=== rf_multiport ===
### Sequential cells colored by netlist name, rf_multiport

Scale: 1 px per um. Other cells in gray.
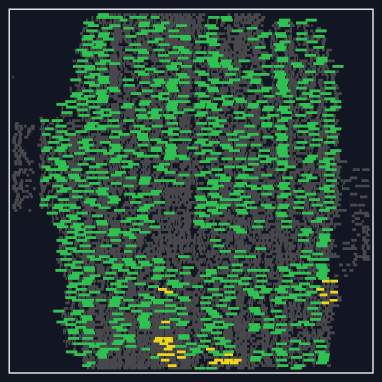
### Congestion heat map, rf_multiport

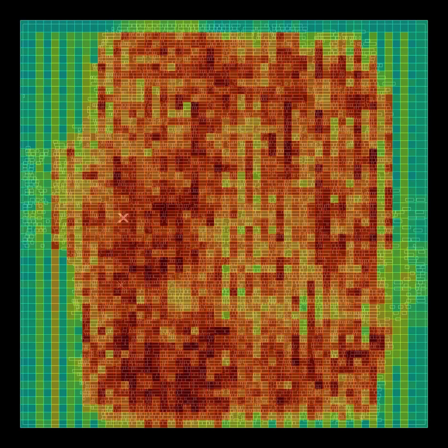
### A small window of the routed layout, rf_multiport

Window x 161 to 201, y 234 to 274 um. Cells in gray, sequential cells in the stronger gray; small squares are vias.
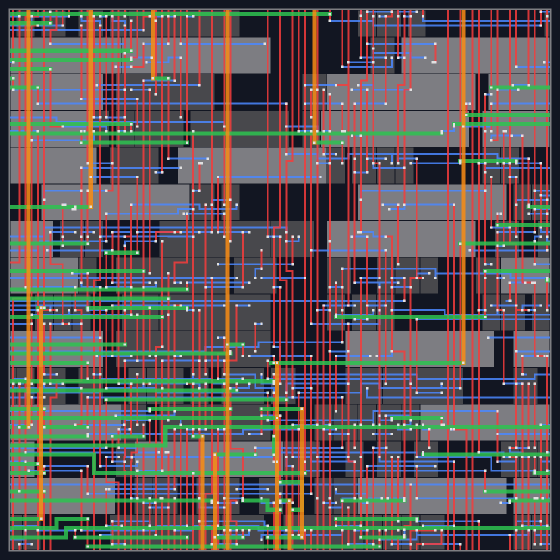
<file path="config.mk">
export PLATFORM = sky130hd
export DESIGN_NAME = rf_multiport
export DESIGN_NICKNAME = d
export VERILOG_FILES = /design/src/rtl/rf_multiport.sv
export SDC_FILE = /design/constraint.sdc
export NUM_CORES = 2
export LEC_CHECK = 0
export CORE_MARGIN = 2
export CORE_UTILIZATION = 49
export CTS_BUF_LIST = sky130_fd_sc_hd__clkbuf_2
export DETAILED_ROUTE_END_ITERATION = 10
export PLACE_DENSITY = 0.72
export SLEW_MARGIN = 0
export SYNTH_ARGS = -nofsm -noshare
export SYNTH_HDL_FRONTEND = slang
export SYNTH_SLANG_ARGS = --single-unit
</file>
<file path="constraint.sdc">
create_clock -name clk -period 2.45 [get_ports clk]
set_clock_uncertainty 0.1 [all_clocks]
set_input_delay 0.3675 -clock clk [delete_from_list [all_inputs] [get_ports clk]]
set_output_delay 0.3675 -clock clk [all_outputs]
set_load 0.03 [all_outputs]
</file>
<file path="src/rtl/rf_multiport.sv">
// Multiport register file: NUM_RD combinational reads, two prioritised write ports,
// per-register busy scoreboard and registered probe. Optional write bypass: RF_BYPASS_EN.
module rf_multiport #(
   parameter int DW        = 32,
   parameter int DEPTH     = 32,
   parameter int AW        = $clog2(DEPTH),
   parameter int NUM_RD    = 2,
   parameter int PROBE_IDX = 19
) (
   input  logic                 clk,
   input  logic                 rst,
   input  logic [NUM_RD*AW-1:0] rd_addr,
   output logic [NUM_RD*DW-1:0] rd_data,
   output logic [NUM_RD-1:0]    rd_busy,
   input  logic [1:0]           wr_en,
   input  logic [2*AW-1:0]      wr_addr,
   input  logic [2*DW-1:0]      wr_data,
   input  logic                 bs_en,
   input  logic [AW-1:0]        bs_addr,
   output logic [DEPTH-1:0]     busy_vec,
   output logic [DW-1:0]        probe_data
);

   logic [DW-1:0]    regs     [DEPTH];
   logic [DW-1:0]    reg_next [DEPTH];
   logic [DEPTH-1:0] busy;
   logic [DEPTH-1:0] busy_next;

   logic [AW-1:0] wa0, wa1;
   logic [DW-1:0] wd0, wd1;

   assign wa0 = wr_addr[0 +: AW];
   assign wa1 = wr_addr[AW +: AW];
   assign wd0 = wr_data[0 +: DW];
   assign wd1 = wr_data[DW +: DW];

   // Register 0 is pinned to zero/idle, so entry 0 is never updated.
   always_comb begin
      busy_next = busy;
      for (int unsigned r = 0; r < DEPTH; r++) begin
         reg_next[r] = regs[r];
      end
      for (int unsigned r = 1; r < DEPTH; r++) begin
         if (wr_en[1] && wa1 == AW'(r)) begin
            reg_next[r] = wd1;
         end else if (wr_en[0] && wa0 == AW'(r)) begin
            reg_next[r] = wd0;
         end
         if (bs_en && bs_addr == AW'(r)) begin
            busy_next[r] = 1'b1;
         end else if ((wr_en[1] && wa1 == AW'(r)) || (wr_en[0] && wa0 == AW'(r))) begin
            busy_next[r] = 1'b0;
         end
      end
      reg_next[0]  = '0;
      busy_next[0] = 1'b0;
   end

   always_ff @(posedge clk) begin
      if (rst) begin
         for (int unsigned r = 0; r < DEPTH; r++) begin
            regs[r] <= '0;
         end
         busy       <= '0;
         probe_data <= '0;
      end else begin
         for (int unsigned r = 0; r < DEPTH; r++) begin
            regs[r] <= reg_next[r];
         end
         busy       <= busy_next;
         // Probe samples the post-write value so it trails writes by one edge.
         probe_data <= reg_next[PROBE_IDX];
      end
   end

   assign busy_vec = busy;

   always_comb begin
      rd_data = '0;
      rd_busy = '0;
      for (int unsigned i = 0; i < NUM_RD; i++) begin
         logic [AW-1:0] a;
         logic [DW-1:0] d;
         logic          b;
         a = rd_addr[i*AW +: AW];
         d = regs[a];
         b = busy[a];
`ifdef RF_BYPASS_EN
         if (a != '0) begin
            if ((wr_en[1] && wa1 == a) || (wr_en[0] && wa0 == a)) begin
               d = (wr_en[1] && wa1 == a) ? wd1 : wd0;
               if (!(bs_en && bs_addr == a)) begin
                  b = 1'b0;
               end
            end
         end
`endif
         rd_data[i*DW +: DW] = d;
         rd_busy[i]          = b;
      end
   end

endmodule

</file>
==> Slide: Implementation Results <==
Key Metrics from the Run

Synth
  • Dominant flop cell: edfxtp_1
  • Cell area leaders: edfxtp_1 (46%), mux4_2 (14%), nand2_1 (12%)
  • Distinct lib cells used: 46
  • Most frequent cell after synthesis: nand2_1
  • Synthesized flop and latch total: 1023

Min path
  • Hold Path Sink: regs[1][3]

Power and ir drop
  • Power share of the clock group: 0.282
  • Total power: 42700 uW
  • Power Sequential: 21100 uW

Detailed routing
  • Via-per-instance ratio: 6.95
  • Routed WL: 263000 um
  • DRC: 12
  • DRT iter0 DRCs: 11600

Clock network
  • Post_cts resized: 668
  • Post-CTS Setup Repair Bufs: 0

Floorplan
  • DIE AREA: 0.131 sq mm

Cells and area
  • Fin nets: 6930
  • P&R area growth vs syn: 23.9%

Timing
  • Final worst slack: -1540 ps
  • Final setup fails: 130
  • Worst Tran Pin Value: 1220 ps

Status
  • Status: finished, violations left
  • Failing checks: DRC, setup timing

Flow run
  • OpenROAD warning count: 35

Global routing
  • Largest net degree at the start of global routing: 143

Worst setup path
  • CP required: 1980 ps
Notes on 'Sequential cells colored by netlist name' of rf_multiport above:
Key: green = regs [placed flops 992, where all over the die]; yellow = busy_vec [placed flops 31]

Notes on 'Congestion heat map' of rf_multiport above:
Final Util: 0.611
Tot GR Track Use: 0.390

Notes on 'A small window of the routed layout' of rf_multiport above:
Key: blue = met1; orange = met4; green = met3; red = met2
Most frequent: nand2_1 (43), a21oi_1 (22), edfxtp_1 (19). 116 logic cells have their middle in the window. Netlist names of flops here include regs (19). Sequential cells in the window: 19.

[area by class of cell]
| class | count | area (sq um) | share of cell area |
|---|---|---|---|
| well taps | 1662 | 2080 | 0.0267 |
| diodes | 4 | 10.0 | 0.000128 |
| clock inverters | 69 | 274 | 0.00352 |
| multi-input cells | 4421 | 30900 | 0.396 |
| flip-flops and latches | 1023 | 30300 | 0.389 |
| repair buffers | 1079 | 12200 | 0.157 |
| inverters | 29 | 109 | 0.00140 |
| clock buffers | 405 | 2030 | 0.0260 |
[cells by family (layout without fill, tap and decap cells)]
kind of cell,count (synthesis),in the layout,share of synthesized area
and+or+nand+nor,2223,2223,0.141
AOI/OAI and AO/OA,1504,1504,0.140
DFF,1023,1023,0.478
buffers and inverters,746,1582,0.0500
muxes,693,693,0.190
other,1,5,0.0000596
[critical path: cells and delay by family, from the launching register on]
kind            cells  cell delay (ps)
buf+inv             2              370
mux                 1              510
flops               1              470
compound gates      3              460
[metal layers]
metal	share of wire	vias up	global-route usage
met5	0.0014	-	0.0122
met4	0.077	10	0.245
met3	0.18	1578	0.166
met2	0.43	6323	0.577
met1	0.31	28500	0.469
li1	-	24000	-

=== perf_ctrl ===
### Metal 2, perf_ctrl

Scale: 1 px per um.
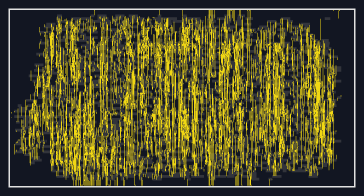
===== config.mk =====
export PLATFORM = sky130hd
export DESIGN_NAME = perf_ctrl
export DESIGN_NICKNAME = d
export VERILOG_FILES = /design/src/rtl/perf_pkg.sv /design/src/rtl/perf_dump.sv /design/src/rtl/perf_ctrl.sv
export SDC_FILE = /design/constraint.sdc
export NUM_CORES = 1
export LEC_CHECK = 0
export CAP_MARGIN = 20
export CORE_ASPECT_RATIO = 0.5
export CORE_MARGIN = 4
export CORE_UTILIZATION = 45
export CTS_BUF_LIST = sky130_fd_sc_hd__clkbuf_8
export CTS_CLUSTER_DIAMETER = 50
export DETAILED_ROUTE_END_ITERATION = 6
export HOLD_SLACK_MARGIN = 0.12
export PLACE_DENSITY_LB_ADDON = 0.12
export SKIP_CTS_REPAIR_TIMING = 1
export SLEW_MARGIN = 20
export SYNTH_ARGS = -nofsm -noshare
export SYNTH_HDL_FRONTEND = slang
export SYNTH_HIERARCHICAL = 1
export SYNTH_SLANG_ARGS = --single-unit
export TNS_END_PERCENT = 5

===== constraint.sdc =====
create_clock -name clk -period 3.87 [get_ports clk]
set_input_delay 0.9675 -clock clk [delete_from_list [all_inputs] [get_ports clk]]
set_output_delay 0.9675 -clock clk [all_outputs]
set_load 0.03 [all_outputs]

===== src/rtl/perf_pkg.sv =====
// rtl/perf_pkg.sv - shared types and record index map for the performance counter block
package perf_pkg;

   typedef enum logic [1:0] {
      ST_IDLE,
      ST_RUN,
      ST_FLUSH,
      ST_DONE
   } run_state_e;

   typedef enum logic {
      DS_IDLE,
      DS_SEND
   } dump_state_e;

   localparam int REC_WIN = 0;
   localparam int REC_CYC = 1;
   localparam int REC_INS = 2;
   localparam int REC_EV0 = 3;

endpackage


===== src/rtl/perf_dump.sv =====
// rtl/perf_dump.sv - shadow register bank and record serializer
// A snapshot is only latched while idle; records then stream out one per handshake.
module perf_dump
   import perf_pkg::*;
#(
   parameter int CW  = 32,
   parameter int NEV = 4,
   parameter int IW  = $clog2(NEV + 3)
) (
   input  logic                    clk,
   input  logic                    rst_n,
   input  logic                    snap_req,
   output logic                    snap_ack,
   input  logic [CW-1:0]           snap_win,
   input  logic [CW-1:0]           snap_cyc,
   input  logic [CW-1:0]           snap_ins,
   input  logic [NEV-1:0][CW-1:0]  snap_ev,
   output logic                    rec_valid,
   input  logic                    rec_ready,
   output logic [IW-1:0]           rec_idx,
   output logic [CW-1:0]           rec_data
);

   localparam int NREC = NEV + 3;
   localparam logic [IW-1:0] LAST_IDX = IW'(NREC - 1);

   dump_state_e              state_q, state_d;
   logic [IW-1:0]            idx_q, idx_d;
   logic [NREC-1:0][CW-1:0]  shadow_q, shadow_d;

   always_comb begin
      state_d  = state_q;
      idx_d    = idx_q;
      shadow_d = shadow_q;
      case (state_q)
         DS_IDLE: begin
            if (snap_req) begin
               shadow_d[REC_WIN] = snap_win;
               shadow_d[REC_CYC] = snap_cyc;
               shadow_d[REC_INS] = snap_ins;
               for (int i = 0; i < NEV; i++) begin
                  shadow_d[REC_EV0 + i] = snap_ev[i];
               end
               idx_d   = '0;
               state_d = DS_SEND;
            end
         end
         DS_SEND: begin
            if (rec_ready) begin
               if (idx_q == LAST_IDX) begin
                  idx_d   = '0;
                  state_d = DS_IDLE;
               end else begin
                  idx_d = idx_q + IW'(1);
               end
            end
         end
      endcase
   end

   always_ff @(posedge clk or negedge rst_n) begin
      if (!rst_n) begin
         state_q  <= DS_IDLE;
         idx_q    <= '0;
         shadow_q <= '0;
      end else begin
         state_q  <= state_d;
         idx_q    <= idx_d;
         shadow_q <= shadow_d;
      end
   end

   // Valid comes straight from the state flop so reset kills the stream at once.
   assign snap_ack  = (state_q == DS_IDLE);
   assign rec_valid = (state_q == DS_SEND);
   assign rec_idx   = idx_q;
   assign rec_data  = shadow_q[idx_q];

endmodule


===== src/rtl/perf_ctrl.sv =====
// rtl/perf_ctrl.sv - run FSM, live saturating counters, window timer and sticky flags
// Snapshots go to perf_dump, which streams them as (index, value) records.
module perf_ctrl
   import perf_pkg::*;
#(
   parameter int CW         = 32,
   parameter int NEV        = 4,
   parameter int WINDOW     = 1024,
   parameter int MAX_CYCLES = 100000,
   parameter int IW         = $clog2(NEV + 3)
) (
   input  logic            clk,
   input  logic            rst_n,
   input  logic            start,
   input  logic            is_halt,
   input  logic            W_v,
   input  logic [NEV-1:0]  ev,
   output logic            rec_valid,
   input  logic            rec_ready,
   output logic [IW-1:0]   rec_idx,
   output logic [CW-1:0]   rec_data,
   output logic [CW-1:0]   cycle,
   output logic            busy,
   output logic            done,
   output logic            timeout,
   output logic            overrun
);

   localparam int WW = (WINDOW > 1) ? $clog2(WINDOW) : 1;
   localparam logic [WW-1:0] WIN_LAST = WW'(WINDOW - 1);

   run_state_e              state_q, state_d;
   logic [CW-1:0]           cycle_q, cycle_d, instr_q, instr_d, win_id_q, win_id_d;
   logic [NEV-1:0][CW-1:0]  ev_q, ev_d;
   logic [WW-1:0]           win_q, win_d;
   logic                    timeout_q, timeout_d, overrun_q, overrun_d;
   logic                    final_sent_q, final_sent_d;
   logic                    snap_req, snap_ack, wrap, max_hit, last_hs;

   always_comb begin
      state_d      = state_q;
      cycle_d      = cycle_q;
      instr_d      = instr_q;
      ev_d         = ev_q;
      win_d        = win_q;
      win_id_d     = win_id_q;
      timeout_d    = timeout_q;
      overrun_d    = overrun_q;
      final_sent_d = final_sent_q;
      snap_req     = 1'b0;
      wrap         = (win_q == WIN_LAST);
      max_hit      = (cycle_q == CW'(MAX_CYCLES - 1));
      last_hs      = rec_valid & rec_ready & (rec_idx == IW'(NEV + 2));
      case (state_q)
         ST_IDLE, ST_DONE: begin
            if (start) begin
               state_d      = ST_RUN;
               cycle_d      = '0;
               instr_d      = '0;
               ev_d         = '0;
               win_d        = '0;
               win_id_d     = '0;
               timeout_d    = 1'b0;
               overrun_d    = 1'b0;
               final_sent_d = 1'b0;
            end
         end
         ST_RUN: begin
            cycle_d = (&cycle_q) ? cycle_q : cycle_q + CW'(1);
            instr_d = (&instr_q) ? instr_q : instr_q + CW'(W_v);
            for (int i = 0; i < NEV; i++) begin
               ev_d[i] = (&ev_q[i]) ? ev_q[i] : ev_q[i] + CW'(ev[i]);
            end
            win_d = wrap ? '0 : win_q + WW'(1);
            if (is_halt | max_hit) begin
               // A wrap on the stopping edge becomes the final snapshot, never a drop.
               state_d      = ST_FLUSH;
               timeout_d    = timeout_q | max_hit;
               snap_req     = wrap & snap_ack;
               final_sent_d = wrap & snap_ack;
            end else if (wrap) begin
               snap_req  = snap_ack;
               overrun_d = overrun_q | ~snap_ack;
               win_id_d  = win_id_q + CW'(1);
            end
         end
         ST_FLUSH: begin
            if (!final_sent_q) begin
               snap_req     = snap_ack;
               final_sent_d = snap_ack;
            end else if (last_hs) begin
               state_d = ST_DONE;
            end
         end
      endcase
   end

   always_ff @(posedge clk or negedge rst_n) begin
      if (!rst_n) begin
         state_q      <= ST_IDLE;
         cycle_q      <= '0;
         instr_q      <= '0;
         ev_q         <= '0;
         win_q        <= '0;
         win_id_q     <= '0;
         timeout_q    <= 1'b0;
         overrun_q    <= 1'b0;
         final_sent_q <= 1'b0;
      end else begin
         state_q      <= state_d;
         cycle_q      <= cycle_d;
         instr_q      <= instr_d;
         ev_q         <= ev_d;
         win_q        <= win_d;
         win_id_q     <= win_id_d;
         timeout_q    <= timeout_d;
         overrun_q    <= overrun_d;
         final_sent_q <= final_sent_d;
      end
   end

   perf_dump #(
      .CW  (CW),
      .NEV (NEV),
      .IW  (IW)
   ) u_dump (
      .clk       (clk),
      .rst_n     (rst_n),
      .snap_req  (snap_req),
      .snap_ack  (snap_ack),
      .snap_win  (win_id_q),
      .snap_cyc  (cycle_d),
      .snap_ins  (instr_d),
      .snap_ev   (ev_d),
      .rec_valid (rec_valid),
      .rec_ready (rec_ready),
      .rec_idx   (rec_idx),
      .rec_data  (rec_data)
   );

   assign cycle   = cycle_q;
   assign busy    = (state_q == ST_RUN) || (state_q == ST_FLUSH);
   assign done    = (state_q == ST_DONE);
   assign timeout = timeout_q;
   assign overrun = overrun_q;

endmodule


==> Slide: Implementation Results <==
Key Metrics from the Run

Worst setup path
  • Startpoint types: flip-flop
  • Critical Path End: rec_data[2]
  • Crit end category: output pin
  • CP required: 2900 ps
  • CP arrival: 2770 ps
  • Crit path depth: 5
  • Crit-path most repeated cell: buf_12

Global routing
  • Vias in the first global route: 19100
  • Antenna violations before repair: 2
  • Met2 usage: 0.374
  • Met3 Resource Use GR: 0.0568
  • Grt total ovfl: 0
  • GR Util met1: 0.374
  • Most Crowded Layer GR: met2

Timing
  • Final setup fails: 0
  • RSZ-0062 raised after global routing: no
  • Worst hold slack: 279 ps
  • Final Skew: 44.1 ps
  • Max-slew violations: 0

Synth
  • Seq/Total Area, Yosys: 0.460
  • Post-synthesis instance area: 0.0254 sq mm
  • Syn_nets: 2419
  • Simple-Gate Area Share: 0.178
  • Area leader, netlist: dfrtp_1
  • Synthesized flop and latch total: 467

Cells and area
  • Share of layout cells above drive strength 1: 0.196
  • Fin nets: 2502
  • Commonest Layout Cell: dfrtp_1
  • Largest class: multi-input combinational cells
  • Biggest regs: u_dump/shadow_q x224, ev_q x128
  • Combinational share of cell area: 0.443
  • Signal buffers: 163

Clock network
  • Reg clk slew, reported paths: 70 ps
  • Clock buffer depth: 3

Power and ir drop
  • Power share of the clock group: 0.257
  • PD cells: 564 mW/mm^2
  • Comb power frac: 0.416
  • Psw: 6720 uW

Floorplan
  • Starting Density: 0.456
  • Tap cells: 756

Status
  • Status: complete, no violations

Place
  • Inst Count DP: 3157

Detailed routing
  • Via-per-instance ratio: 6.06
  • Highest routed layer: met4
  • DR WL met3: 5480 um
## Picture notes: 'Metal 2' of perf_ctrl
The layer holds 43% of the routed length. The longest straight run is 82.3 um. The wires run mostly vertical.

cell usage after synthesis (17+ instances only):
cell / count
a21oi_1: 72
a22o_1: 40
a31oi_1: 80
a41oi_1: 17
and3_1: 42
and4_1: 29
buf_2: 32
buf_6: 27
clkbuf_1: 81
dfrtp_1: 467
ha_1: 17
inv_1: 28
mux2_2: 67
mux2_4: 160
mux2i_1: 115
nand2_1: 234
nand3_1: 130
nand4_1: 87
nor2_1: 115
nor3_1: 32
nor4_1: 36
o21ai_0: 142
o311ai_0: 34
o31ai_1: 23
or2_1: 34
or3_1: 21
worst min path at each step:
stage,startpoint,endpoint,slack (ps)
finish,rst_n,u_dump/shadow_q[218],280
global route,rst_n,u_dump/shadow_q[218],280
CTS,rst_n,u_dump/shadow_q[218],270
detailed placement,win_q[9],win_q[9],470
global placement,win_q[9],win_q[9],470
floorplan,win_q[9],win_q[9],440
kinds of logic (layout without fill, tap and decap cells):
group | Yosys count | count (layout)
buffers and inverters | 182 | 311
multiplexers | 342 | 342
XOR/XNOR | 25 | 25
AND-OR/OR-AND | 512 | 512
adder cells (fa/ha/maj) | 17 | 17
AND/OR/NAND/NOR | 847 | 847
other | 0 | 1
flip-flops | 467 | 467

=== systolic_mac_pe ===
### Sequential cells colored by netlist name, systolic_mac_pe

Scale: 4 px per um. Other sequential cells in the stronger gray, the rest of the logic in the fainter gray.
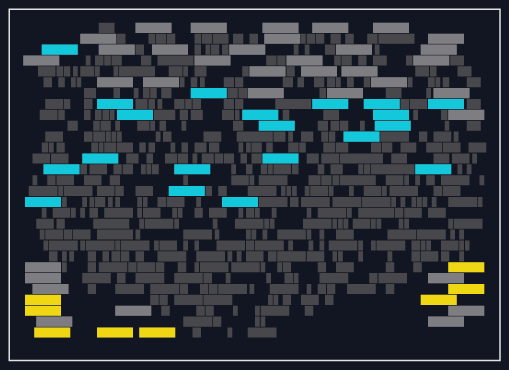
### A small window of the routed layout, systolic_mac_pe

Window x 41 to 81, y 41 to 81 um. Cells in gray, sequential cells in the stronger gray; small squares are vias.
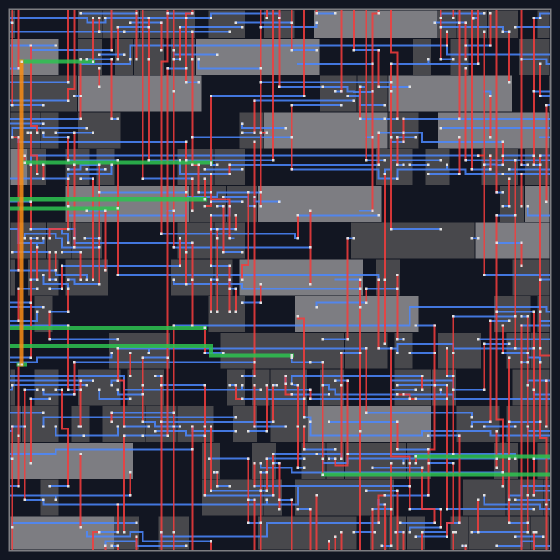
### src/rtl/systolic_mac_pe.sv
// Output-stationary systolic MAC processing element: forwards A east / B south,
// accumulates A*B per dot-product, and hands results to a per-column drain chain.
//   state | meaning
//   IDLE  | no dot-product open; waiting for a first-marked pair
//   ACCUM | dot-product open; accumulating until a last-marked pair
module systolic_mac_pe #(
  parameter int DATA_WIDTH = 8,
  parameter int ACC_WIDTH  = 20,
  parameter int SIGNED     = 0,
  parameter int SATURATE   = 0
) (
  input  logic                  clk,
  input  logic                  reset,
  input  logic [DATA_WIDTH-1:0] a_in,
  input  logic                  a_valid_in,
  input  logic                  a_first_in,
  input  logic                  a_last_in,
  input  logic [DATA_WIDTH-1:0] b_in,
  input  logic                  b_valid_in,
  output logic [DATA_WIDTH-1:0] a_out,
  output logic                  a_valid_out,
  output logic                  a_first_out,
  output logic                  a_last_out,
  output logic [DATA_WIDTH-1:0] b_out,
  output logic                  b_valid_out,
  input  logic                  drain_shift,
  input  logic [ACC_WIDTH-1:0]  drain_in,
  input  logic                  drain_valid_in,
  output logic [ACC_WIDTH-1:0]  result_out,
  output logic                  result_valid_out,
  output logic                  overflow,
  output logic                  overrun
);

  localparam int PW  = 2 * DATA_WIDTH;
  localparam int SW  = ACC_WIDTH + 1;
  localparam bit SGN = (SIGNED != 0);
  localparam bit SAT = (SATURATE != 0);
  localparam logic [ACC_WIDTH-1:0] ACC_MAX = SGN ? {1'b0, {(ACC_WIDTH-1){1'b1}}} : {ACC_WIDTH{1'b1}};
  localparam logic [ACC_WIDTH-1:0] ACC_MIN = SGN ? {1'b1, {(ACC_WIDTH-1){1'b0}}} : {ACC_WIDTH{1'b0}};

  typedef enum logic {IDLE = 1'b0, ACCUM = 1'b1} state_e;

  logic [DATA_WIDTH-1:0] a_q, b_q;
  logic                  a_valid_q, a_first_q, a_last_q, b_valid_q;
  logic [ACC_WIDTH-1:0]  acc_q, acc_d, res_q, res_d;
  logic                  ovf_q, ovf_d, rv_q, rv_d, ovr_q, ovr_d;
  state_e                state_q, state_d;
  logic [PW-1:0]         prod;
  logic [SW-1:0]         prod_x, base_x, sum;
  logic                  fire, sum_ovf, capture;

  always_ff @(posedge clk or negedge reset) begin
    if (!reset) begin
      a_q       <= '0;
      a_valid_q <= 1'b0;
      a_first_q <= 1'b0;
      a_last_q  <= 1'b0;
      b_q       <= '0;
      b_valid_q <= 1'b0;
    end else begin
      a_q       <= a_in;
      a_valid_q <= a_valid_in;
      a_first_q <= a_first_in;
      a_last_q  <= a_last_in;
      b_q       <= b_in;
      b_valid_q <= b_valid_in;
    end
  end

  assign a_out       = a_q;
  assign a_valid_out = a_valid_q;
  assign a_first_out = a_first_q;
  assign a_last_out  = a_last_q;
  assign b_out       = b_q;
  assign b_valid_out = b_valid_q;

  assign fire = a_valid_q & b_valid_q;

  // One guard bit above the accumulator is enough since ACC_WIDTH >= 2*DATA_WIDTH.
  always_comb begin
    if (SGN)
      prod = $signed({{DATA_WIDTH{a_q[DATA_WIDTH-1]}}, a_q}) *
             $signed({{DATA_WIDTH{b_q[DATA_WIDTH-1]}}, b_q});
    else
      prod = {{DATA_WIDTH{1'b0}}, a_q} * {{DATA_WIDTH{1'b0}}, b_q};
    prod_x  = SGN ? {{(SW-PW){prod[PW-1]}}, prod} : {{(SW-PW){1'b0}}, prod};
    base_x  = a_first_q ? '0 : {(SGN ? acc_q[ACC_WIDTH-1] : 1'b0), acc_q};
    sum     = base_x + prod_x;
    sum_ovf = SGN ? (sum[SW-1] ^ sum[SW-2]) : sum[SW-1];
  end

  always_comb begin
    acc_d = acc_q;
    ovf_d = ovf_q;
    if (fire) begin
      if (sum_ovf) begin
        ovf_d = 1'b1;
        if (SAT)
          acc_d = (SGN && sum[SW-1]) ? ACC_MIN : ACC_MAX;
        else
          acc_d = sum[ACC_WIDTH-1:0];
      end else begin
        acc_d = sum[ACC_WIDTH-1:0];
        if (a_first_q) ovf_d = 1'b0;
      end
    end
  end

  always_ff @(posedge clk or negedge reset) begin
    if (!reset) state_q <= IDLE;
    else        state_q <= state_d;
  end

  always_comb begin
    state_d = state_q;
    if (fire) begin
      if (a_last_q)       state_d = IDLE;
      else if (a_first_q) state_d = ACCUM;
    end
  end

  always_comb begin
    capture = fire & a_last_q;
  end

  // A capture wins over the drain; whatever it displaces is recorded as overrun.
  always_comb begin
    res_d = res_q;
    rv_d  = rv_q;
    ovr_d = ovr_q;
    if (capture) begin
      res_d = acc_d;
      rv_d  = 1'b1;
      if (drain_shift ? drain_valid_in : rv_q) ovr_d = 1'b1;
    end else if (drain_shift) begin
      res_d = drain_in;
      rv_d  = drain_valid_in;
    end
  end

  always_ff @(posedge clk or negedge reset) begin
    if (!reset) begin
      acc_q <= '0;
      ovf_q <= 1'b0;
      res_q <= '0;
      rv_q  <= 1'b0;
      ovr_q <= 1'b0;
    end else begin
      acc_q <= acc_d;
      ovf_q <= ovf_d;
      res_q <= res_d;
      rv_q  <= rv_d;
      ovr_q <= ovr_d;
    end
  end

  assign result_out       = res_q;
  assign result_valid_out = rv_q;
  assign overflow         = ovf_q;
  assign overrun          = ovr_q;

endmodule

### config.mk
export PLATFORM = sky130hd
export DESIGN_NAME = systolic_mac_pe
export DESIGN_NICKNAME = d
export VERILOG_FILES = /design/src/rtl/systolic_mac_pe.sv
export SDC_FILE = /design/constraint.sdc
export NUM_CORES = 1
export LEC_CHECK = 0
export ABC_CLOCK_PERIOD_IN_PS = 6800
export CAP_MARGIN = 10
export CELL_PAD_IN_SITES_DETAIL_PLACEMENT = 0
export CELL_PAD_IN_SITES_GLOBAL_PLACEMENT = 1
export CORE_ASPECT_RATIO = 0.7
export CORE_MARGIN = 3
export CORE_UTILIZATION = 54
export DETAILED_ROUTE_END_ITERATION = 12
export DONT_BUFFER_PORTS = 1
export PLACE_DENSITY = 0.83
export SLEW_MARGIN = 0
export SYNTH_ARGS = -nofsm -noshare
export SYNTH_HDL_FRONTEND = slang
export SYNTH_SLANG_ARGS = --single-unit
### constraint.sdc
create_clock -name clk -period 6.8 [get_ports clk]
set_input_delay 1.36 -clock clk [delete_from_list [all_inputs] [get_ports clk]]
set_output_delay 1.36 -clock clk [all_outputs]
set_load 0.005 [all_outputs]
==> Slide: Implementation Results <==
Key Metrics from the Run

Detailed routing
  • Routed Antenna Nets: 0
  • DR WL met3: 447 um
  • Routed WL: 10900 um
  • DRT iter0 DRCs: 151
  • Routed length per instance: 16.8 um
  • Via-per-instance ratio: 5.48

Worst setup path
  • CP required: 7030 ps
  • Crit end category: flip-flop
  • Crit path max fanout: 24
  • CP Launch Point: a_first_out
  • Critical Path End: result_out[17]

Clock network
  • Post-CTS Setup Repair Bufs: 0
  • Htree depth: 3
  • Reg clk slew, reported paths: 60 ps
  • Clk latency of the worst-skew pair: 330 ps
  • CTS Buf Count: 9
  • Post_cts resized: 0
  • CTS tree: built

Power and ir drop
  • Psw: 941 uW
  • Flop pwr share: 0.242
  • Internal power: 1250 uW
  • Power Sequential: 530 uW
  • Biggest consumer: combinational logic
  • Pleak: 0.00271 uW
  • Power share of the clock group: 0.225
  • Comb power frac: 0.534
  • P_clk: 493 uW

Flow run
  • Max-cap check violation count: 0

Floorplan
  • I/O Pins: 87
  • Tap cells: 124
  • Core area: 0.00914 sq mm
  • Die width: 122 um

Global routing
  • Tot GR Track Use: 0.224

Cells and area
  • Commonest Layout Cell: inv_1
  • Clock buffers: 10
  • Final clock-cell share: 0.0569
  • Multi-Input Combinational: 362
  • Fillers: 803

Synth
  • Post-Synth AOI/OAI Area: 0.113
  • Dominant flop cell: dfrtp_1
  • Simple-Gate Area Share: 0.155
  • Avg Cell Area, Syn: 9.74 sq um
  • Synthesized flop and latch total: 63
  • Post-synthesis instance area: 0.00511 sq mm
  • Yosys warnings: 0

Timing
  • Worst Tran Pin Value: 935 ps
  • Peak Freq: 207 MHz
  • Slew HR: 0.375
  • Final period util: 0.712
  • Final worst slack: 1960 ps

Place
  • Number of I/O port buffers: 0

Status
  • Status: complete, no violations
Notes on 'Sequential cells colored by netlist name' of systolic_mac_pe above:
Key: yellow = b_out [placed flops 8]; cyan = acc_q [placed flops 20]
Another 35 sequential cells are not colored.

Notes on 'A small window of the routed layout' of systolic_mac_pe above:
Key: blue = met1; red = met2; green = met3; orange = met4
Netlist names of flops here include acc_q (7), result_out (5). Sequential cells in the window: 14. Most frequent: nand2_1 (14), dfrtp_1 (14), a21oi_1 (9). 112 logic cells have their middle in the window.

==> state kept, by name, indices dropped and copies added, names as in the netlist <==
name              cells
a_first_out           1
b_out                 8
result_valid_out      1
a_out                 8
overrun               1
a_valid_out           1
a_last_out            1
b_valid_out           1
result_out           20
overflow              1
acc_q                20
==> Yosys cell counts (2+ instances only) <==
cell,instances,share of area
a211oi_1,14,0.021
a21o_1,7,0.010
a21oi_1,24,0.023
a31oi_1,3,0.0037
and2_1,42,0.051
buf_2,3,0.0029
clkbuf_1,15,0.011
dfrtp_1,63,0.31
fa_1,50,0.20
ha_1,41,0.10
inv_1,82,0.060
mux2_2,8,0.018
mux2i_1,8,0.016
nand2_1,60,0.044
nand2b_1,10,0.012
nand3_1,4,0.0039
nor2_1,8,0.0059
nor2b_1,21,0.026
o211ai_1,4,0.0059
o21ai_0,15,0.015
o21ai_1,8,0.0078
o21bai_1,2,0.0029
or3_1,2,0.0024
xnor2_1,8,0.014
xor2_1,4,0.0068

=== rolling_mark_board ===
**src/rtl/rolling_mark_board.sv**
```systemverilog
`default_nettype none
// ============================================================================
// Module : rolling_mark_board
// Brief  : Board keeper for rolling-mark tic-tac-toe; each player holds at
//          most DEPTH marks and the oldest one vanishes on overflow.
// Rev    : 1.0  initial release
// ============================================================================
module rolling_mark_board #(
  parameter int CELLS   = 9,
  parameter int PLAYERS = 2,
  parameter int DEPTH   = 3,
  localparam int AW = (CELLS > 1) ? $clog2(CELLS) : 1,
  localparam int CW = $clog2(PLAYERS + 1),
  localparam int PW = (PLAYERS > 1) ? $clog2(PLAYERS) : 1,
  localparam int DW = $clog2(DEPTH + 1)
) (
  input  logic                  clk,
  input  logic                  rst,
  input  logic                  i_clear,
  input  logic                  i_move_valid,
  output logic                  o_move_ready,
  input  logic [PW-1:0]         i_move_player,
  input  logic [AW-1:0]         i_move_pos,
  output logic                  o_resp_valid,
  output logic [1:0]            o_resp_code,
  output logic [PW-1:0]         o_turn,
  output logic [CELLS*CW-1:0]   o_board,
  output logic [PLAYERS*DW-1:0] o_live_cnt,
  output logic [PLAYERS*AW-1:0] o_oldest_pos,
  output logic [PLAYERS-1:0]    o_evict_next
);

  localparam int QW = (DEPTH > 1) ? $clog2(DEPTH) : 1;
  localparam logic [AW:0]    c_cells       = (AW + 1)'(CELLS);
  localparam logic [DW-1:0]  c_depth       = DW'(DEPTH);
  localparam logic [PW-1:0]  c_last_player = PW'(PLAYERS - 1);
  localparam logic [QW-1:0]  c_last_slot   = QW'(DEPTH - 1);

  localparam logic [1:0] c_RESP_OK    = 2'b00;
  localparam logic [1:0] c_RESP_RANGE = 2'b01;
  localparam logic [1:0] c_RESP_TURN  = 2'b10;
  localparam logic [1:0] c_RESP_OCC   = 2'b11;

  logic [CW-1:0] r_board [CELLS];
  logic [AW-1:0] r_q     [PLAYERS][DEPTH];
  logic [QW-1:0] r_head  [PLAYERS];
  logic [QW-1:0] r_tail  [PLAYERS];
  logic [DW-1:0] r_cnt   [PLAYERS];
  logic [PW-1:0] r_turn;
  logic          r_resp_valid;
  logic [1:0]    r_resp_code;

  logic          w_accept;
  logic          w_range;
  logic          w_turn_err;
  logic          w_occupied;
  logic [1:0]    w_code;
  logic          w_ok;
  logic          w_full;
  logic [AW-1:0] w_evict_pos;
  logic [CW-1:0] w_mark;

  function automatic logic [QW-1:0] f_next_slot(input logic [QW-1:0] slot);
    return (slot == c_last_slot) ? '0 : slot + QW'(1);
  endfunction

  assign o_move_ready = ~i_clear;
  assign w_accept     = i_move_valid & ~i_clear;
  assign w_range      = {1'b0, i_move_pos} >= c_cells;
  assign w_turn_err   = i_move_player != r_turn;
  // Only meaningful when w_range is low; the priority mux below guarantees that.
  assign w_occupied   = r_board[i_move_pos] != '0;
  assign w_full       = r_cnt[r_turn] == c_depth;
  assign w_evict_pos  = r_q[r_turn][r_head[r_turn]];
  assign w_mark       = CW'(r_turn) + CW'(1);
  assign w_ok         = w_accept & (w_code == c_RESP_OK);

  always_comb begin
    w_code = c_RESP_OK;
    if (w_range)         w_code = c_RESP_RANGE;
    else if (w_turn_err) w_code = c_RESP_TURN;
    else if (w_occupied) w_code = c_RESP_OCC;
  end

  always_ff @(posedge clk or negedge rst) begin
    if (!rst) begin
      r_turn       <= '0;
      r_resp_valid <= 1'b0;
      r_resp_code  <= c_RESP_OK;
      for (int c = 0; c < CELLS; c++) r_board[c] <= '0;
      for (int p = 0; p < PLAYERS; p++) begin
        r_head[p] <= '0;
        r_tail[p] <= '0;
        r_cnt[p]  <= '0;
        for (int d = 0; d < DEPTH; d++) r_q[p][d] <= '0;
      end
    end else if (i_clear) begin
      r_turn       <= '0;
      r_resp_valid <= 1'b0;
      r_resp_code  <= c_RESP_OK;
      for (int c = 0; c < CELLS; c++) r_board[c] <= '0;
      for (int p = 0; p < PLAYERS; p++) begin
        r_head[p] <= '0;
        r_tail[p] <= '0;
        r_cnt[p]  <= '0;
        for (int d = 0; d < DEPTH; d++) r_q[p][d] <= '0;
      end
    end else begin
      r_resp_valid <= w_accept;
      if (w_accept) r_resp_code <= w_code;
      if (w_ok) begin
        // Evicted cell can never be the target: occupied targets are rejected.
        if (w_full) begin
          r_board[w_evict_pos] <= '0;
          r_head[r_turn]       <= f_next_slot(r_head[r_turn]);
        end else begin
          r_cnt[r_turn] <= r_cnt[r_turn] + DW'(1);
        end
        r_board[i_move_pos]         <= w_mark;
        r_q[r_turn][r_tail[r_turn]] <= i_move_pos;
        r_tail[r_turn]              <= f_next_slot(r_tail[r_turn]);
        r_turn <= (r_turn == c_last_player) ? '0 : r_turn + PW'(1);
      end
    end
  end

  assign o_resp_valid = r_resp_valid;
  assign o_resp_code  = r_resp_code;
  assign o_turn       = r_turn;

  generate
    for (genvar c = 0; c < CELLS; c++) begin : g_board
      assign o_board[c*CW +: CW] = r_board[c];
    end
    for (genvar p = 0; p < PLAYERS; p++) begin : g_player
      assign o_live_cnt[p*DW +: DW]   = r_cnt[p];
      assign o_evict_next[p]          = r_cnt[p] == c_depth;
      assign o_oldest_pos[p*AW +: AW] = (r_cnt[p] == '0) ? '0 : r_q[p][r_head[p]];
    end
  endgenerate

endmodule
`default_nettype wire
```
**config.mk**
```make
export PLATFORM = sky130hd
export DESIGN_NAME = rolling_mark_board
export DESIGN_NICKNAME = d
export VERILOG_FILES = /design/src/rtl/rolling_mark_board.sv
export SDC_FILE = /design/constraint.sdc
export NUM_CORES = 1
export LEC_CHECK = 0
export ABC_AREA = 1
export CORE_MARGIN = 2
export CORE_UTILIZATION = 35
export CTS_BUF_LIST = sky130_fd_sc_hd__clkbuf_2
export DETAILED_ROUTE_END_ITERATION = 12
export SLEW_MARGIN = 10
export SYNTH_ARGS = -nofsm -noshare
export SYNTH_HDL_FRONTEND = slang
export SYNTH_SLANG_ARGS = --single-unit
```
**constraint.sdc**
```tcl
create_clock -name clk -period 5.2 [get_ports clk]
set_input_delay 0.78 -clock clk [delete_from_list [all_inputs] [get_ports clk]]
set_output_delay 0.78 -clock clk [all_outputs]
set_load 0.02 [all_outputs]
```
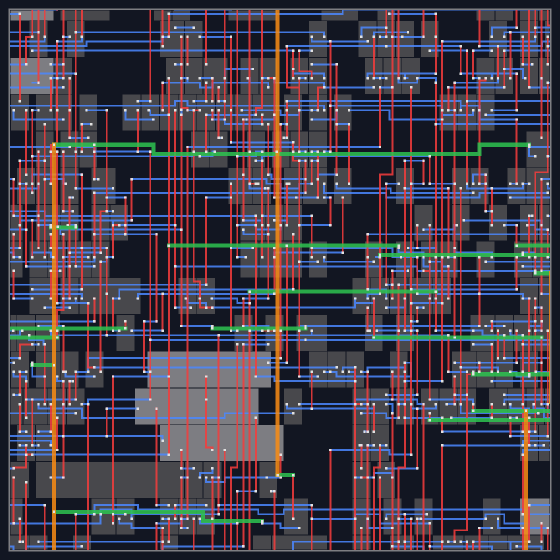
*A small window of the routed layout, rolling_mark_board*
Window x 34 to 74, y 56 to 96 um. Cells in gray, sequential cells in the stronger gray; small squares are vias.
Key: green = met3; orange = met4; red = met2; blue = met1
Netlist names of flops here include r_q (2), o_turn (1). 171 logic cells have their middle in the window. Most frequent: nand2_1 (70), nor2_1 (45), inv_1 (27). Sequential cells in the window: 3.

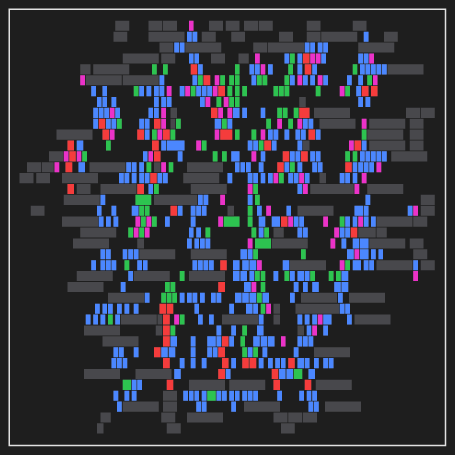
*Logic cells by family, rolling_mark_board*
Scale: 4 px per um.
Key: blue = NAND gates [cells 338]; magenta = inverters [cells 68]; green = NOR gates [cells 99]; red = inverting AOI/OAI gates [cells 53]

==> Slide: Implementation Results <==
Key Metrics from the Run

Synth
  • Yosys warnings: 0
  • Avg Cell Area, Syn: 6.03 sq um
  • Xor+xnor area frac: 0.00228
  • Cell area leaders: dfrtp_1 (38%), nand2_1 (28%), nor2_1 (9.1%)
  • Post-synthesis instance area: 0.00383 sq mm
  • FFs w/ async S/R, synth: 1.00
  • Yosys cell count: 636
  • Dominant flop cell: dfrtp_1
  • Distinct lib cells used: 22
  • Most frequent cell after synthesis: nand2_1
  • Post-synthesis adder-cell area fraction: 0.00326
  • Area reported by Yosys stat: 0.00383 sq mm

Min path
  • HP Class: primary input to asynchronous set/reset pin

Timing
  • Final Hold Viols: 0
  • Slew HR: 0.499
  • Worst hold slack: 378 ps
  • Worst Tran Pin Value: 749 ps
  • RSZ-0062 raised after global routing: no
  • Final Skew: 25.7 ps
  • Tmin final: 3220 ps
  • Final period util: 0.619

Cells and area
  • Fin nets: 689
  • Share of layout cells above drive strength 1: 0.0482
  • P&R area growth vs syn: 18.8%
  • Final Util: 0.424
  • Register area: 0.00145 sq mm
  • Top cells excl fill/tap: nand2_1 (291), nor2_1 (93), inv_1 (66)

Floorplan
  • Die Ht: 109 um
  • DIE AREA: 0.0118 sq mm
  • Starting Density: 0.357

Detailed routing
  • DRT iter0 DRCs: 295
  • Via-per-instance ratio: 4.91
  • Routed Antenna Nets: 0
  • Highest routed layer: met4
  • DR WL met3: 587 um
  • Routed length per instance: 13.8 um
  • Routed WL: 11400 um
  • M1 WL: 5320 um

Worst setup path
  • Crit path largest cell delay: 560 ps
  • Crit path max fanout: 23
  • Startpoint types: primary input
  • R2R Path Start: o_turn
  • R2R depth: 13
  • Crit end category: output pin
  • CP cell instances: clkdlybuf4s50_1 > buf_4 > inv_1 > buf_4 > clkdlybuf4s50_1

Status
  • Status: complete, no violations

Clock network
  • CTS sink cnt: 58
  • Clk latency of the worst-skew pair: 520 ps
  • CTS root buf: clkbuf_2
  • Hold-fix buffers, CTS: 0
  • Htree depth: 3

Global routing
  • Largest net degree at the start of global routing: 59
  • Tot GR Track Use: 0.206
  • Antenna violations before repair: 0

Place
  • Detailed Place HPWL: 8330 um
  • Number of I/O port buffers: 45

Power and ir drop
  • Peak VDD IR: 104 uV
  • Pleak: 0.00246 uW

Flow run
  • Max-cap check violation count: 0
  • OpenROAD warning count: 26
-- cell type report --
type | instances | area share
flip-flops and latches | 58 | 0.319
multi-input cells | 492 | 0.448
inverters | 68 | 0.0560
well taps | 140 | 0.0384
clock buffers | 9 | 0.00988
clock inverters | 7 | 0.0236
repair buffers | 50 | 0.106
-- state kept, by name, summed over array words and instances, names as in the netlist --
register and cells:
r_q 24, o_board 18, o_live_cnt 4, r_head 4, r_tail 4, o_resp_code 2, o_resp_valid 1, o_turn 1
-- routing by layer --
metal  vias to the layer above  GRT usage
li1                       2034          -
met1                      1880      0.282
met2                       117      0.327
met3                        14     0.0389
met4                         0     0.0687
met5                         -          0
-- metrics by stage --
step / power (uW) / setup WS [ps] / std cells
after floorplan: 578 / 2830 / 636
after global placement: 636 / 1990 / 808
after detailed placement: 638 / 1930 / 808
after CTS: 1030 / 1980 / 824
after global routing: 1070 / 1930 / 824
final: 1020 / 1980 / 824
-- worst max-delay path, delay by kind of cell --
kind,cells,cell delay [ps]
buffers and inverters,5,1640
-- where the power goes --
group	leakage (uW)	internal, uW	total, uW	switching (uW)
logic	0.00156	45.6	156	110
registers	0.000805	461	474	13.3
clock network	0.0000907	203	388	185
total	0.00246	709	1020	309

=== axi4_lite_slave_regs ===
<file path="src/rtl/axi4_lite_slave_regs.sv">
// AXI4-Lite slave exposing a bank of NUM_REGS registers with byte-lane writes,
// per-register read-only protection and SLVERR decoding of bad addresses.
module axi4_lite_slave_regs #(
   parameter int                  ADDR_WIDTH = 32,
   parameter int                  DATA_WIDTH = 32,
   parameter int                  NUM_REGS   = 8,
   parameter logic [NUM_REGS-1:0] RO_MASK    = '0
) (
   input  logic                           ACLK,
   input  logic                           ARESET,
   input  logic [ADDR_WIDTH-1:0]          AWADDR,
   input  logic                           AWVALID,
   output logic                           AWREADY,
   input  logic [DATA_WIDTH-1:0]          WDATA,
   input  logic [DATA_WIDTH/8-1:0]        WSTRB,
   input  logic                           WVALID,
   output logic                           WREADY,
   output logic [1:0]                     BRESP,
   output logic                           BVALID,
   input  logic                           BREADY,
   input  logic [ADDR_WIDTH-1:0]          ARADDR,
   input  logic                           ARVALID,
   output logic                           ARREADY,
   output logic [DATA_WIDTH-1:0]          RDATA,
   output logic [1:0]                     RRESP,
   output logic                           RVALID,
   input  logic                           RREADY,
   output logic [NUM_REGS*DATA_WIDTH-1:0] reg_q,
   output logic [NUM_REGS-1:0]            wr_pulse
);

   localparam int ADDR_LSB   = $clog2(DATA_WIDTH / 8);
   localparam int STRB_WIDTH = DATA_WIDTH / 8;

   typedef enum logic [2:0] {
      WR_IDLE    = 3'd0,
      WR_HAVE_AW = 3'd1,
      WR_HAVE_W  = 3'd2,
      WR_COMMIT  = 3'd3,
      WR_RESP    = 3'd4
   } wr_state_t;

   // Misaligned, beyond the register bank, or with stray upper address bits.
   function automatic logic addr_err(input logic [ADDR_WIDTH-1:0] a);
      logic [ADDR_WIDTH-1:0] upper;
      upper = a >> (ADDR_LSB + 8);
      return (a[ADDR_LSB-1:0] != '0) ||
             ({1'b0, a[ADDR_LSB +: 8]} >= 9'(NUM_REGS)) ||
             (upper != '0);
   endfunction

   function automatic logic is_ro(input logic [7:0] idx);
      logic ro;
      ro = 1'b0;
      for (int i = 0; i < NUM_REGS; i++) begin
         ro = ro | (RO_MASK[i] & (idx == 8'(i)));
      end
      return ro;
   endfunction

   wr_state_t                     wr_state_r;
   wr_state_t                     wr_state_nxt_s;
   logic [ADDR_WIDTH-1:0]         aw_addr_r;
   logic [DATA_WIDTH-1:0]         w_data_r;
   logic [STRB_WIDTH-1:0]         w_strb_r;
   logic [1:0]                    bresp_r;
   logic [NUM_REGS-1:0]           wr_pulse_r;
   logic [NUM_REGS*DATA_WIDTH-1:0] regs_r;
   logic                          rvalid_r;
   logic [DATA_WIDTH-1:0]         rdata_r;
   logic [1:0]                    rresp_r;

   logic                          aw_hs_s;
   logic                          w_hs_s;
   logic                          ar_hs_s;
   logic                          commit_s;
   logic                          wr_err_s;
   logic [7:0]                    wr_idx_s;
   logic [NUM_REGS-1:0]           wr_sel_s;
   logic [7:0]                    rd_idx_s;
   logic                          rd_err_s;
   logic [DATA_WIDTH-1:0]         rd_mux_s;

   assign AWREADY  = !ARESET && ((wr_state_r == WR_IDLE) || (wr_state_r == WR_HAVE_W));
   assign WREADY   = !ARESET && ((wr_state_r == WR_IDLE) || (wr_state_r == WR_HAVE_AW));
   assign ARREADY  = !ARESET && !rvalid_r;
   assign BVALID   = (wr_state_r == WR_RESP);
   assign BRESP    = bresp_r;
   assign RVALID   = rvalid_r;
   assign RDATA    = rdata_r;
   assign RRESP    = rresp_r;
   assign reg_q    = regs_r;
   assign wr_pulse = wr_pulse_r;

   assign aw_hs_s  = AWVALID && AWREADY;
   assign w_hs_s   = WVALID && WREADY;
   assign ar_hs_s  = ARVALID && ARREADY;
   assign commit_s = (wr_state_r == WR_COMMIT);
   assign wr_idx_s = aw_addr_r[ADDR_LSB +: 8];
   assign wr_err_s = addr_err(aw_addr_r) || is_ro(wr_idx_s);
   assign rd_idx_s = ARADDR[ADDR_LSB +: 8];
   assign rd_err_s = addr_err(ARADDR);

   // Write channel state register.
   always_ff @(posedge ACLK) begin
      if (ARESET) begin
         wr_state_r <= WR_IDLE;
      end else begin
         wr_state_r <= wr_state_nxt_s;
      end
   end

   // Write next-state: AW and W are accepted in any order, commit, then respond.
   always_comb begin
      wr_state_nxt_s = wr_state_r;
      case (wr_state_r)
         WR_IDLE: begin
            if (aw_hs_s && w_hs_s) begin
               wr_state_nxt_s = WR_COMMIT;
            end else if (aw_hs_s) begin
               wr_state_nxt_s = WR_HAVE_AW;
            end else if (w_hs_s) begin
               wr_state_nxt_s = WR_HAVE_W;
            end else begin
               wr_state_nxt_s = WR_IDLE;
            end
         end
         WR_HAVE_AW: begin
            if (w_hs_s) begin
               wr_state_nxt_s = WR_COMMIT;
            end else begin
               wr_state_nxt_s = WR_HAVE_AW;
            end
         end
         WR_HAVE_W: begin
            if (aw_hs_s) begin
               wr_state_nxt_s = WR_COMMIT;
            end else begin
               wr_state_nxt_s = WR_HAVE_W;
            end
         end
         WR_COMMIT: begin
            wr_state_nxt_s = WR_RESP;
         end
         WR_RESP: begin
            if (BREADY) begin
               wr_state_nxt_s = WR_IDLE;
            end else begin
               wr_state_nxt_s = WR_RESP;
            end
         end
         default: begin
            wr_state_nxt_s = WR_IDLE;
         end
      endcase
   end

   // Capture write address and data on their handshakes.
   always_ff @(posedge ACLK) begin
      if (ARESET) begin
         aw_addr_r <= '0;
         w_data_r  <= '0;
         w_strb_r  <= '0;
      end else begin
         if (aw_hs_s) begin
            aw_addr_r <= AWADDR;
         end
         if (w_hs_s) begin
            w_data_r <= WDATA;
            w_strb_r <= WSTRB;
         end
      end
   end

   // One-hot select of the register being committed; empty on error.
   always_comb begin
      wr_sel_s = '0;
      for (int i = 0; i < NUM_REGS; i++) begin
         wr_sel_s[i] = commit_s && !wr_err_s && (wr_idx_s == 8'(i));
      end
   end

   // Write response and update pulse, both set on the commit edge.
   always_ff @(posedge ACLK) begin
      if (ARESET) begin
         bresp_r    <= 2'b00;
         wr_pulse_r <= '0;
      end else begin
         wr_pulse_r <= wr_sel_s;
         if (commit_s) begin
            bresp_r <= wr_err_s ? 2'b10 : 2'b00;
         end
      end
   end

   // Register bank with byte-lane updates.
   always_ff @(posedge ACLK) begin
      if (ARESET) begin
         regs_r <= '0;
      end else begin
         for (int i = 0; i < NUM_REGS; i++) begin
            for (int b = 0; b < STRB_WIDTH; b++) begin
               if (wr_sel_s[i] && w_strb_r[b]) begin
                  regs_r[i*DATA_WIDTH + 8*b +: 8] <= w_data_r[8*b +: 8];
               end
            end
         end
      end
   end

   // Read mux; sees pre-commit contents, so a colliding read returns the old value.
   always_comb begin
      rd_mux_s = '0;
      for (int i = 0; i < NUM_REGS; i++) begin
         rd_mux_s = rd_mux_s |
                    ((rd_idx_s == 8'(i)) ? regs_r[i*DATA_WIDTH +: DATA_WIDTH] : '0);
      end
   end

   // Read data channel: load on AR handshake, hold until RREADY.
   always_ff @(posedge ACLK) begin
      if (ARESET) begin
         rvalid_r <= 1'b0;
         rdata_r  <= '0;
         rresp_r  <= 2'b00;
      end else if (ar_hs_s) begin
         rvalid_r <= 1'b1;
         rdata_r  <= rd_err_s ? '0 : rd_mux_s;
         rresp_r  <= rd_err_s ? 2'b10 : 2'b00;
      end else if (rvalid_r && RREADY) begin
         rvalid_r <= 1'b0;
      end else begin
         rvalid_r <= rvalid_r;
      end
   end

endmodule

</file>
<file path="config.mk">
export PLATFORM = sky130hd
export DESIGN_NAME = axi4_lite_slave_regs
export DESIGN_NICKNAME = d
export VERILOG_FILES = /design/src/rtl/axi4_lite_slave_regs.sv
export SDC_FILE = /design/constraint.sdc
export NUM_CORES = 1
export LEC_CHECK = 0
export ABC_AREA = 1
export CORE_ASPECT_RATIO = 0.9
export CORE_MARGIN = 10
export CORE_UTILIZATION = 47
export CTS_BUF_LIST = sky130_fd_sc_hd__clkbuf_4 sky130_fd_sc_hd__clkbuf_8
export DETAILED_ROUTE_END_ITERATION = 12
export PLACE_DENSITY = 0.79
export SLEW_MARGIN = 20
export SYNTH_ARGS = -nofsm -noshare
export SYNTH_HDL_FRONTEND = slang
export SYNTH_SLANG_ARGS = --single-unit
</file>
<file path="constraint.sdc">
create_clock -name ACLK -period 1.75 [get_ports ACLK]
set_input_delay 0.175 -clock ACLK [delete_from_list [all_inputs] [get_ports ACLK]]
set_output_delay 0.175 -clock ACLK [all_outputs]
set_load 0.05 [all_outputs]
</file>
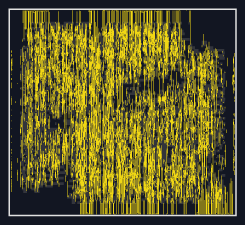
*Metal 2, axi4_lite_slave_regs*
Scale: 1 px per um.
The longest straight run is 62.0 um. The wires run mostly vertical. 2536 nets have wire on it.

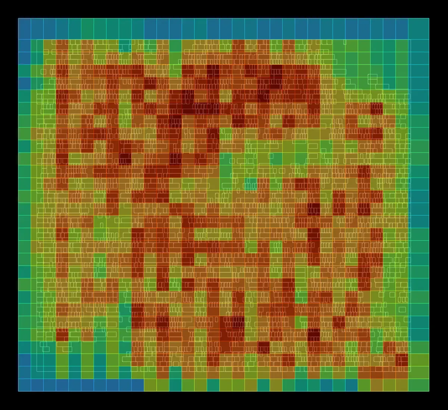
*Congestion heat map, axi4_lite_slave_regs*
Tot GR Track Use: 0.306
Most Crowded Layer GR: met2

==> Slide: Implementation Results <==
Key Metrics from the Run

Status
  • Status: finished, violations left
  • Failing checks: setup timing

Cells and area
  • Final clock-cell share: 0.0529
  • Register area: 0.00742 sq mm
  • Clock buffers: 100
  • Seq/total area: 0.296
  • Final non-clock buffer share: 0.211
  • Fin cells: 3779
  • Largest class: multi-input combinational cells
  • Share of layout cells above drive strength 1: 0.241
  • Signal buffers: 549
  • Fin nets: 3356
  • Fillers: 3180

Worst setup path
  • CP Launch Point: aw_addr_r[26]
  • Startpoint types: flip-flop
  • Crit path depth: 11
  • Critical Path End: reg_q[165]
  • Kind of critical path: flip-flop to flip-flop
  • Reg-to-Reg End: reg_q[165]
  • Crit path max fanout: 8
  • Delay-heaviest family, CP: simple AND/OR/NAND/NOR gates

Power and ir drop
  • Power Sequential: 8810 uW
  • Total power: 19600 uW
  • Switch share: 0.276
  • Peak VDD IR: 790 uV
  • Biggest consumer: registers
  • Comb power frac: 0.128
  • Internal power: 14200 uW

Timing
  • Final setup fails: 168
  • Slew HR: 0.295
  • Final worst slack: -76.7 ps
  • RSZ-0062 raised after global routing: yes
  • Final Skew: 48.1 ps

Synth
  • Top-area cell share: 0.415
  • Area reported by Yosys stat: 0.0178 sq mm
  • Yosys warnings: 0
  • Distinct lib cells used: 23
  • Xor+xnor area frac: 0
  • Post-synthesis adder-cell area fraction: 0

Clock network
  • CTS tree: built
  • CTS sink cnt: 370
  • CTS root buf: clkbuf_8
  • Post-CTS Setup Repair Bufs: 5
  • CTS Buf Count: 61
  • Hold-fix buffers, CTS: 1
  • Clock buffer depth: 3

Min path
  • Hold Crit Start: RREADY
  • HP Class: primary input to flip-flop
  • Hold path depth: 2

Flow run
  • OpenROAD warning count: 28
  • Max-cap check violation count: 0

Detailed routing
  • DRT iter0 DRCs: 2681
  • DRT Pass-1 Iters: 9
  • Via-per-instance ratio: 5.37
  • DR WL met3: 8890 um
  • Routed WL: 75400 um
  • M1 WL: 29900 um
  • Highest routed layer: met5

Global routing
  • Vias in the first global route: 18900
  • Met3 Resource Use GR: 0.0836
  • Grt total ovfl: 0
  • GR Util met1: 0.398

Place
  • Detailed Place HPWL: 53300 um
  • Area post-placement: 0.0226 sq mm

Floorplan
  • Rows: 67
  • DIE AREA: 0.0462 sq mm
  • I/O Pins: 412
  • Tap cells: 483
  • Die width: 225 um
  • Core area: 0.0374 sq mm
==> Yosys cell counts <==
library cell,number
nand2_4,1
conb_1,1
inv_1,283
nand3_1,283
dfxtp_1,370
a21oi_1,103
nand2_1,860
nor2_2,3
buf_2,16
buf_1,31
or2_2,1
inv_2,3
nor3_2,5
nand4_1,35
nor2_1,633
nor2_4,1
buf_4,3
buf_6,3
nor3_1,2
nor3_4,5
clkbuf_1,115
nand4_4,30
o21ai_0,17
==> cell usage in the layout (no fill, tap or decap), types with 3 or more instances in the layout <==
cell type        synthesis  routed
buf_6                    3      47
nor2_1                 633     520
buf_12                   0      36
nor3_2                   5       3
nand4_4                 30      30
dfxtp_2                  0      11
clkbuf_16                0       7
nand4_1                 35      35
inv_2                    3       9
clkinv_2                 0       8
inv_1                  283     273
nand3_2                  0       5
clkbuf_8                 0      80
dfxtp_1                370     359
clkdlybuf4s15_1          0      13
nand2_1                860     782
nand2_4                  1       3
nor2_2                   3      92
clkdlybuf4s15_2          0      17
nand2_2                  0      76
clkbuf_4                 0      20
nand3_1                283     278
nor2_4                   1      25
clkdlybuf4s50_1          0     104
buf_4                    3     305
nor3_4                   5       8
o21ai_0                 17      17
dlygate4sd2_1            0      13
a21oi_1                103     103

=== regfile_wr_arbiter_flat ===
### A small window of the routed layout, regfile_wr_arbiter_flat

Window x 19 to 59, y 35 to 75 um. Cells in gray, sequential cells in the stronger gray; small squares are vias.
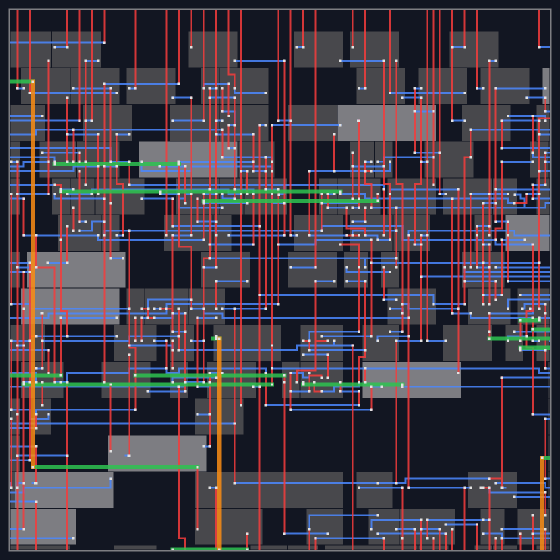
--- src/rtl/regfile_wr_arbiter_if.sv ---
// Write-request bus between requesters and the register-file write arbiter.
//   req_valid/req_addr/req_data : per-requester write requests (requester i at slice i)
//   req_ready                   : per-requester grant from the arbiter
//   clr_start/clr_busy/clr_done : bulk-clear request and status
//   wr_en/wr_addr/wr_data       : registered write port toward the register file
// Modports: master = requester/register-file side, slave = arbiter.
interface regfile_wr_arbiter_if #(
  parameter int ADDR_WIDTH = 5,
  parameter int DATA_WIDTH = 16,
  parameter int NUM_REQ    = 3
);
  logic [NUM_REQ-1:0]            req_valid;
  logic [NUM_REQ*ADDR_WIDTH-1:0] req_addr;
  logic [NUM_REQ*DATA_WIDTH-1:0] req_data;
  logic [NUM_REQ-1:0]            req_ready;
  logic                          clr_start;
  logic                          clr_busy;
  logic                          clr_done;
  logic                          wr_en;
  logic [ADDR_WIDTH-1:0]         wr_addr;
  logic [DATA_WIDTH-1:0]         wr_data;

  modport master (
    output req_valid, req_addr, req_data, clr_start,
    input  req_ready, clr_busy, clr_done, wr_en, wr_addr, wr_data
  );

  modport slave (
    input  req_valid, req_addr, req_data, clr_start,
    output req_ready, clr_busy, clr_done, wr_en, wr_addr, wr_data
  );
endinterface

--- src/rtl/regfile_wr_arbiter.sv ---
// Round-robin write arbiter for a register file with optional bulk clear.
//   clk : single clock, all state on rising edge
//   rst : synchronous active-high reset
//   bus : regfile_wr_arbiter_if.slave (requests, grants, clear control, write port)
// Grants are combinational (one-hot or zero) from a rotating priority pointer;
// a transfer appears on the registered write port one cycle later.
// Optional feature macro: REGFILE_WR_ARBITER_CLEAR_EN enables the CLEAR state,
// which writes zero to every entry 0..REG_COUNT-1 and then pulses clr_done.
module regfile_wr_arbiter #(
  parameter int ADDR_WIDTH = 5,
  parameter int DATA_WIDTH = 16,
  parameter int REG_COUNT  = 32,
  parameter int NUM_REQ    = 3
) (
  input  logic                  clk,
  input  logic                  rst,
  regfile_wr_arbiter_if.slave   bus
);

  localparam int PW = (NUM_REQ > 1) ? $clog2(NUM_REQ) : 1;

  logic [PW-1:0]         r_ptr;
  logic [PW-1:0]         w_ptr_nxt;
  logic [NUM_REQ-1:0]    w_grant;
  logic                  w_found;
  logic                  w_arb_en;
  logic [ADDR_WIDTH-1:0] w_sel_addr;
  logic [DATA_WIDTH-1:0] w_sel_data;
  logic                  r_wr_en;
  logic [ADDR_WIDTH-1:0] r_wr_addr;
  logic [DATA_WIDTH-1:0] r_wr_data;

`ifdef REGFILE_WR_ARBITER_CLEAR_EN
  typedef enum logic {ST_IDLE, ST_CLEAR} state_t;
  state_t                r_state;
  state_t                w_state_nxt;
  logic [ADDR_WIDTH-1:0] r_cnt;
  logic                  r_clr_done;
  logic                  w_clr_last;

  always_ff @(posedge clk) begin
    if (rst) r_state <= ST_IDLE;
    else     r_state <= w_state_nxt;
  end

  always_comb begin
    w_state_nxt = r_state;
    w_clr_last  = (r_cnt == ADDR_WIDTH'(REG_COUNT - 1));
    case (r_state)
      ST_IDLE:  if (bus.clr_start) w_state_nxt = ST_CLEAR;
      ST_CLEAR: if (w_clr_last)    w_state_nxt = ST_IDLE;
    endcase
  end

  // A clear request wins over every requester in the cycle it is seen.
  assign w_arb_en     = !rst && (r_state == ST_IDLE) && !bus.clr_start;
  assign bus.clr_busy = (r_state == ST_CLEAR);
  assign bus.clr_done = r_clr_done;
`else
  logic w_unused_clr;
  assign w_unused_clr = bus.clr_start;
  assign w_arb_en     = !rst;
  assign bus.clr_busy = 1'b0;
  assign bus.clr_done = 1'b0;
`endif

  // Rotating-priority search: offset k from the pointer picks candidate j;
  // the first valid candidate wins. Constant j keeps all slices static.
  always_comb begin
    w_grant    = '0;
    w_found    = 1'b0;
    w_sel_addr = '0;
    w_sel_data = '0;
    w_ptr_nxt  = r_ptr;
    for (int unsigned k = 0; k < NUM_REQ; k++) begin
      for (int unsigned j = 0; j < NUM_REQ; j++) begin
        if (!w_found && w_arb_en && bus.req_valid[j] &&
            ((32'(r_ptr) + k) % unsigned'(NUM_REQ)) == j) begin
          w_found    = 1'b1;
          w_grant[j] = 1'b1;
          w_sel_addr = bus.req_addr[j*ADDR_WIDTH +: ADDR_WIDTH];
          w_sel_data = bus.req_data[j*DATA_WIDTH +: DATA_WIDTH];
          w_ptr_nxt  = (j == unsigned'(NUM_REQ - 1)) ? '0 : PW'(j + 1);
        end
      end
    end
  end

  assign bus.req_ready = w_grant;

  always_ff @(posedge clk) begin
    if (rst) begin
      r_ptr     <= '0;
      r_wr_en   <= 1'b0;
      r_wr_addr <= '0;
      r_wr_data <= '0;
`ifdef REGFILE_WR_ARBITER_CLEAR_EN
      r_cnt      <= '0;
      r_clr_done <= 1'b0;
`endif
    end else begin
`ifdef REGFILE_WR_ARBITER_CLEAR_EN
      r_clr_done <= 1'b0;
      if (r_state == ST_CLEAR) begin
        // Counter doubles as the clear address and parks at REG_COUNT-1.
        if (w_clr_last) begin
          r_wr_en    <= 1'b0;
          r_clr_done <= 1'b1;
        end else begin
          r_wr_en   <= 1'b1;
          r_cnt     <= r_cnt + 1'b1;
          r_wr_addr <= r_cnt + 1'b1;
          r_wr_data <= '0;
        end
      end else if (bus.clr_start) begin
        r_cnt     <= '0;
        r_wr_en   <= 1'b1;
        r_wr_addr <= '0;
        r_wr_data <= '0;
      end else
`endif
      if (w_found) begin
        r_wr_en   <= 1'b1;
        r_wr_addr <= w_sel_addr;
        r_wr_data <= w_sel_data;
        r_ptr     <= w_ptr_nxt;
      end else begin
        r_wr_en <= 1'b0;
      end
    end
  end

  assign bus.wr_en   = r_wr_en;
  assign bus.wr_addr = r_wr_addr;
  assign bus.wr_data = r_wr_data;

endmodule
--- src/flat_wrapper.sv ---
// flat-port wrapper written by rule: the top's interface ports become plain ports
module regfile_wr_arbiter_flat 
#(
  parameter int ADDR_WIDTH = 5,
  parameter int DATA_WIDTH = 16,
  parameter int REG_COUNT  = 32,
  parameter int NUM_REQ    = 3
)
  (clk, rst, bus_req_valid, bus_req_addr, bus_req_data, bus_clr_start, bus_req_ready, bus_clr_busy, bus_clr_done, bus_wr_en, bus_wr_addr, bus_wr_data);
  regfile_wr_arbiter_if #(.ADDR_WIDTH(ADDR_WIDTH), .DATA_WIDTH(DATA_WIDTH), .NUM_REQ(NUM_REQ)) bus_i ();
  input  logic clk;
  input  logic rst;
  input wire logic [$bits(bus_i.req_valid)-1:0] bus_req_valid;
  input wire logic [$bits(bus_i.req_addr)-1:0] bus_req_addr;
  input wire logic [$bits(bus_i.req_data)-1:0] bus_req_data;
  input wire logic [$bits(bus_i.clr_start)-1:0] bus_clr_start;
  output wire logic [$bits(bus_i.req_ready)-1:0] bus_req_ready;
  output wire logic [$bits(bus_i.clr_busy)-1:0] bus_clr_busy;
  output wire logic [$bits(bus_i.clr_done)-1:0] bus_clr_done;
  output wire logic [$bits(bus_i.wr_en)-1:0] bus_wr_en;
  output wire logic [$bits(bus_i.wr_addr)-1:0] bus_wr_addr;
  output wire logic [$bits(bus_i.wr_data)-1:0] bus_wr_data;
  assign bus_i.req_valid = bus_req_valid;
  assign bus_i.req_addr = bus_req_addr;
  assign bus_i.req_data = bus_req_data;
  assign bus_i.clr_start = bus_clr_start;
  assign bus_req_ready = bus_i.req_ready;
  assign bus_clr_busy = bus_i.clr_busy;
  assign bus_clr_done = bus_i.clr_done;
  assign bus_wr_en = bus_i.wr_en;
  assign bus_wr_addr = bus_i.wr_addr;
  assign bus_wr_data = bus_i.wr_data;
  regfile_wr_arbiter #(.ADDR_WIDTH(ADDR_WIDTH), .DATA_WIDTH(DATA_WIDTH), .REG_COUNT(REG_COUNT), .NUM_REQ(NUM_REQ)) u_core (.clk(clk), .rst(rst), .bus(bus_i));
endmodule
--- config.mk ---
export PLATFORM = sky130hd
export DESIGN_NAME = regfile_wr_arbiter_flat
export DESIGN_NICKNAME = d
export VERILOG_FILES = /design/src/rtl/regfile_wr_arbiter_if.sv /design/src/rtl/regfile_wr_arbiter.sv /design/src/flat_wrapper.sv
export SDC_FILE = /design/constraint.sdc
export NUM_CORES = 1
export LEC_CHECK = 0
export CAP_MARGIN = 5
export CORE_MARGIN = 2
export CORE_UTILIZATION = 39
export CTS_CLUSTER_DIAMETER = 80
export CTS_CLUSTER_SIZE = 10
export DETAILED_ROUTE_END_ITERATION = 8
export PLACE_DENSITY_LB_ADDON = 0.25
export SETUP_SLACK_MARGIN = 0.02
export SYNTH_ARGS = -nofsm -noshare
export SYNTH_HDL_FRONTEND = slang
export SYNTH_SLANG_ARGS = --single-unit
--- constraint.sdc ---
create_clock -name clk -period 6.35 [get_ports clk]
set_clock_uncertainty 0.2 [all_clocks]
set_input_delay 1.27 -clock clk [delete_from_list [all_inputs] [get_ports clk]]
set_output_delay 1.27 -clock clk [all_outputs]
set_load 0.05 [all_outputs]
==> Slide: Implementation Results <==
Key Metrics from the Run

Status
  • Status: complete, no violations

Cells and area
  • Share of layout cells above drive strength 1: 0.102
  • Final clock-cell share: 0.0230
  • Clock buffers: 3
  • Fillers: 477
  • Largest class: multi-input combinational cells
  • Registers: 24
  • Fin cells: 403
  • Multi-Input Combinational: 202

Synth
  • Area leader, netlist: dfxtp_1
  • Yosys cell count: 257
  • Xor+xnor area frac: 0
  • Distinct lib cells used: 50
  • Number of enable flip-flop cells: 0
  • Dominant flop cell: dfxtp_1

Worst setup path
  • Reg-to-Reg End: u_core.bus.wr_data[3]
  • CP arrival: 3600 ps
  • Crit path largest cell delay: 890 ps
  • R2R Path Start: u_core.r_ptr[0]

Floorplan
  • Tap cells: 70
  • Core area: 0.00517 sq mm

Power and ir drop
  • Psw: 218 uW
  • Power share of the clock group: 0.245

Flow run
  • Max-cap check violation count: 0

Clock network
  • CTS Buf Count: 3

Global routing
  • Vias in the first global route: 2353

Detailed routing
  • Routed Antenna Nets: 0
  • Routed WL: 6840 um

Place
  • Inst Count DP: 399
About 'A small window of the routed layout' of regfile_wr_arbiter_flat:
Key: blue = met1; red = met2; green = met3; orange = met4
90 logic cells have their middle in the window. Most frequent: clkdlybuf4s50_1 (27), nor2_1 (15), dfxtp_1 (8). Sequential cells in the window: 8. Netlist names of flops here include u_core.bus.wr_data (5), u_core.bus.wr_addr (3).

-- power groups by stage --
stage	Sequential [uW]	Clock, uW	Combinational [uW]
after global placement	179	0	263
after floorplan	231	0	115
final	175	144	268
after detailed placement	179	0	266
after CTS	175	145	267
after global routing	177	149	285
-- through the flow --
step | cell area (sq um) | hold slack [ps] | power [uW] | util | setup slack (ps)
finish | 3100 | 433 | 587 | 0.600 | 1280
global route | 3100 | 476 | 611 | 0.600 | 1220
CTS | 3100 | 438 | 587 | 0.600 | 1310
detailed placement | 3030 | 420 | 444 | 0.586 | 1320
global placement | 3030 | 408 | 442 | 0.586 | 1320
floorplan | 2130 | 375 | 346 | - | 2020
-- registers in the layout, indices dropped and copies added (netlist names) --
signal / cells
u_core.bus.wr_addr: 5
u_core.bus.wr_en: 1
u_core.bus.wr_data: 16
u_core.r_ptr: 2
-- metal layers --
| layer | up-vias | global-route usage | share of wire |
|---|---|---|---|
| met2 | 110 | 0.384 | 0.50 |
| met1 | 1149 | 0.290 | 0.43 |
| met5 | - | 0 | 0 |
| met3 | 6 | 0.0267 | 0.066 |
| met4 | 0 | 0.0821 | 0.0095 |
| li1 | 1143 | - | - |

=== ddr_pixel_prefetch ===
### A small window of the routed layout, ddr_pixel_prefetch

Window x 140 to 180, y 204 to 244 um. Cells in gray, sequential cells in the stronger gray; small squares are vias.
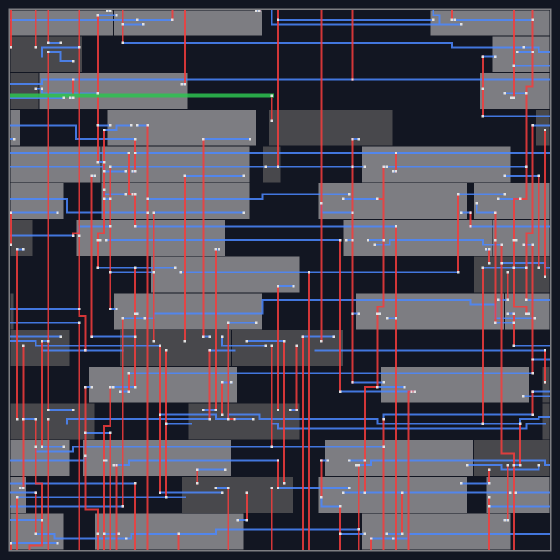
### Sequential cells colored by netlist name, ddr_pixel_prefetch

Scale: 1.5 px per um. Other sequential cells in the stronger gray, the rest of the logic in the fainter gray.
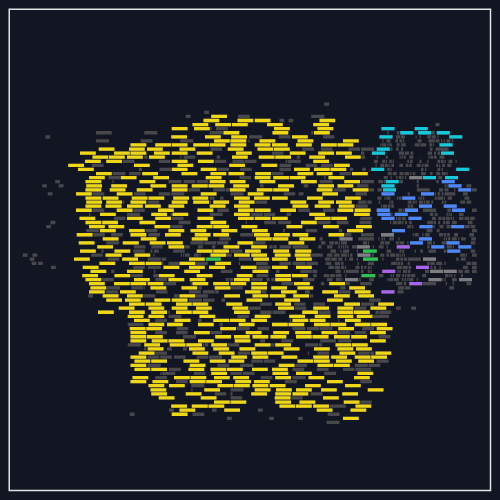
<file path="src/rtl/ddr_pkg.sv">
// Shared definitions for the DDR pixel prefetch slice: address width, default
// frame geometry, request FSM encoding and the packed pixel-word layout.
package ddr_pkg;

  localparam int unsigned ADDR_W          = 24;
  localparam int unsigned WORD_W          = 32;
  localparam int unsigned PIX_W           = 16;
  localparam int unsigned UCNT_W          = 16;
  localparam int unsigned DEF_LINE_WORDS  = 320;
  localparam int unsigned DEF_FRAME_LINES = 480;
  localparam int unsigned DEF_FIFO_DEPTH  = 16;

  typedef enum logic [1:0] {
    IDLE    = 2'd0,
    REQ     = 2'd1,
    RELEASE = 2'd2
  } req_state_t;

  // Two 16-bit pixels per DDR word; the low half is displayed first.
  typedef struct packed {
    logic [PIX_W-1:0] hi;
    logic [PIX_W-1:0] lo;
  } pix_word_t;

endpackage

</file>
<file path="src/rtl/pixel_fifo.sv">
// Synchronous word FIFO between the DDR read side and the pixel consumer.
// Flush has priority over push and pop; pointers wrap modulo DEPTH.
module pixel_fifo
  import ddr_pkg::*;
#(
  parameter  int unsigned DEPTH = DEF_FIFO_DEPTH,
  localparam int unsigned CNT_W = $clog2(DEPTH) + 1
) (
  input  logic             clk,
  input  logic             rst,
  input  logic             flush,
  input  logic             push,
  input  pix_word_t        wdata,
  input  logic             pop,
  output pix_word_t        rdata,
  output logic [CNT_W-1:0] count,
  output logic             empty
);

  localparam int unsigned PTR_W = $clog2(DEPTH);

  pix_word_t        mem [DEPTH];
  logic [PTR_W-1:0] wr_ptr;
  logic [PTR_W-1:0] rd_ptr;
  logic             do_push;
  logic             do_pop;

  assign empty   = (count == '0);
  assign do_push = push && (count != CNT_W'(DEPTH));
  assign do_pop  = pop && !empty;
  assign rdata   = mem[rd_ptr];

  // Pointer and occupancy bookkeeping.
  always_ff @(posedge clk or posedge rst) begin
    if (rst) begin
      wr_ptr <= '0;
      rd_ptr <= '0;
      count  <= '0;
    end else if (flush) begin
      wr_ptr <= '0;
      rd_ptr <= '0;
      count  <= '0;
    end else begin
      if (do_push) wr_ptr <= wr_ptr + 1'b1;
      if (do_pop)  rd_ptr <= rd_ptr + 1'b1;
      case ({do_push, do_pop})
        2'b10:   count <= count + 1'b1;
        2'b01:   count <= count - 1'b1;
        default: count <= count;
      endcase
    end
  end

  always_ff @(posedge clk) begin
    if (do_push && !flush) mem[wr_ptr] <= wdata;
  end

endmodule

</file>
<file path="src/rtl/ddr_pixel_prefetch.sv">
// Prefetches a frame of 32-bit words from the DDR user port into a small FIFO
// and serves them as 16-bit pixels. Optional macro: UNDERFLOW_COUNT_EN.
module ddr_pixel_prefetch
  import ddr_pkg::*;
#(
  parameter logic [ADDR_W-1:0] BASE_ADDR   = 24'h000000,
  parameter int unsigned       LINE_WORDS  = DEF_LINE_WORDS,
  parameter int unsigned       FRAME_LINES = DEF_FRAME_LINES,
  parameter int unsigned       FIFO_DEPTH  = DEF_FIFO_DEPTH
) (
  input  logic              clk,
  input  logic              rst,
  input  logic              frameStart,
  input  logic              pixelReq,
  output logic [PIX_W-1:0]  pixelData,
  output logic              pixelValid,
  output logic              underflow,
  output logic              read,
  output logic [ADDR_W-1:0] readAddress,
  input  logic              readAcknowledge,
  input  logic [WORD_W-1:0] readData
`ifdef UNDERFLOW_COUNT_EN
  ,
  output logic [UCNT_W-1:0] underflowCount
`endif
);

  localparam int unsigned TOTAL_WORDS = LINE_WORDS * FRAME_LINES;
  localparam int unsigned WC_W        = $clog2(TOTAL_WORDS + 1);
  localparam int unsigned CNT_W       = $clog2(FIFO_DEPTH) + 1;

  req_state_t        state;
  req_state_t        state_next;
  logic              read_next;
  logic [ADDR_W-1:0] addr_next;
  logic [WC_W-1:0]   words;
  logic [WC_W-1:0]   words_next;
  logic              frame_active;
  logic              active_next;
  logic              discard;
  logic              discard_next;
  logic              accept;

  logic              half;
  logic              pix_pop;
  pix_word_t         head;
  logic [CNT_W-1:0]  fifo_count;
  logic              fifo_empty;

  // Request FSM: state register and registered DDR-side outputs.
  always_ff @(posedge clk or posedge rst) begin
    if (rst) begin
      state        <= IDLE;
      read         <= 1'b0;
      readAddress  <= BASE_ADDR;
      words        <= '0;
      frame_active <= 1'b0;
      discard      <= 1'b0;
    end else begin
      state        <= state_next;
      read         <= read_next;
      readAddress  <= addr_next;
      words        <= words_next;
      frame_active <= active_next;
      discard      <= discard_next;
    end
  end

  // Next-state logic. A frameStart during REQ lets the open read finish but
  // marks its data for discard; frameStart in IDLE defers the next request.
  always_comb begin
    state_next   = state;
    discard_next = 1'b0;
    accept       = 1'b0;
    addr_next    = readAddress;
    words_next   = words;
    active_next  = frame_active;

    unique case (state)
      IDLE: begin
        if (frame_active && !frameStart && !readAcknowledge &&
            (words < WC_W'(TOTAL_WORDS)) && (fifo_count < CNT_W'(FIFO_DEPTH)))
          state_next = REQ;
      end
      REQ: begin
        if (readAcknowledge) begin
          state_next = RELEASE;
          accept     = !discard && !frameStart;
        end else begin
          discard_next = discard || frameStart;
        end
      end
      RELEASE: begin
        if (!readAcknowledge) state_next = IDLE;
      end
      default: state_next = IDLE;
    endcase

    if (frameStart) begin
      addr_next   = BASE_ADDR;
      words_next  = '0;
      active_next = 1'b1;
    end else if (accept) begin
      addr_next   = readAddress + 1'b1;
      words_next  = words + 1'b1;
      active_next = (words_next != WC_W'(TOTAL_WORDS));
    end

    read_next = (state_next == REQ);
  end

  pixel_fifo #(
    .DEPTH (FIFO_DEPTH)
  ) u_fifo (
    .clk   (clk),
    .rst   (rst),
    .flush (frameStart),
    .push  (accept),
    .wdata (pix_word_t'(readData)),
    .pop   (pix_pop),
    .rdata (head),
    .count (fifo_count),
    .empty (fifo_empty)
  );

  // Pixel side: the head word is released only after its high half is taken.
  assign pix_pop    = pixelReq && !fifo_empty && half && !frameStart;
  assign pixelValid = !fifo_empty;
  assign pixelData  = fifo_empty ? '0 : (half ? head.hi : head.lo);

  always_ff @(posedge clk or posedge rst) begin
    if (rst) begin
      half      <= 1'b0;
      underflow <= 1'b0;
    end else begin
      underflow <= pixelReq && fifo_empty;
      if (frameStart)                    half <= 1'b0;
      else if (pixelReq && !fifo_empty)  half <= ~half;
    end
  end

`ifdef UNDERFLOW_COUNT_EN
  // Saturating underflow event counter, cleared at every frame start.
  always_ff @(posedge clk or posedge rst) begin
    if (rst)
      underflowCount <= '0;
    else if (frameStart)
      underflowCount <= '0;
    else if (pixelReq && fifo_empty && (underflowCount != {UCNT_W{1'b1}}))
      underflowCount <= underflowCount + 1'b1;
  end
`endif

endmodule

</file>
<file path="config.mk">
export PLATFORM = sky130hd
export DESIGN_NAME = ddr_pixel_prefetch
export DESIGN_NICKNAME = d
export VERILOG_FILES = /design/src/rtl/ddr_pkg.sv /design/src/rtl/pixel_fifo.sv /design/src/rtl/ddr_pixel_prefetch.sv
export SDC_FILE = /design/constraint.sdc
export NUM_CORES = 1
export LEC_CHECK = 0
export CAP_MARGIN = 10
export CORE_MARGIN = 8
export CORE_UTILIZATION = 25
export CTS_CLUSTER_SIZE = 20
export DETAILED_ROUTE_END_ITERATION = 10
export SYNTH_ARGS = -nofsm -noshare
export SYNTH_HDL_FRONTEND = slang
export SYNTH_HIERARCHICAL = 1
export SYNTH_SLANG_ARGS = --single-unit
</file>
<file path="constraint.sdc">
create_clock -name clk -period 5.6 [get_ports clk]
set_clock_uncertainty 0.05 [all_clocks]
set_input_delay 0.56 -clock clk [delete_from_list [all_inputs] [get_ports clk]]
set_output_delay 0.56 -clock clk [all_outputs]
set_load 0.01 [all_outputs]
</file>
==> Slide: Implementation Results <==
Key Metrics from the Run

Synth
  • FFs w/ async S/R, synth: 0.108
  • Post-synthesis instance area: 0.0231 sq mm
  • Seq/Total Area, Yosys: 0.733
  • Synth mux share: 0.167
  • Post-Synth AOI/OAI Area: 0.0100
  • Area reported by Yosys stat: 0.0231 sq mm
  • Simple-Gate Area Share: 0.0494
  • Synthesized flop and latch total: 574

Clock network
  • Htree depth: 2
  • CTS tree: built
  • Post-CTS Setup Repair Bufs: 0

Timing
  • Final setup TNS: 0 ps
  • Tmin final: 4700 ps
  • RSZ-0062 raised after global routing: no
  • Peak Freq: 213 MHz

Floorplan
  • Die width: 320 um
  • I/O Pins: 80
  • Starting Density: 0.252

Power and ir drop
  • Switch share: 0.197
  • Comb pwr: 139 uW
  • Power share of the clock group: 0.435
  • Pleak: 0.00834 uW

Global routing
  • Antenna violations before repair: 8
  • Vias in the first global route: 11400

Detailed routing
  • DRT Pass-1 Iters: 5
  • Via Count: 11400
  • Via-per-instance ratio: 4.59

Cells and area
  • Max reg flops: 512

Status
  • Status: complete, no violations

Place
  • GP Congestion: 0.777

Worst setup path
  • Crit end category: output pin
  • CP required: 4990 ps
  • Startpoint types: flip-flop

Flow run
  • Max-cap check violation count: 0
About 'A small window of the routed layout' of ddr_pixel_prefetch:
Key: red = met2; green = met3; blue = met1
Most frequent: edfxtp_1 (23), mux4_2 (9). 34 logic cells have their middle in the window. Netlist names of flops here include u_fifo/mem (23). Sequential cells in the window: 23.

About 'Sequential cells colored by netlist name' of ddr_pixel_prefetch:
Key: blue = readAddress [placed flops 24, where right middle]; purple = u_fifo/count [placed flops 5, where right middle]; cyan = words [placed flops 18]; yellow = u_fifo/mem [placed flops 512]; green = u_fifo/rd_ptr [placed flops 4, where right middle]

==> area by class of cell <==
cell class | count | area (sq um)
clock buffer | 66 | 1420
clock inverter | 35 | 389
fill | 8846 | 64300
inverter | 12 | 45.0
multi-input combinational | 500 | 5900
sequential | 574 | 16900
tap | 1186 | 1480
timing repair buffer | 116 | 1080
==> path summary, 6_finish.rpt <==
check	to	start	slack, ps	depth (start not counted)
max	pixelData[6]	u_fifo/rd_ptr[0]	900	6
min	discard	frameStart	310	3
max reg2reg	u_fifo/count[4]	u_fifo/count[0]	1550	13
min in group asynchronous	u_fifo/count[4]	rst	380	2
max in group asynchronous	words[1]	rst	4370	2
min reg2reg	discard	state[1]	500	1
==> per-stage QoR <==
step           hold WS, ps  instances  power [uW]  setup WS, ps
6_report               308       2489        8540           903
4_1_cts                264       2489        8630           775
2_1_floorplan          387       1146        4810          2110
3_3_place_gp           471       2388        4900          1450
3_5_place_dp           483       2388        4910          1400
5_1_grt                303       2489        8810           675
==> routing by layer <==
layer  GRT usage  vias to the layer above  part of all wire
met4      0.0195                        8             0.015
met5           0                        -           0.00098
met1       0.144                     6142              0.46
met2       0.161                      316              0.46
met3      0.0289                       73             0.065
li1            -                     4874                 -

=== bit_scan8_flat ===
### Congestion heat map, bit_scan8_flat

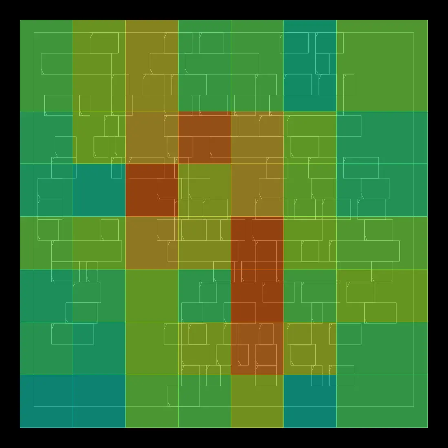
### Logic cells by family, bit_scan8_flat

Scale: 10 px per um.
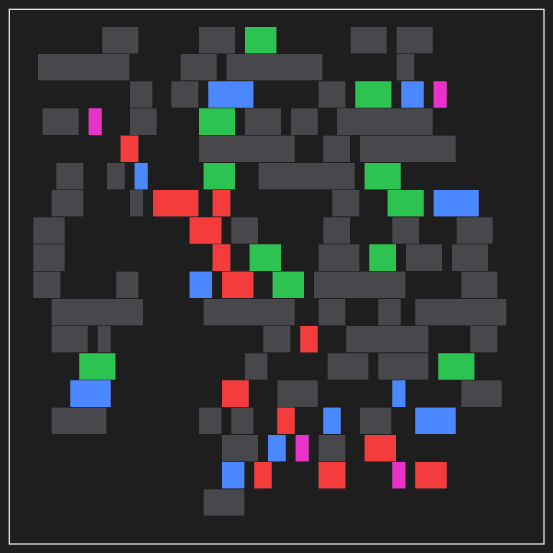
### config.mk
export PLATFORM = sky130hd
export DESIGN_NAME = bit_scan8_flat
export DESIGN_NICKNAME = d
export VERILOG_FILES = /design/src/rtl/bit_scan8_if.sv /design/src/rtl/bit_scan8.sv /design/src/flat_wrapper.sv
export SDC_FILE = /design/constraint.sdc
export NUM_CORES = 1
export LEC_CHECK = 0
export CELL_PAD_IN_SITES_DETAIL_PLACEMENT = 1
export CELL_PAD_IN_SITES_GLOBAL_PLACEMENT = 2
export CORE_MARGIN = 1.5
export CORE_UTILIZATION = 25
export CTS_BUF_LIST = sky130_fd_sc_hd__clkbuf_4
export DETAILED_ROUTE_END_ITERATION = 10
export GPL_TIMING_DRIVEN = 0
export PLACE_DENSITY_LB_ADDON = 0.1
export SETUP_SLACK_MARGIN = 0.4
export SLEW_MARGIN = 30
export SYNTH_ARGS = -nofsm -noshare
export SYNTH_HDL_FRONTEND = slang
export SYNTH_SLANG_ARGS = --single-unit
### constraint.sdc
create_clock -name clk -period 2.55 [get_ports clk]
set_input_delay 0.6375 -clock clk [delete_from_list [all_inputs] [get_ports clk]]
set_output_delay 0.6375 -clock clk [all_outputs]
set_load 0.05 [all_outputs]
### src/rtl/bit_scan8_if.sv
// Word-in / index-out bus of the bit scanner.
// A transfer completes on a rising clk edge where valid and ready are both high; a source holds
// its payload and valid steady until that edge, and ready may be asserted without waiting for valid.
interface bit_scan8_if #(
    parameter int WIDTH = 8
);
    localparam int IDX_W = $clog2(WIDTH);

    logic             in_valid;
    logic             in_ready;
    logic [WIDTH-1:0] in_data;
    logic             out_valid;
    logic             out_ready;
    logic [IDX_W-1:0] out_index;
    logic             out_last;

    modport master (
        output in_valid, in_data, out_ready,
        input  in_ready, out_valid, out_index, out_last
    );

    modport slave (
        input  in_valid, in_data, out_ready,
        output in_ready, out_valid, out_index, out_last
    );
endinterface

### src/rtl/bit_scan8.sv
// Accepts a word and emits the index of each set bit, lowest first, one per output transfer.
module bit_scan8 #(
    parameter int WIDTH = 8
) (
    input  logic          clk,
    input  logic          reset,
    bit_scan8_if.slave    bus,
    output logic          zero_seen,
    output logic          busy,
    output logic          state_dbg
);
    localparam int IDX_W = $clog2(WIDTH);

    localparam logic [0:0] IDLE = 1'b0;
    localparam logic [0:0] SCAN = 1'b1;

    logic [0:0]       state;
    logic [WIDTH-1:0] pending;
    logic [IDX_W-1:0] low_idx;
    logic             one_hot;

    // Downward loop so the lowest set bit wins.
    always_comb begin
        low_idx = '0;
        for (int i = WIDTH - 1; i >= 0; i--) begin
            if (pending[i]) begin
                low_idx = IDX_W'(i);
            end
        end
    end

    assign one_hot = (pending != '0) && ((pending & (pending - WIDTH'(1))) == '0);

    // Gating with reset keeps in_ready low for the whole reset interval.
    assign bus.in_ready  = (state == IDLE) && !reset;
    assign bus.out_valid = (state == SCAN);
    assign bus.out_index = low_idx;
    assign bus.out_last  = one_hot;
    assign busy          = (state == SCAN);
    assign state_dbg     = state;

    always_ff @(posedge clk or posedge reset) begin
        if (reset) begin
            state     <= IDLE;
            pending   <= '0;
            zero_seen <= 1'b0;
        end else begin
            zero_seen <= 1'b0;
            if (state == IDLE) begin
                if (bus.in_valid) begin
                    if (bus.in_data != '0) begin
                        pending <= bus.in_data;
                        state   <= SCAN;
                    end else begin
                        zero_seen <= 1'b1;
                    end
                end
            end else begin
                if (bus.out_ready) begin
                    // Clearing the lowest set bit is the same as clearing bit low_idx.
                    pending <= pending & (pending - WIDTH'(1));
                    if (one_hot) begin
                        state <= IDLE;
                    end
                end
            end
        end
    end
endmodule

### src/flat_wrapper.sv
// flat-port wrapper written by rule: the top's interface ports become plain ports
module bit_scan8_flat 
#(
    parameter int WIDTH = 8
)
  (clk, reset, zero_seen, busy, state_dbg, bus_in_valid, bus_in_data, bus_out_ready, bus_in_ready, bus_out_valid, bus_out_index, bus_out_last);
  bit_scan8_if #(.WIDTH(WIDTH)) bus_i ();
  input  logic clk;
  input  logic reset;
  output logic zero_seen;
  output logic busy;
  output logic state_dbg;
  input wire logic [$bits(bus_i.in_valid)-1:0] bus_in_valid;
  input wire logic [$bits(bus_i.in_data)-1:0] bus_in_data;
  input wire logic [$bits(bus_i.out_ready)-1:0] bus_out_ready;
  output wire logic [$bits(bus_i.in_ready)-1:0] bus_in_ready;
  output wire logic [$bits(bus_i.out_valid)-1:0] bus_out_valid;
  output wire logic [$bits(bus_i.out_index)-1:0] bus_out_index;
  output wire logic [$bits(bus_i.out_last)-1:0] bus_out_last;
  assign bus_i.in_valid = bus_in_valid;
  assign bus_i.in_data = bus_in_data;
  assign bus_i.out_ready = bus_out_ready;
  assign bus_in_ready = bus_i.in_ready;
  assign bus_out_valid = bus_i.out_valid;
  assign bus_out_index = bus_i.out_index;
  assign bus_out_last = bus_i.out_last;
  bit_scan8 #(.WIDTH(WIDTH)) u_core (.clk(clk), .reset(reset), .bus(bus_i), .zero_seen(zero_seen), .busy(busy), .state_dbg(state_dbg));
endmodule
==> Slide: Implementation Results <==
Key Metrics from the Run

Cells and area
  • Registers: 10
  • Commonest Layout Cell: clkdlybuf4s50_1
  • Fin cells: 129
  • Multi-Input Combinational: 50
  • Non-Clock Inverter Count: 4
  • Ant diodes: 0

Clock network
  • CTS tree: built
  • Post-CTS Setup Repair Bufs: 4

Floorplan
  • I/O Pins: 21
  • Die width: 53.3 um
  • Die Ht: 53.3 um
  • Tap cells: 30

Synth
  • Yosys cell count: 68
  • Cell area leaders: dfrtp_1 (40%), a22o_1 (5.5%), a221o_1 (4.7%)
  • Area leader, netlist: dfrtp_1
  • Synth top cells by count: dfrtp_1 (10), nor2_1 (7), a21oi_1 (5)

Worst setup path
  • CP required: 1910 ps
  • R2R Path Start: u_core.pending[3]

Flow run
  • Max-cap check violation count: 0

Detailed routing
  • Via Count: 690
  • DRT Pass-1 Iters: 4
  • DRC: 0

Timing
  • Slew HR: 0.541
  • Final worst slack: -185 ps
  • Final setup fails: 1

Global routing
  • Vias in the first global route: 681
  • First-pass GRT wire length: 3180 um

Status
  • Status: finished, violations left
  • Failing checks: setup timing

Power and ir drop
  • PD cells: 1610 mW/mm^2
## Picture notes: 'Congestion heat map' of bit_scan8_flat
routed length per instance: 16.2 um
met2 usage: 0.259
met3 Resource Use GR: 0.0508
Final Util: 0.423
Most Crowded Layer GR: met2

## Picture notes: 'Logic cells by family' of bit_scan8_flat
Key: blue = NOR gates [cells 11]; red = inverting AOI/OAI gates [cells 13]; green = AND-OR and OR-AND gates [cells 11]; magenta = inverters [cells 4]

[power breakdown]
group | switching, uW | internal, uW
clock | 63.5 | 56.7
sequential | 95.4 | 221
combinational | 684 | 538
total | 843 | 816
[logic make-up after synthesis]
| group | synth area share |
|---|---|
| compound gates | 0.289 |
| flops | 0.395 |
| fa+ha+maj | 0.0158 |
| simple gates | 0.211 |
| xor+xnor | 0.0138 |
| buf+inv | 0.0593 |
| mux | 0.0158 |
[final timing paths]
| check | end | cells after the start | slack, ps |
|---|---|---|---|
| max | bus_out_last | 5 | -190 |
| min | u_core.pending[0] | 2 | 640 |
| max reg2reg | u_core.bus.out_valid | 4 | 570 |
| min reg2reg | u_core.pending[0] | 2 | 640 |
| max in group asynchronous | u_core.pending[2] | 2 | 1540 |
| min in group asynchronous | u_core.pending[7] | 2 | 700 |
[registers in the layout, summed over array words and instances (netlist names)]
register,cells
u_core.pending,8
u_core.bus.out_valid,1
u_core.zero_seen,1
[metal layers]
metal	share of wire	GRT usage	vias up	wire [um]
met3	0.058	0.0508	4	121
met4	0.011	0.0513	0	23
met1	0.45	0.210	344	945
met5	0	0	-	0
met2	0.48	0.259	21	996
li1	-	-	321	-

=== asc_fifo_sync ===
### Sequential cells colored by netlist name, asc_fifo_sync

Scale: 6 px per um. Other sequential cells in the stronger gray, the rest of the logic in the fainter gray.
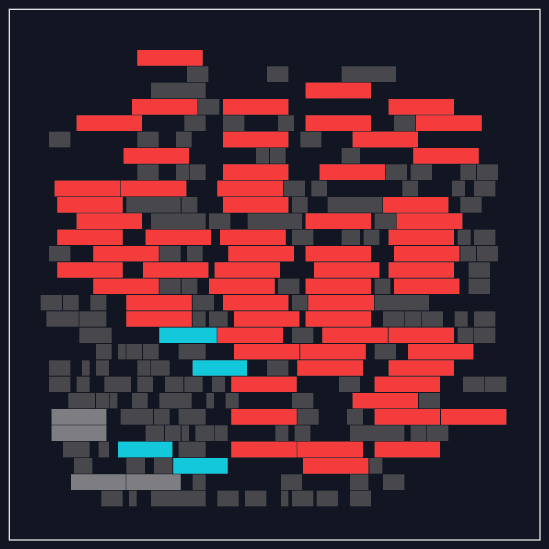
--- src/rtl/asc_fifo_sync.sv ---
// asc_fifo_sync: single-clock circular-buffer FIFO with show-ahead output.
// Keeps the asc_fifo port names and parameters for drop-in replacement.
// Optional build macro ASC_FIFO_STATUS_EN adds o_count, o_almost_full and
// o_almost_empty, all decoded from the registered pointers.
`timescale 1ns/1ps

module asc_fifo_sync #(
    parameter int P_DEPTH  = 8,
    parameter int P_DATA_W = 8,
    parameter int P_AF_LVL = P_DEPTH - 2,
    parameter int P_AE_LVL = 2
) (
    input  logic                        clk,
    input  logic                        rst,
    input  logic                        w_en,
    input  logic [P_DATA_W-1:0]         i_data,
    output logic                        o_full,
    input  logic                        r_en,
    output logic                        o_empty,
    output logic [P_DATA_W-1:0]         o_data
`ifdef ASC_FIFO_STATUS_EN
    ,
    output logic [$clog2(P_DEPTH):0]    o_count,
    output logic                        o_almost_full,
    output logic                        o_almost_empty
`endif
);

    localparam int AW = $clog2(P_DEPTH);
    localparam int PW = AW + 1;

    // Elaboration-time sanity checks on the configuration.
    if (P_DEPTH < 2 || (P_DEPTH & (P_DEPTH - 1)) != 0) begin : g_chk_depth
        $error("asc_fifo_sync: P_DEPTH must be a power of two >= 2");
    end
    if (P_AF_LVL < 0 || P_AF_LVL > P_DEPTH || P_AE_LVL < 0 || P_AE_LVL > P_DEPTH) begin : g_chk_lvl
        $error("asc_fifo_sync: almost-full/empty levels must lie in 0..P_DEPTH");
    end

    logic [P_DATA_W-1:0] mem_q [P_DEPTH];
    logic [PW-1:0]       wr_ptr_q, wr_ptr_d;
    logic [PW-1:0]       rd_ptr_q, rd_ptr_d;
    logic                push, pop;

    // Flags decode the registered pointers; the MSB is the lap (wrap) bit.
    always_comb begin
        o_empty = (wr_ptr_q == rd_ptr_q);
        o_full  = (wr_ptr_q[AW] != rd_ptr_q[AW]) &&
                  (wr_ptr_q[AW-1:0] == rd_ptr_q[AW-1:0]);
    end

    // Accept gates use the pre-edge flags, so a push into a full FIFO is
    // dropped even when a pop happens on the same edge.
    always_comb begin
        push     = w_en && !o_full;
        pop      = r_en && !o_empty;
        wr_ptr_d = wr_ptr_q + {{AW{1'b0}}, push};
        rd_ptr_d = rd_ptr_q + {{AW{1'b0}}, pop};
    end

    // Pointer registers with asynchronous reset to the empty state.
    always_ff @(posedge clk or posedge rst) begin
        if (rst) begin
            wr_ptr_q <= '0;
            rd_ptr_q <= '0;
        end else begin
            wr_ptr_q <= wr_ptr_d;
            rd_ptr_q <= rd_ptr_d;
        end
    end

    // Storage array, deliberately not reset; only written entries are read.
    always_ff @(posedge clk) begin
        if (push) begin
            mem_q[wr_ptr_q[AW-1:0]] <= i_data;
        end
    end

    // Show-ahead head word, forced to zero while nothing is stored.
    always_comb begin
        o_data = '0;
        if (!o_empty) begin
            o_data = mem_q[rd_ptr_q[AW-1:0]];
        end
    end

`ifdef ASC_FIFO_STATUS_EN
    localparam logic [PW-1:0] AF_LVL_C = PW'(P_AF_LVL);
    localparam logic [PW-1:0] AE_LVL_C = PW'(P_AE_LVL);

    // Occupancy and threshold flags; modular subtraction handles wrap.
    always_comb begin
        o_count        = wr_ptr_q - rd_ptr_q;
        o_almost_full  = (o_count >= AF_LVL_C);
        o_almost_empty = (o_count <= AE_LVL_C);
    end
`endif

endmodule

--- config.mk ---
export PLATFORM = sky130hd
export DESIGN_NAME = asc_fifo_sync
export DESIGN_NICKNAME = d
export VERILOG_FILES = /design/src/rtl/asc_fifo_sync.sv
export SDC_FILE = /design/constraint.sdc
export NUM_CORES = 1
export LEC_CHECK = 0
export ABC_CLOCK_PERIOD_IN_PS = 3700
export CORE_MARGIN = 5
export CORE_UTILIZATION = 49
export CTS_BUF_LIST = sky130_fd_sc_hd__clkbuf_16
export CTS_CLUSTER_DIAMETER = 100
export DETAILED_ROUTE_END_ITERATION = 10
export PLACE_DENSITY = 0.79
export SLEW_MARGIN = 20
export SYNTH_ARGS = -nofsm -noshare
export SYNTH_HDL_FRONTEND = slang
export SYNTH_SLANG_ARGS = --single-unit
--- constraint.sdc ---
create_clock -name clk -period 3.7 [get_ports clk]
set_clock_uncertainty 0.1 [all_clocks]
set_input_delay 0.74 -clock clk [delete_from_list [all_inputs] [get_ports clk]]
set_output_delay 0.74 -clock clk [all_outputs]
set_load 0.02 [all_outputs]
==> Slide: Implementation Results <==
Key Metrics from the Run

Global routing
  • Most Crowded Layer GR: met2

Flow run
  • Max-cap check violation count: 0

Detailed routing
  • Highest routed layer: met4
  • DRT iter0 DRCs: 67
  • Via-per-instance ratio: 5.48
  • Routed length per instance: 19.4 um

Min path
  • Hold Crit Start: rd_ptr_q[3]

Worst setup path
  • CP cell instances: buf_4 > mux2i_1 > a22oi_1 > and3_1 > clkdlybuf4s50_1
  • Crit end category: output pin
  • Startpoint types: flip-flop
  • Critical path's slowest cell: dfrtp_2
  • Reg2reg setup slack: 1340 ps

Status
  • Status: complete, no violations

Synth
  • Number of enable flip-flop cells: 64
  • Synth mux share: 0.107
  • Yosys warnings: 0

Timing
  • Max-slew violations: 0

Cells and area
  • Commonest Layout Cell: edfxtp_1
  • Ant diodes: 0

Clock network
  • CTS root buf: clkbuf_16
  • Post-CTS Setup Repair Bufs: 0
  • Htree depth: 3

Place
  • Inst Count DP: 269
About 'Sequential cells colored by netlist name' of asc_fifo_sync:
Key: red = mem_q [placed flops 64]; cyan = rd_ptr_q [placed flops 4]
Another 4 sequential cells are not colored.

==> power by group through the flow <==
stage / clock, uW / combinational, uW / sequential, uW
global route: 843 / 1260 / 1210
finish: 793 / 1170 / 1190
floorplan: 0 / 867 / 1110
global placement: 0 / 1160 / 1200
detailed placement: 0 / 1180 / 1210
CTS: 806 / 1190 / 1190
==> worst max-delay path by stage <==
stage | endpoint | slack (ps) | depth (start not counted)
after floorplan | mem_q[0][0] | 1590 | 2
after global placement | o_data[7] | 720 | 5
after detailed placement | o_data[1] | 690 | 5
after CTS | o_data[7] | 320 | 5
after global routing | o_data[7] | 220 | 5
final | o_data[1] | 350 | 5
==> area by class of cell <==
type / count / area share
inverters: 3 / 0.00385
multi-input cells: 90 / 0.221
well taps: 75 / 0.0263
clock inverters: 7 / 0.0161
clock buffers: 9 / 0.0630
flip-flops and latches: 72 / 0.594
repair buffers: 29 / 0.0756
==> logic make-up (layout without fill, tap and decap cells) <==
family                     Yosys count  in the layout
buffers and inverters               13             48
adders and majority gates            4              4
DFF                                 72             72
xor gates and xnor gates             8              8
AOI/OAI and AO/OA                   16             16
and+or+nand+nor                     30             30
muxes                               32             32

=== r88_prefetch ===
### A small window of the routed layout, r88_prefetch

Window x 35 to 75, y 56 to 96 um. Cells in gray, sequential cells in the stronger gray; small squares are vias.
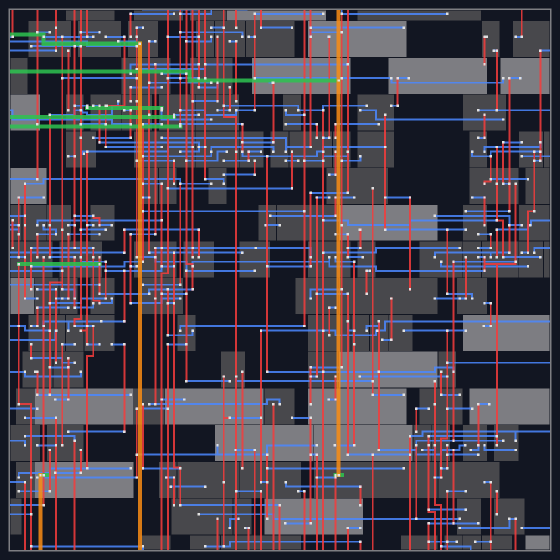
==> config.mk <==
export PLATFORM = sky130hd
export DESIGN_NAME = r88_prefetch
export DESIGN_NICKNAME = d
export VERILOG_FILES = /design/src/rtl/r88_prefetch.sv
export SDC_FILE = /design/constraint.sdc
export NUM_CORES = 1
export LEC_CHECK = 0
export CAP_MARGIN = 25
export CELL_PAD_IN_SITES_DETAIL_PLACEMENT = 0
export CELL_PAD_IN_SITES_GLOBAL_PLACEMENT = 1
export CORE_UTILIZATION = 40
export DETAILED_ROUTE_END_ITERATION = 8
export PLACE_DENSITY = 0.89
export SETUP_SLACK_MARGIN = 0.2
export SLEW_MARGIN = 20
export SYNTH_ARGS = -nofsm -noshare
export SYNTH_HDL_FRONTEND = slang
export SYNTH_SLANG_ARGS = --single-unit
==> constraint.sdc <==
create_clock -name sysClock -period 4.7 [get_ports sysClock]
set_input_delay 0.47 -clock sysClock [delete_from_list [all_inputs] [get_ports sysClock]]
set_output_delay 0.47 -clock sysClock [all_outputs]
set_load 0.05 [all_outputs]
==> src/rtl/r88_prefetch.sv <==
// r88_prefetch: instruction prefetch queue for the Rocket88 front end.
// Fetches sequential bytes into a DEPTH-entry circular buffer and presents
// a 3-byte window (opcode + two operands) with the PC of its first byte.
// Decoder consumes 0..3 bytes per cycle; a flush restarts the stream and
// discards responses to requests that were already in flight.
// DEPTH must be a power of two and at least 4.
module r88_prefetch #(
   parameter int                DEPTH    = 4,
   parameter int                ADDR_W   = 16,
   parameter logic [ADDR_W-1:0] RESET_PC = '0
) (
   input  logic              sysClock,
   input  logic              resetReq,
   output logic              memReq,
   output logic [ADDR_W-1:0] memAddr,
   input  logic              memGrant,
   input  logic              memValid,
   input  logic [7:0]        memData,
   output logic [7:0]        win0,
   output logic [7:0]        win1,
   output logic [7:0]        win2,
   output logic [2:0]        winValid,
   output logic [ADDR_W-1:0] winPC,
   input  logic [1:0]        consume,
   input  logic              flush,
   input  logic [ADDR_W-1:0] flushAddr,
   output logic              consumeErr
);

   // Pointer width and counter width (counters must hold the value DEPTH).
   localparam int PW = $clog2(DEPTH);
   localparam int CW = PW + 1;
   localparam logic [CW:0] DEPTH_L = (CW+1)'(DEPTH);

   logic [7:0]        data_q [DEPTH];
   logic [PW-1:0]     head_q, head_d;
   logic [PW-1:0]     tail_q, tail_d;
   logic [CW-1:0]     count_q, count_d;
   logic [CW-1:0]     inflight_q, inflight_d;
   logic [CW-1:0]     discard_q, discard_d;
   logic [ADDR_W-1:0] fetch_pc_q, fetch_pc_d;
   logic [ADDR_W-1:0] win_pc_q, win_pc_d;
   logic              err_q, err_d;

   logic [CW:0]       occupancy;
   logic              grant;
   logic              wr_en;
   logic              app;
   logic [1:0]        avail;
   logic [1:0]        cons_n;
   logic [7:0]        win_byte [3];

   // Request side: reserve a slot for every outstanding fetch so the queue
   // can never overflow; flush suppresses the request in its own cycle.
   always_comb begin
      occupancy = {1'b0, count_q} + {1'b0, inflight_q};
      memReq    = (occupancy < DEPTH_L) && !resetReq && !flush;
      memAddr   = fetch_pc_q;
      grant     = memReq && memGrant;
   end

   // Window: head bytes, zeroed and marked invalid beyond the current count.
   always_comb begin
      for (int k = 0; k < 3; k++) begin
         winValid[k] = (CW'(k) < count_q);
         win_byte[k] = (CW'(k) < count_q) ? data_q[head_q + PW'(k)] : 8'h00;
      end
   end

   assign win0       = win_byte[0];
   assign win1       = win_byte[1];
   assign win2       = win_byte[2];
   assign winPC      = win_pc_q;
   assign consumeErr = err_q;

   // Bytes the decoder may legally take this cycle (window is 3 wide).
   assign avail = (count_q > CW'(3)) ? 2'd3 : count_q[1:0];

   // Next-state: flush overrides consume and append; otherwise consume from
   // the head and append a non-discarded response at the tail.
   always_comb begin
      head_d     = head_q;
      tail_d     = tail_q;
      count_d    = count_q;
      discard_d  = discard_q;
      fetch_pc_d = fetch_pc_q;
      win_pc_d   = win_pc_q;
      err_d      = err_q;
      cons_n     = 2'd0;
      app        = 1'b0;
      wr_en      = 1'b0;
      // A grant and a response in the same cycle cancel out.
      inflight_d = inflight_q + CW'(grant) - CW'(memValid);

      if (flush) begin
         head_d     = tail_q;
         count_d    = '0;
         fetch_pc_d = flushAddr;
         win_pc_d   = flushAddr;
         // Everything still outstanding after this cycle belongs to the
         // old stream and must be thrown away when it returns.
         discard_d  = inflight_d;
      end else begin
         if (consume <= avail) begin
            cons_n   = consume;
            head_d   = head_q + PW'(consume);
            win_pc_d = win_pc_q + ADDR_W'(consume);
         end else begin
            err_d = 1'b1;
         end

         if (memValid) begin
            if (discard_q != '0) begin
               discard_d = discard_q - CW'(1);
            end else begin
               wr_en  = 1'b1;
               app    = 1'b1;
               tail_d = tail_q + PW'(1);
            end
         end

         count_d = count_q - CW'(cons_n) + CW'(app);

         if (grant) begin
            fetch_pc_d = fetch_pc_q + ADDR_W'(1);
         end
      end
   end

   // Control state registers with synchronous reset.
   always_ff @(posedge sysClock) begin
      if (resetReq) begin
         head_q     <= '0;
         tail_q     <= '0;
         count_q    <= '0;
         inflight_q <= '0;
         discard_q  <= '0;
         fetch_pc_q <= RESET_PC;
         win_pc_q   <= RESET_PC;
         err_q      <= 1'b0;
      end else begin
         head_q     <= head_d;
         tail_q     <= tail_d;
         count_q    <= count_d;
         inflight_q <= inflight_d;
         discard_q  <= discard_d;
         fetch_pc_q <= fetch_pc_d;
         win_pc_q   <= win_pc_d;
         err_q      <= err_d;
      end
   end

   // Byte storage; contents are only observed through count, so no reset.
   always_ff @(posedge sysClock) begin
      if (wr_en && !resetReq) begin
         data_q[tail_q] <= memData;
      end
   end

endmodule

==> Slide: Implementation Results <==
Key Metrics from the Run

Power and ir drop
  • Biggest consumer: combinational logic
  • Psw: 1250 uW
  • Comb power frac: 0.474
  • Comb pwr: 1400 uW
  • Peak VDD IR: 429 uV
  • Flop pwr share: 0.297

Timing
  • Final period util: 0.713
  • Final setup TNS: 0 ps
  • Slew HR: 0.385

Worst setup path
  • Reg-to-Reg End: count_q[2]
  • Startpoint types: flip-flop
  • CP Launch Point: count_q[2]
  • CP required: 4900 ps
  • Critical Path End: count_q[2]
  • Crit path largest cell delay: 650 ps
  • Critical path's slowest cell: nor2_1

Synth
  • Top-area cell share: 0.210
  • Yosys cell count: 440
  • Number of enable flip-flop cells: 32

Cells and area
  • Multi-Input Combinational: 310
  • Final clock-cell share: 0.0496
  • Seq/total area: 0.327
  • Non-Clock Inverter Count: 25
  • Multi-input gate area: 0.00246 sq mm
  • Combinational share of cell area: 0.419

Detailed routing
  • Routed Antenna Nets: 0
  • Via-per-instance ratio: 5.64
  • DRT Pass-1 Iters: 4
  • Routed WL: 11300 um

Global routing
  • Grt total ovfl: 0

Place
  • GP Congestion: 0.852

Floorplan
  • Rows: 38
  • Starting Density: 0.417

Clock network
  • CTS sink cnt: 80
  • Clock buffer depth: 2

Status
  • Status: complete, no violations
Notes on 'A small window of the routed layout' of r88_prefetch above:
Key: red = met2; blue = met1; orange = met4; green = met3
Netlist names of flops here include memAddr (4), count_q (3), discard_q (3). Sequential cells in the window: 15. 106 logic cells have their middle in the window. Most frequent: dfxtp_1 (15), nand2_1 (10).

==> flip-flops by register name, summed over array words and instances, names as in the netlist, named ones only <==
signal	flops
discard_q	3
head_q	2
tail_q	2
consumeErr	1
data_q	32
winPC	16
count_q	3
memAddr	16
inflight_q	3
==> routing by layer <==
layer | wire [um] | track usage | vias to the layer above
li1 | - | - | 1835
met1 | 4840 | 0.257 | 1779
met2 | 5640 | 0.346 | 119
met3 | 626 | 0.0365 | 16
met4 | 186 | 0.0878 | 0
met5 | 0 | 0 | -
==> kinds of logic after synthesis <==
logic type / synth area share
AND-OR/OR-AND: 0.135
XOR/XNOR: 0.0153
adder cells (fa/ha/maj): 0.0650
buffers and inverters: 0.0431
flip-flops: 0.419
multiplexers: 0.118
AND/OR/NAND/NOR: 0.204
==> per-stage QoR <==
| step | utilization | power [uW] |
|---|---|---|
| floorplan | - | 1880 |
| global placement | 0.509 | 2280 |
| detailed placement | 0.509 | 2310 |
| CTS | 0.535 | 2990 |
| global route | 0.535 | 3130 |
| finish | 0.535 | 2960 |

=== shift_pipe ===
### Metal 2, shift_pipe

Scale: 2 px per um.
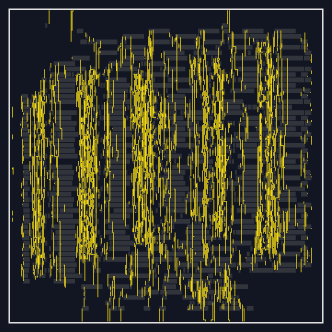
### Sequential cells colored by netlist name, shift_pipe

Scale: 3 px per um. Other cells in gray.
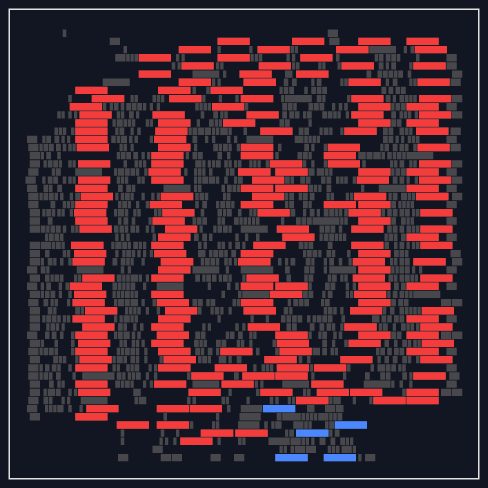
[config.mk]
export PLATFORM = sky130hd
export DESIGN_NAME = shift_pipe
export DESIGN_NICKNAME = d
export VERILOG_FILES = /design/src/rtl/shift_pipe.sv
export SDC_FILE = /design/constraint.sdc
export NUM_CORES = 1
export LEC_CHECK = 0
export ABC_AREA = 1
export CAP_MARGIN = 40
export CORE_MARGIN = 5
export CORE_UTILIZATION = 52
export DETAILED_ROUTE_END_ITERATION = 16
export GPL_ROUTABILITY_DRIVEN = 1
export HOLD_SLACK_MARGIN = 0.12
export PLACE_DENSITY = 0.75
export SLEW_MARGIN = 15
export SYNTH_ARGS = -nofsm -noshare
export SYNTH_HDL_FRONTEND = slang
export SYNTH_SLANG_ARGS = --single-unit
[constraint.sdc]
create_clock -name clk -period 2.9 [get_ports clk]
set_clock_uncertainty 0.05 [all_clocks]
set_input_delay 0.435 -clock clk [delete_from_list [all_inputs] [get_ports clk]]
set_output_delay 0.435 -clock clk [all_outputs]
set_load 0.05 [all_outputs]
[src/rtl/shift_pipe.sv]
// ---------------------------------------------------------------------------
// shift_pipe
//
// Pipelined logarithmic barrel shifter with a valid/ready handshake on both
// sides. It serves the CORDIC datapath (x>>>i, y>>>i terms) and the
// normaliser. The shift is split into SHW mux levels, taken MSB-first
// (2^(SHW-1) down to 1). A register stage follows every PIPE_EVERY levels,
// which gives L = ceil(SHW/PIPE_EVERY) stages. The mode, remaining amount,
// operand sign and tag travel with the data through every stage.
//
// Parameters
//   WIDTH       data width, power of 2, >= 4
//   PIPE_EVERY  mux levels per register stage, 1..SHW
//   TAG_W       sideband tag width, >= 1
//
// Ports
//   clk         rising-edge clock
//   rst         synchronous active-high reset; clears every stage
//   in_valid    operation offered
//   in_ready    operation can be taken this cycle (combinational ready chain)
//   in_data     operand
//   in_amount   shift distance 0..WIDTH-1
//   in_mode     00 SLL, 01 SRL, 10 SRA, 11 ROR
//   in_tag      sideband, returned unchanged with the result
//   out_valid   result valid (last stage valid bit)
//   out_ready   consumer takes the result
//   out_data    shifted result (register output)
//   out_tag     tag of this result (register output)
//   out_sticky  OR of all bits shifted out (SHIFT_STICKY_EN only, else 0)
//
// Optional feature
//   SHIFT_STICKY_EN  when defined, out_sticky is the OR of every bit shifted
//                    past bit 0 (SRL/SRA) or past bit WIDTH-1 (SLL). It is
//                    accumulated level by level and pipelined with the data.
//                    It is always 0 for ROR and for amount 0. When the macro
//                    is undefined, the port is tied to 0 and no sticky
//                    storage exists.
// ---------------------------------------------------------------------------
module shift_pipe #(
   parameter int WIDTH      = 32,
   parameter int PIPE_EVERY = 1,
   parameter int TAG_W      = 4
) (
   input  logic                     clk,
   input  logic                     rst,
   input  logic                     in_valid,
   output logic                     in_ready,
   input  logic [WIDTH-1:0]         in_data,
   input  logic [$clog2(WIDTH)-1:0] in_amount,
   input  logic [1:0]               in_mode,
   input  logic [TAG_W-1:0]         in_tag,
   output logic                     out_valid,
   input  logic                     out_ready,
   output logic [WIDTH-1:0]         out_data,
   output logic [TAG_W-1:0]         out_tag,
   output logic                     out_sticky
);

   localparam int SHW = $clog2(WIDTH);
   localparam int L   = (SHW + PIPE_EVERY - 1) / PIPE_EVERY;

   // Everything one operation carries from stage to stage.
   typedef struct packed {
      logic [WIDTH-1:0] data;
      logic [SHW-1:0]   amount;
      logic [1:0]       mode;
      logic             sign;
      logic [TAG_W-1:0] tag;
`ifdef SHIFT_STICKY_EN
      logic             sticky;
`endif
   } op_t;

   op_t  stage_q    [L];
   logic stage_v    [L];
   op_t  stage_in   [L];
   op_t  stage_next [L];
   logic stage_vin  [L];
   logic stage_load [L];

   // One mux level of fixed distance 2^(SHW-1-lvl). The caller applies it
   // only when the matching amount bit is set. SRA fills from the sign bit
   // of the original operand, not from the current top bit. A rotate loses
   // no bits, so it leaves the sticky flag unchanged.
   function automatic op_t shift_level(input op_t o, input int lvl);
      op_t              r;
      int               s;
      logic [WIDTH-1:0] top_mask;
`ifdef SHIFT_STICKY_EN
      logic [WIDTH-1:0] low_mask;
`endif
      r        = o;
      s        = 1 << (SHW - 1 - lvl);
      top_mask = ~({WIDTH{1'b1}} >> s);
`ifdef SHIFT_STICKY_EN
      low_mask = ~({WIDTH{1'b1}} << s);
`endif
      case (o.mode)
         2'b00: begin
`ifdef SHIFT_STICKY_EN
            r.sticky = o.sticky | (|(o.data & top_mask));
`endif
            r.data = o.data << s;
         end
         2'b01: begin
`ifdef SHIFT_STICKY_EN
            r.sticky = o.sticky | (|(o.data & low_mask));
`endif
            r.data = o.data >> s;
         end
         2'b10: begin
`ifdef SHIFT_STICKY_EN
            r.sticky = o.sticky | (|(o.data & low_mask));
`endif
            r.data = (o.data >> s) | (o.sign ? top_mask : '0);
         end
         default: begin
            r.data = (o.data >> s) | (o.data << (WIDTH - s));
         end
      endcase
      return r;
   endfunction

   // Build the input of every stage. Stage 0 is fed from the port. The sign
   // of the operand is captured here so that SRA fill survives later levels.
   // Each stage then applies its own slice of mux levels.
   always_comb begin
      op_t cur;
      cur = '0;
      for (int k = 0; k < L; k++) begin
         stage_in[k]   = '0;
         stage_next[k] = '0;
         stage_vin[k]  = 1'b0;
      end
      stage_in[0].data   = in_data;
      stage_in[0].amount = in_amount;
      stage_in[0].mode   = in_mode;
      stage_in[0].sign   = in_data[WIDTH-1];
      stage_in[0].tag    = in_tag;
      stage_vin[0]       = in_valid;
      for (int k = 1; k < L; k++) begin
         stage_in[k]  = stage_q[k-1];
         stage_vin[k] = stage_v[k-1];
      end
      for (int k = 0; k < L; k++) begin
         cur = stage_in[k];
         for (int lvl = k * PIPE_EVERY; lvl < (k + 1) * PIPE_EVERY && lvl < SHW; lvl++) begin
            if (cur.amount[SHW-1-lvl]) begin
               cur = shift_level(cur, lvl);
            end
         end
         stage_next[k] = cur;
      end
   end

   // Ready chain, walked from the output back to the input. A stage may load
   // when it is empty or when its contents move on in the same cycle. This
   // lets a full pipe accept and emit on the same edge without a bubble.
   always_comb begin
      logic downstream;
      downstream = out_ready;
      for (int k = L - 1; k >= 0; k--) begin
         stage_load[k] = !stage_v[k] || downstream;
         downstream    = stage_load[k];
      end
      in_ready = stage_load[0];
   end

   // Stage registers. The payload is only written when a valid operation
   // arrives. A bubble therefore never disturbs the data, and the input
   // fields are ignored while in_valid is low. A held stage keeps its value.
   always_ff @(posedge clk) begin
      if (rst) begin
         for (int k = 0; k < L; k++) begin
            stage_v[k] <= 1'b0;
            stage_q[k] <= '0;
         end
      end else begin
         for (int k = 0; k < L; k++) begin
            if (stage_load[k]) begin
               stage_v[k] <= stage_vin[k];
               if (stage_vin[k]) begin
                  stage_q[k] <= stage_next[k];
               end
            end
         end
      end
   end

   assign out_valid = stage_v[L-1];
   assign out_data  = stage_q[L-1].data;
   assign out_tag   = stage_q[L-1].tag;
`ifdef SHIFT_STICKY_EN
   assign out_sticky = stage_q[L-1].sticky;
`else
   assign out_sticky = 1'b0;
`endif

endmodule

==> Slide: Implementation Results <==
Key Metrics from the Run

Status
  • Status: complete, no violations

Clock network
  • CTS Buf Count: 21
  • Htree depth: 1
  • Hold-fix buffers, CTS: 0
  • CTS tree: built
  • Post_cts resized: 0
  • CTS sink cnt: 207
  • Clock buffer depth: 3
  • CTS root buf: clkbuf_16
  • Clk latency of the worst-skew pair: 480 ps

Place
  • Number of I/O port buffers: 84
  • Post-Place Worst Slack: 341 ps
  • Detailed Place HPWL: 13500 um
  • GP Congestion: 0.866

Cells and area
  • Top cells excl fill/tap: nand2_1 (329), inv_1 (275), o21ai_0 (229)
  • Fin nets: 1432
  • Commonest Layout Cell: nand2_1
  • Final Util: 0.604

Power and ir drop
  • Internal power: 5710 uW
  • PD cells: 622 mW/mm^2
  • Psw: 2180 uW

Global routing
  • Tot GR Track Use: 0.155
  • Vias in the first global route: 7215
  • Largest net degree at the start of global routing: 123

Floorplan
  • Core area: 0.0210 sq mm
  • Starting Density: 0.527

Flow run
  • OpenROAD warning count: 28

Worst setup path
  • CP required: 2410 ps
  • R2R depth: 10
  • CP cell instances: clkdlybuf4s50_1 > inv_1 > nand3_1 > nor2_2 > nand3_2 > clkdlybuf4s50_1
  • CP arrival: 2080 ps
  • Reg-to-Reg End: stage_q[0][205]
  • Critical path's slowest cell: clkdlybuf4s50_1
  • Crit path max fanout: 4

Timing
  • Final period util: 0.884
  • Final Hold Viols: 0
  • Worst Tran Pin Value: 793 ps

Min path
  • Hold Path Sink: stage_q[0][134]
  • Hold path depth: 2

Detailed routing
  • DRC: 0
  • Routed Antenna Nets: 0
  • Routed WL: 19000 um

Synth
  • Distinct lib cells used: 22
  • Dominant flop cell: edfxtp_1
  • Post-synthesis instance area: 0.0111 sq mm
  • Area reported by Yosys stat: 0.0111 sq mm
Notes on 'Metal 2' of shift_pipe above:
The layer holds 49% of the routed length. The layer carries 9390 um of wire. 942 nets have wire on it.

Notes on 'Sequential cells colored by netlist name' of shift_pipe above:
Key: blue = stage_v [placed flops 5]; red = stage_q [placed flops 202, where all over the die]

-- logic make-up after synthesis --
logic type / after synthesis / share of synthesized area
buffers and inverters: 374 / 0.141
other: 1 / 0.000338
AOI/OAI and AO/OA: 339 / 0.155
and+or+nand+nor: 411 / 0.142
DFF: 207 / 0.561
-- flip-flops by register name, indices dropped and copies added, names as in the netlist --
name,cells
stage_v,5
stage_q,202
-- layout make-up --
type | instances | area share
inverter | 300 | 0.0888
tap | 275 | 0.0271
clock buffer | 25 | 0.0426
clock inverter | 10 | 0.00789
sequential | 207 | 0.490
timing repair buffer | 104 | 0.0821
multi-input combinational | 751 | 0.262
-- power groups by stage --
| stage | Clock, uW | Combinational [uW] | Sequential, uW |
|---|---|---|---|
| final | 2520 | 1460 | 3900 |
| after global routing | 2730 | 1670 | 3930 |
| after CTS | 2600 | 1470 | 3900 |
| after detailed placement | 0 | 1470 | 3960 |
| after global placement | 0 | 1440 | 3950 |
| after floorplan | 0 | 967 | 4080 |
-- routing by layer --
metal / vias up / track usage / share of wire
met2: 212 / 0.285 / 0.49
met1: 3443 / 0.180 / 0.41
met5: - / 0 / 0
met4: 0 / 0.0634 / 0.042
li1: 4326 / - / -
met3: 44 / 0.0239 / 0.055


==> notes/layouts.md <==
Pictures saved along the way, in no particular order.

Metal 2.
Plate I
Scale: 4 px per um.
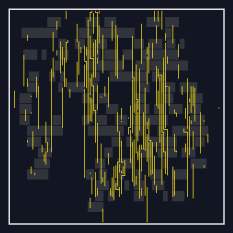
Plate II
Scale: 2 px per um.
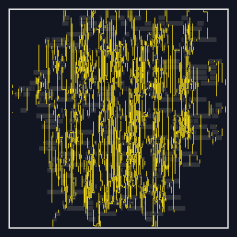
Plate III
Scale: 2 px per um.
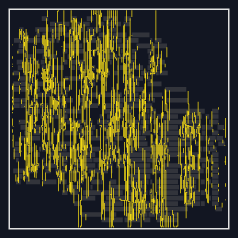
Plate IV
Scale: 4 px per um.
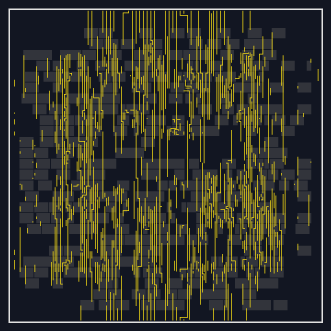
Plate V
Scale: 1 px per um.
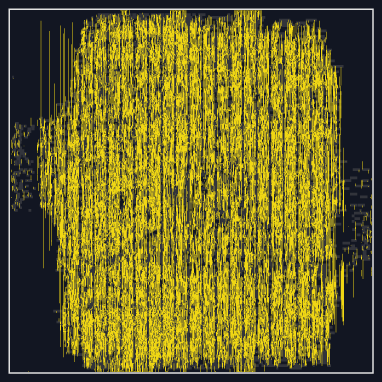
Plate VI
Scale: 3 px per um.
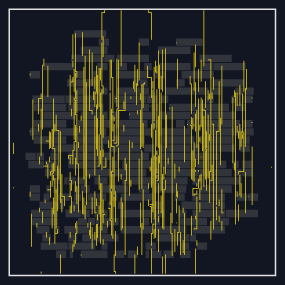
Plate V -> rf_multiport
Plate II -> rolling_mark_board
Plate I -> bit_scan8_flat
Plate IV -> regfile_wr_arbiter_flat
Plate VI -> asc_fifo_sync
Plate III -> r88_prefetch
The one with the largest die is Plate V.
The one with the smallest die is Plate I.

Key to Plate VI:
180 nets have wire on it. The layer holds 52% of the routed length. The wires run mostly vertical. The layer carries 2890 um of wire.


==> layout pictures side by side <==
Logic cells by family.
(a)
Scale: 2 px per um.
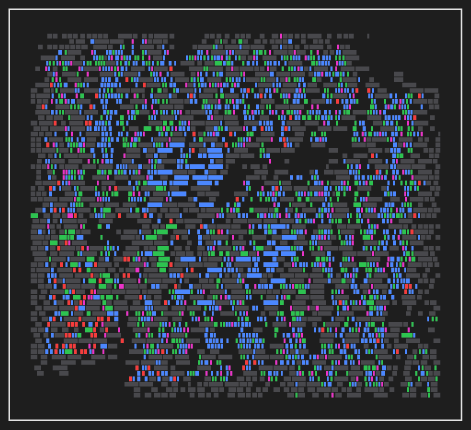
(b)
Scale: 6 px per um.
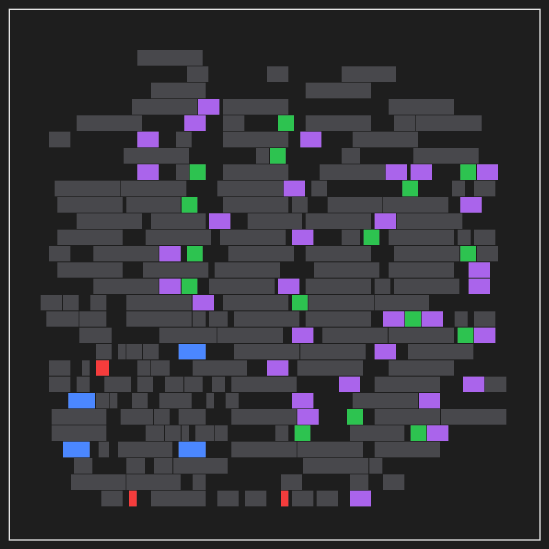
(c)
Scale: 1.5 px per um.
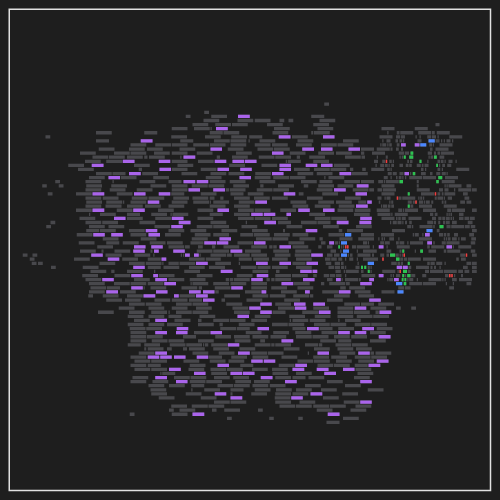
(d)
Scale: 6 px per um.
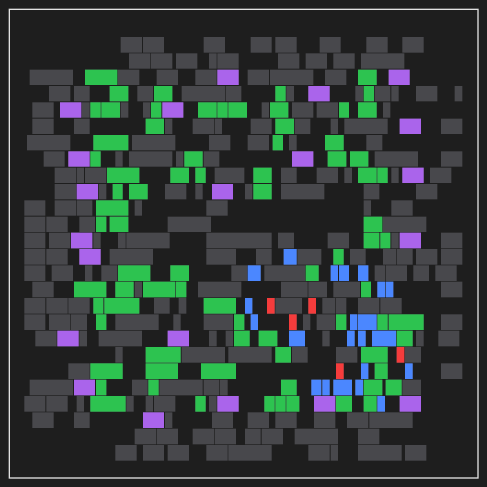
(e)
Scale: 2 px per um.
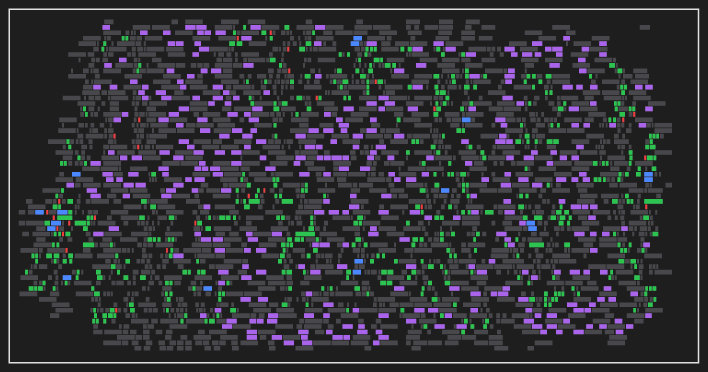
(f)
Scale: 3 px per um.
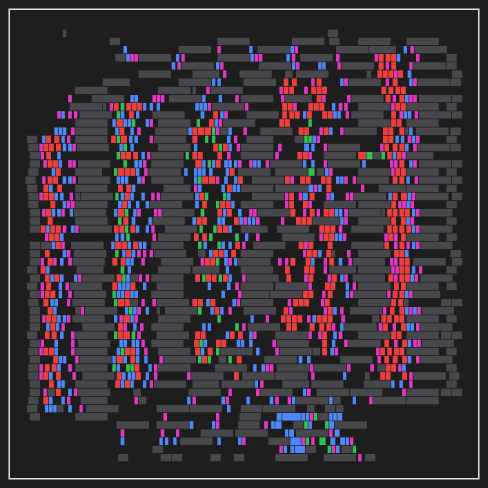
perf_ctrl: (e)
regfile_wr_arbiter_flat: (d)
axi4_lite_slave_regs: (a)
ddr_pixel_prefetch: (c)
asc_fifo_sync: (b)
shift_pipe: (f)

Power is estimated from default activity; no workload was simulated.
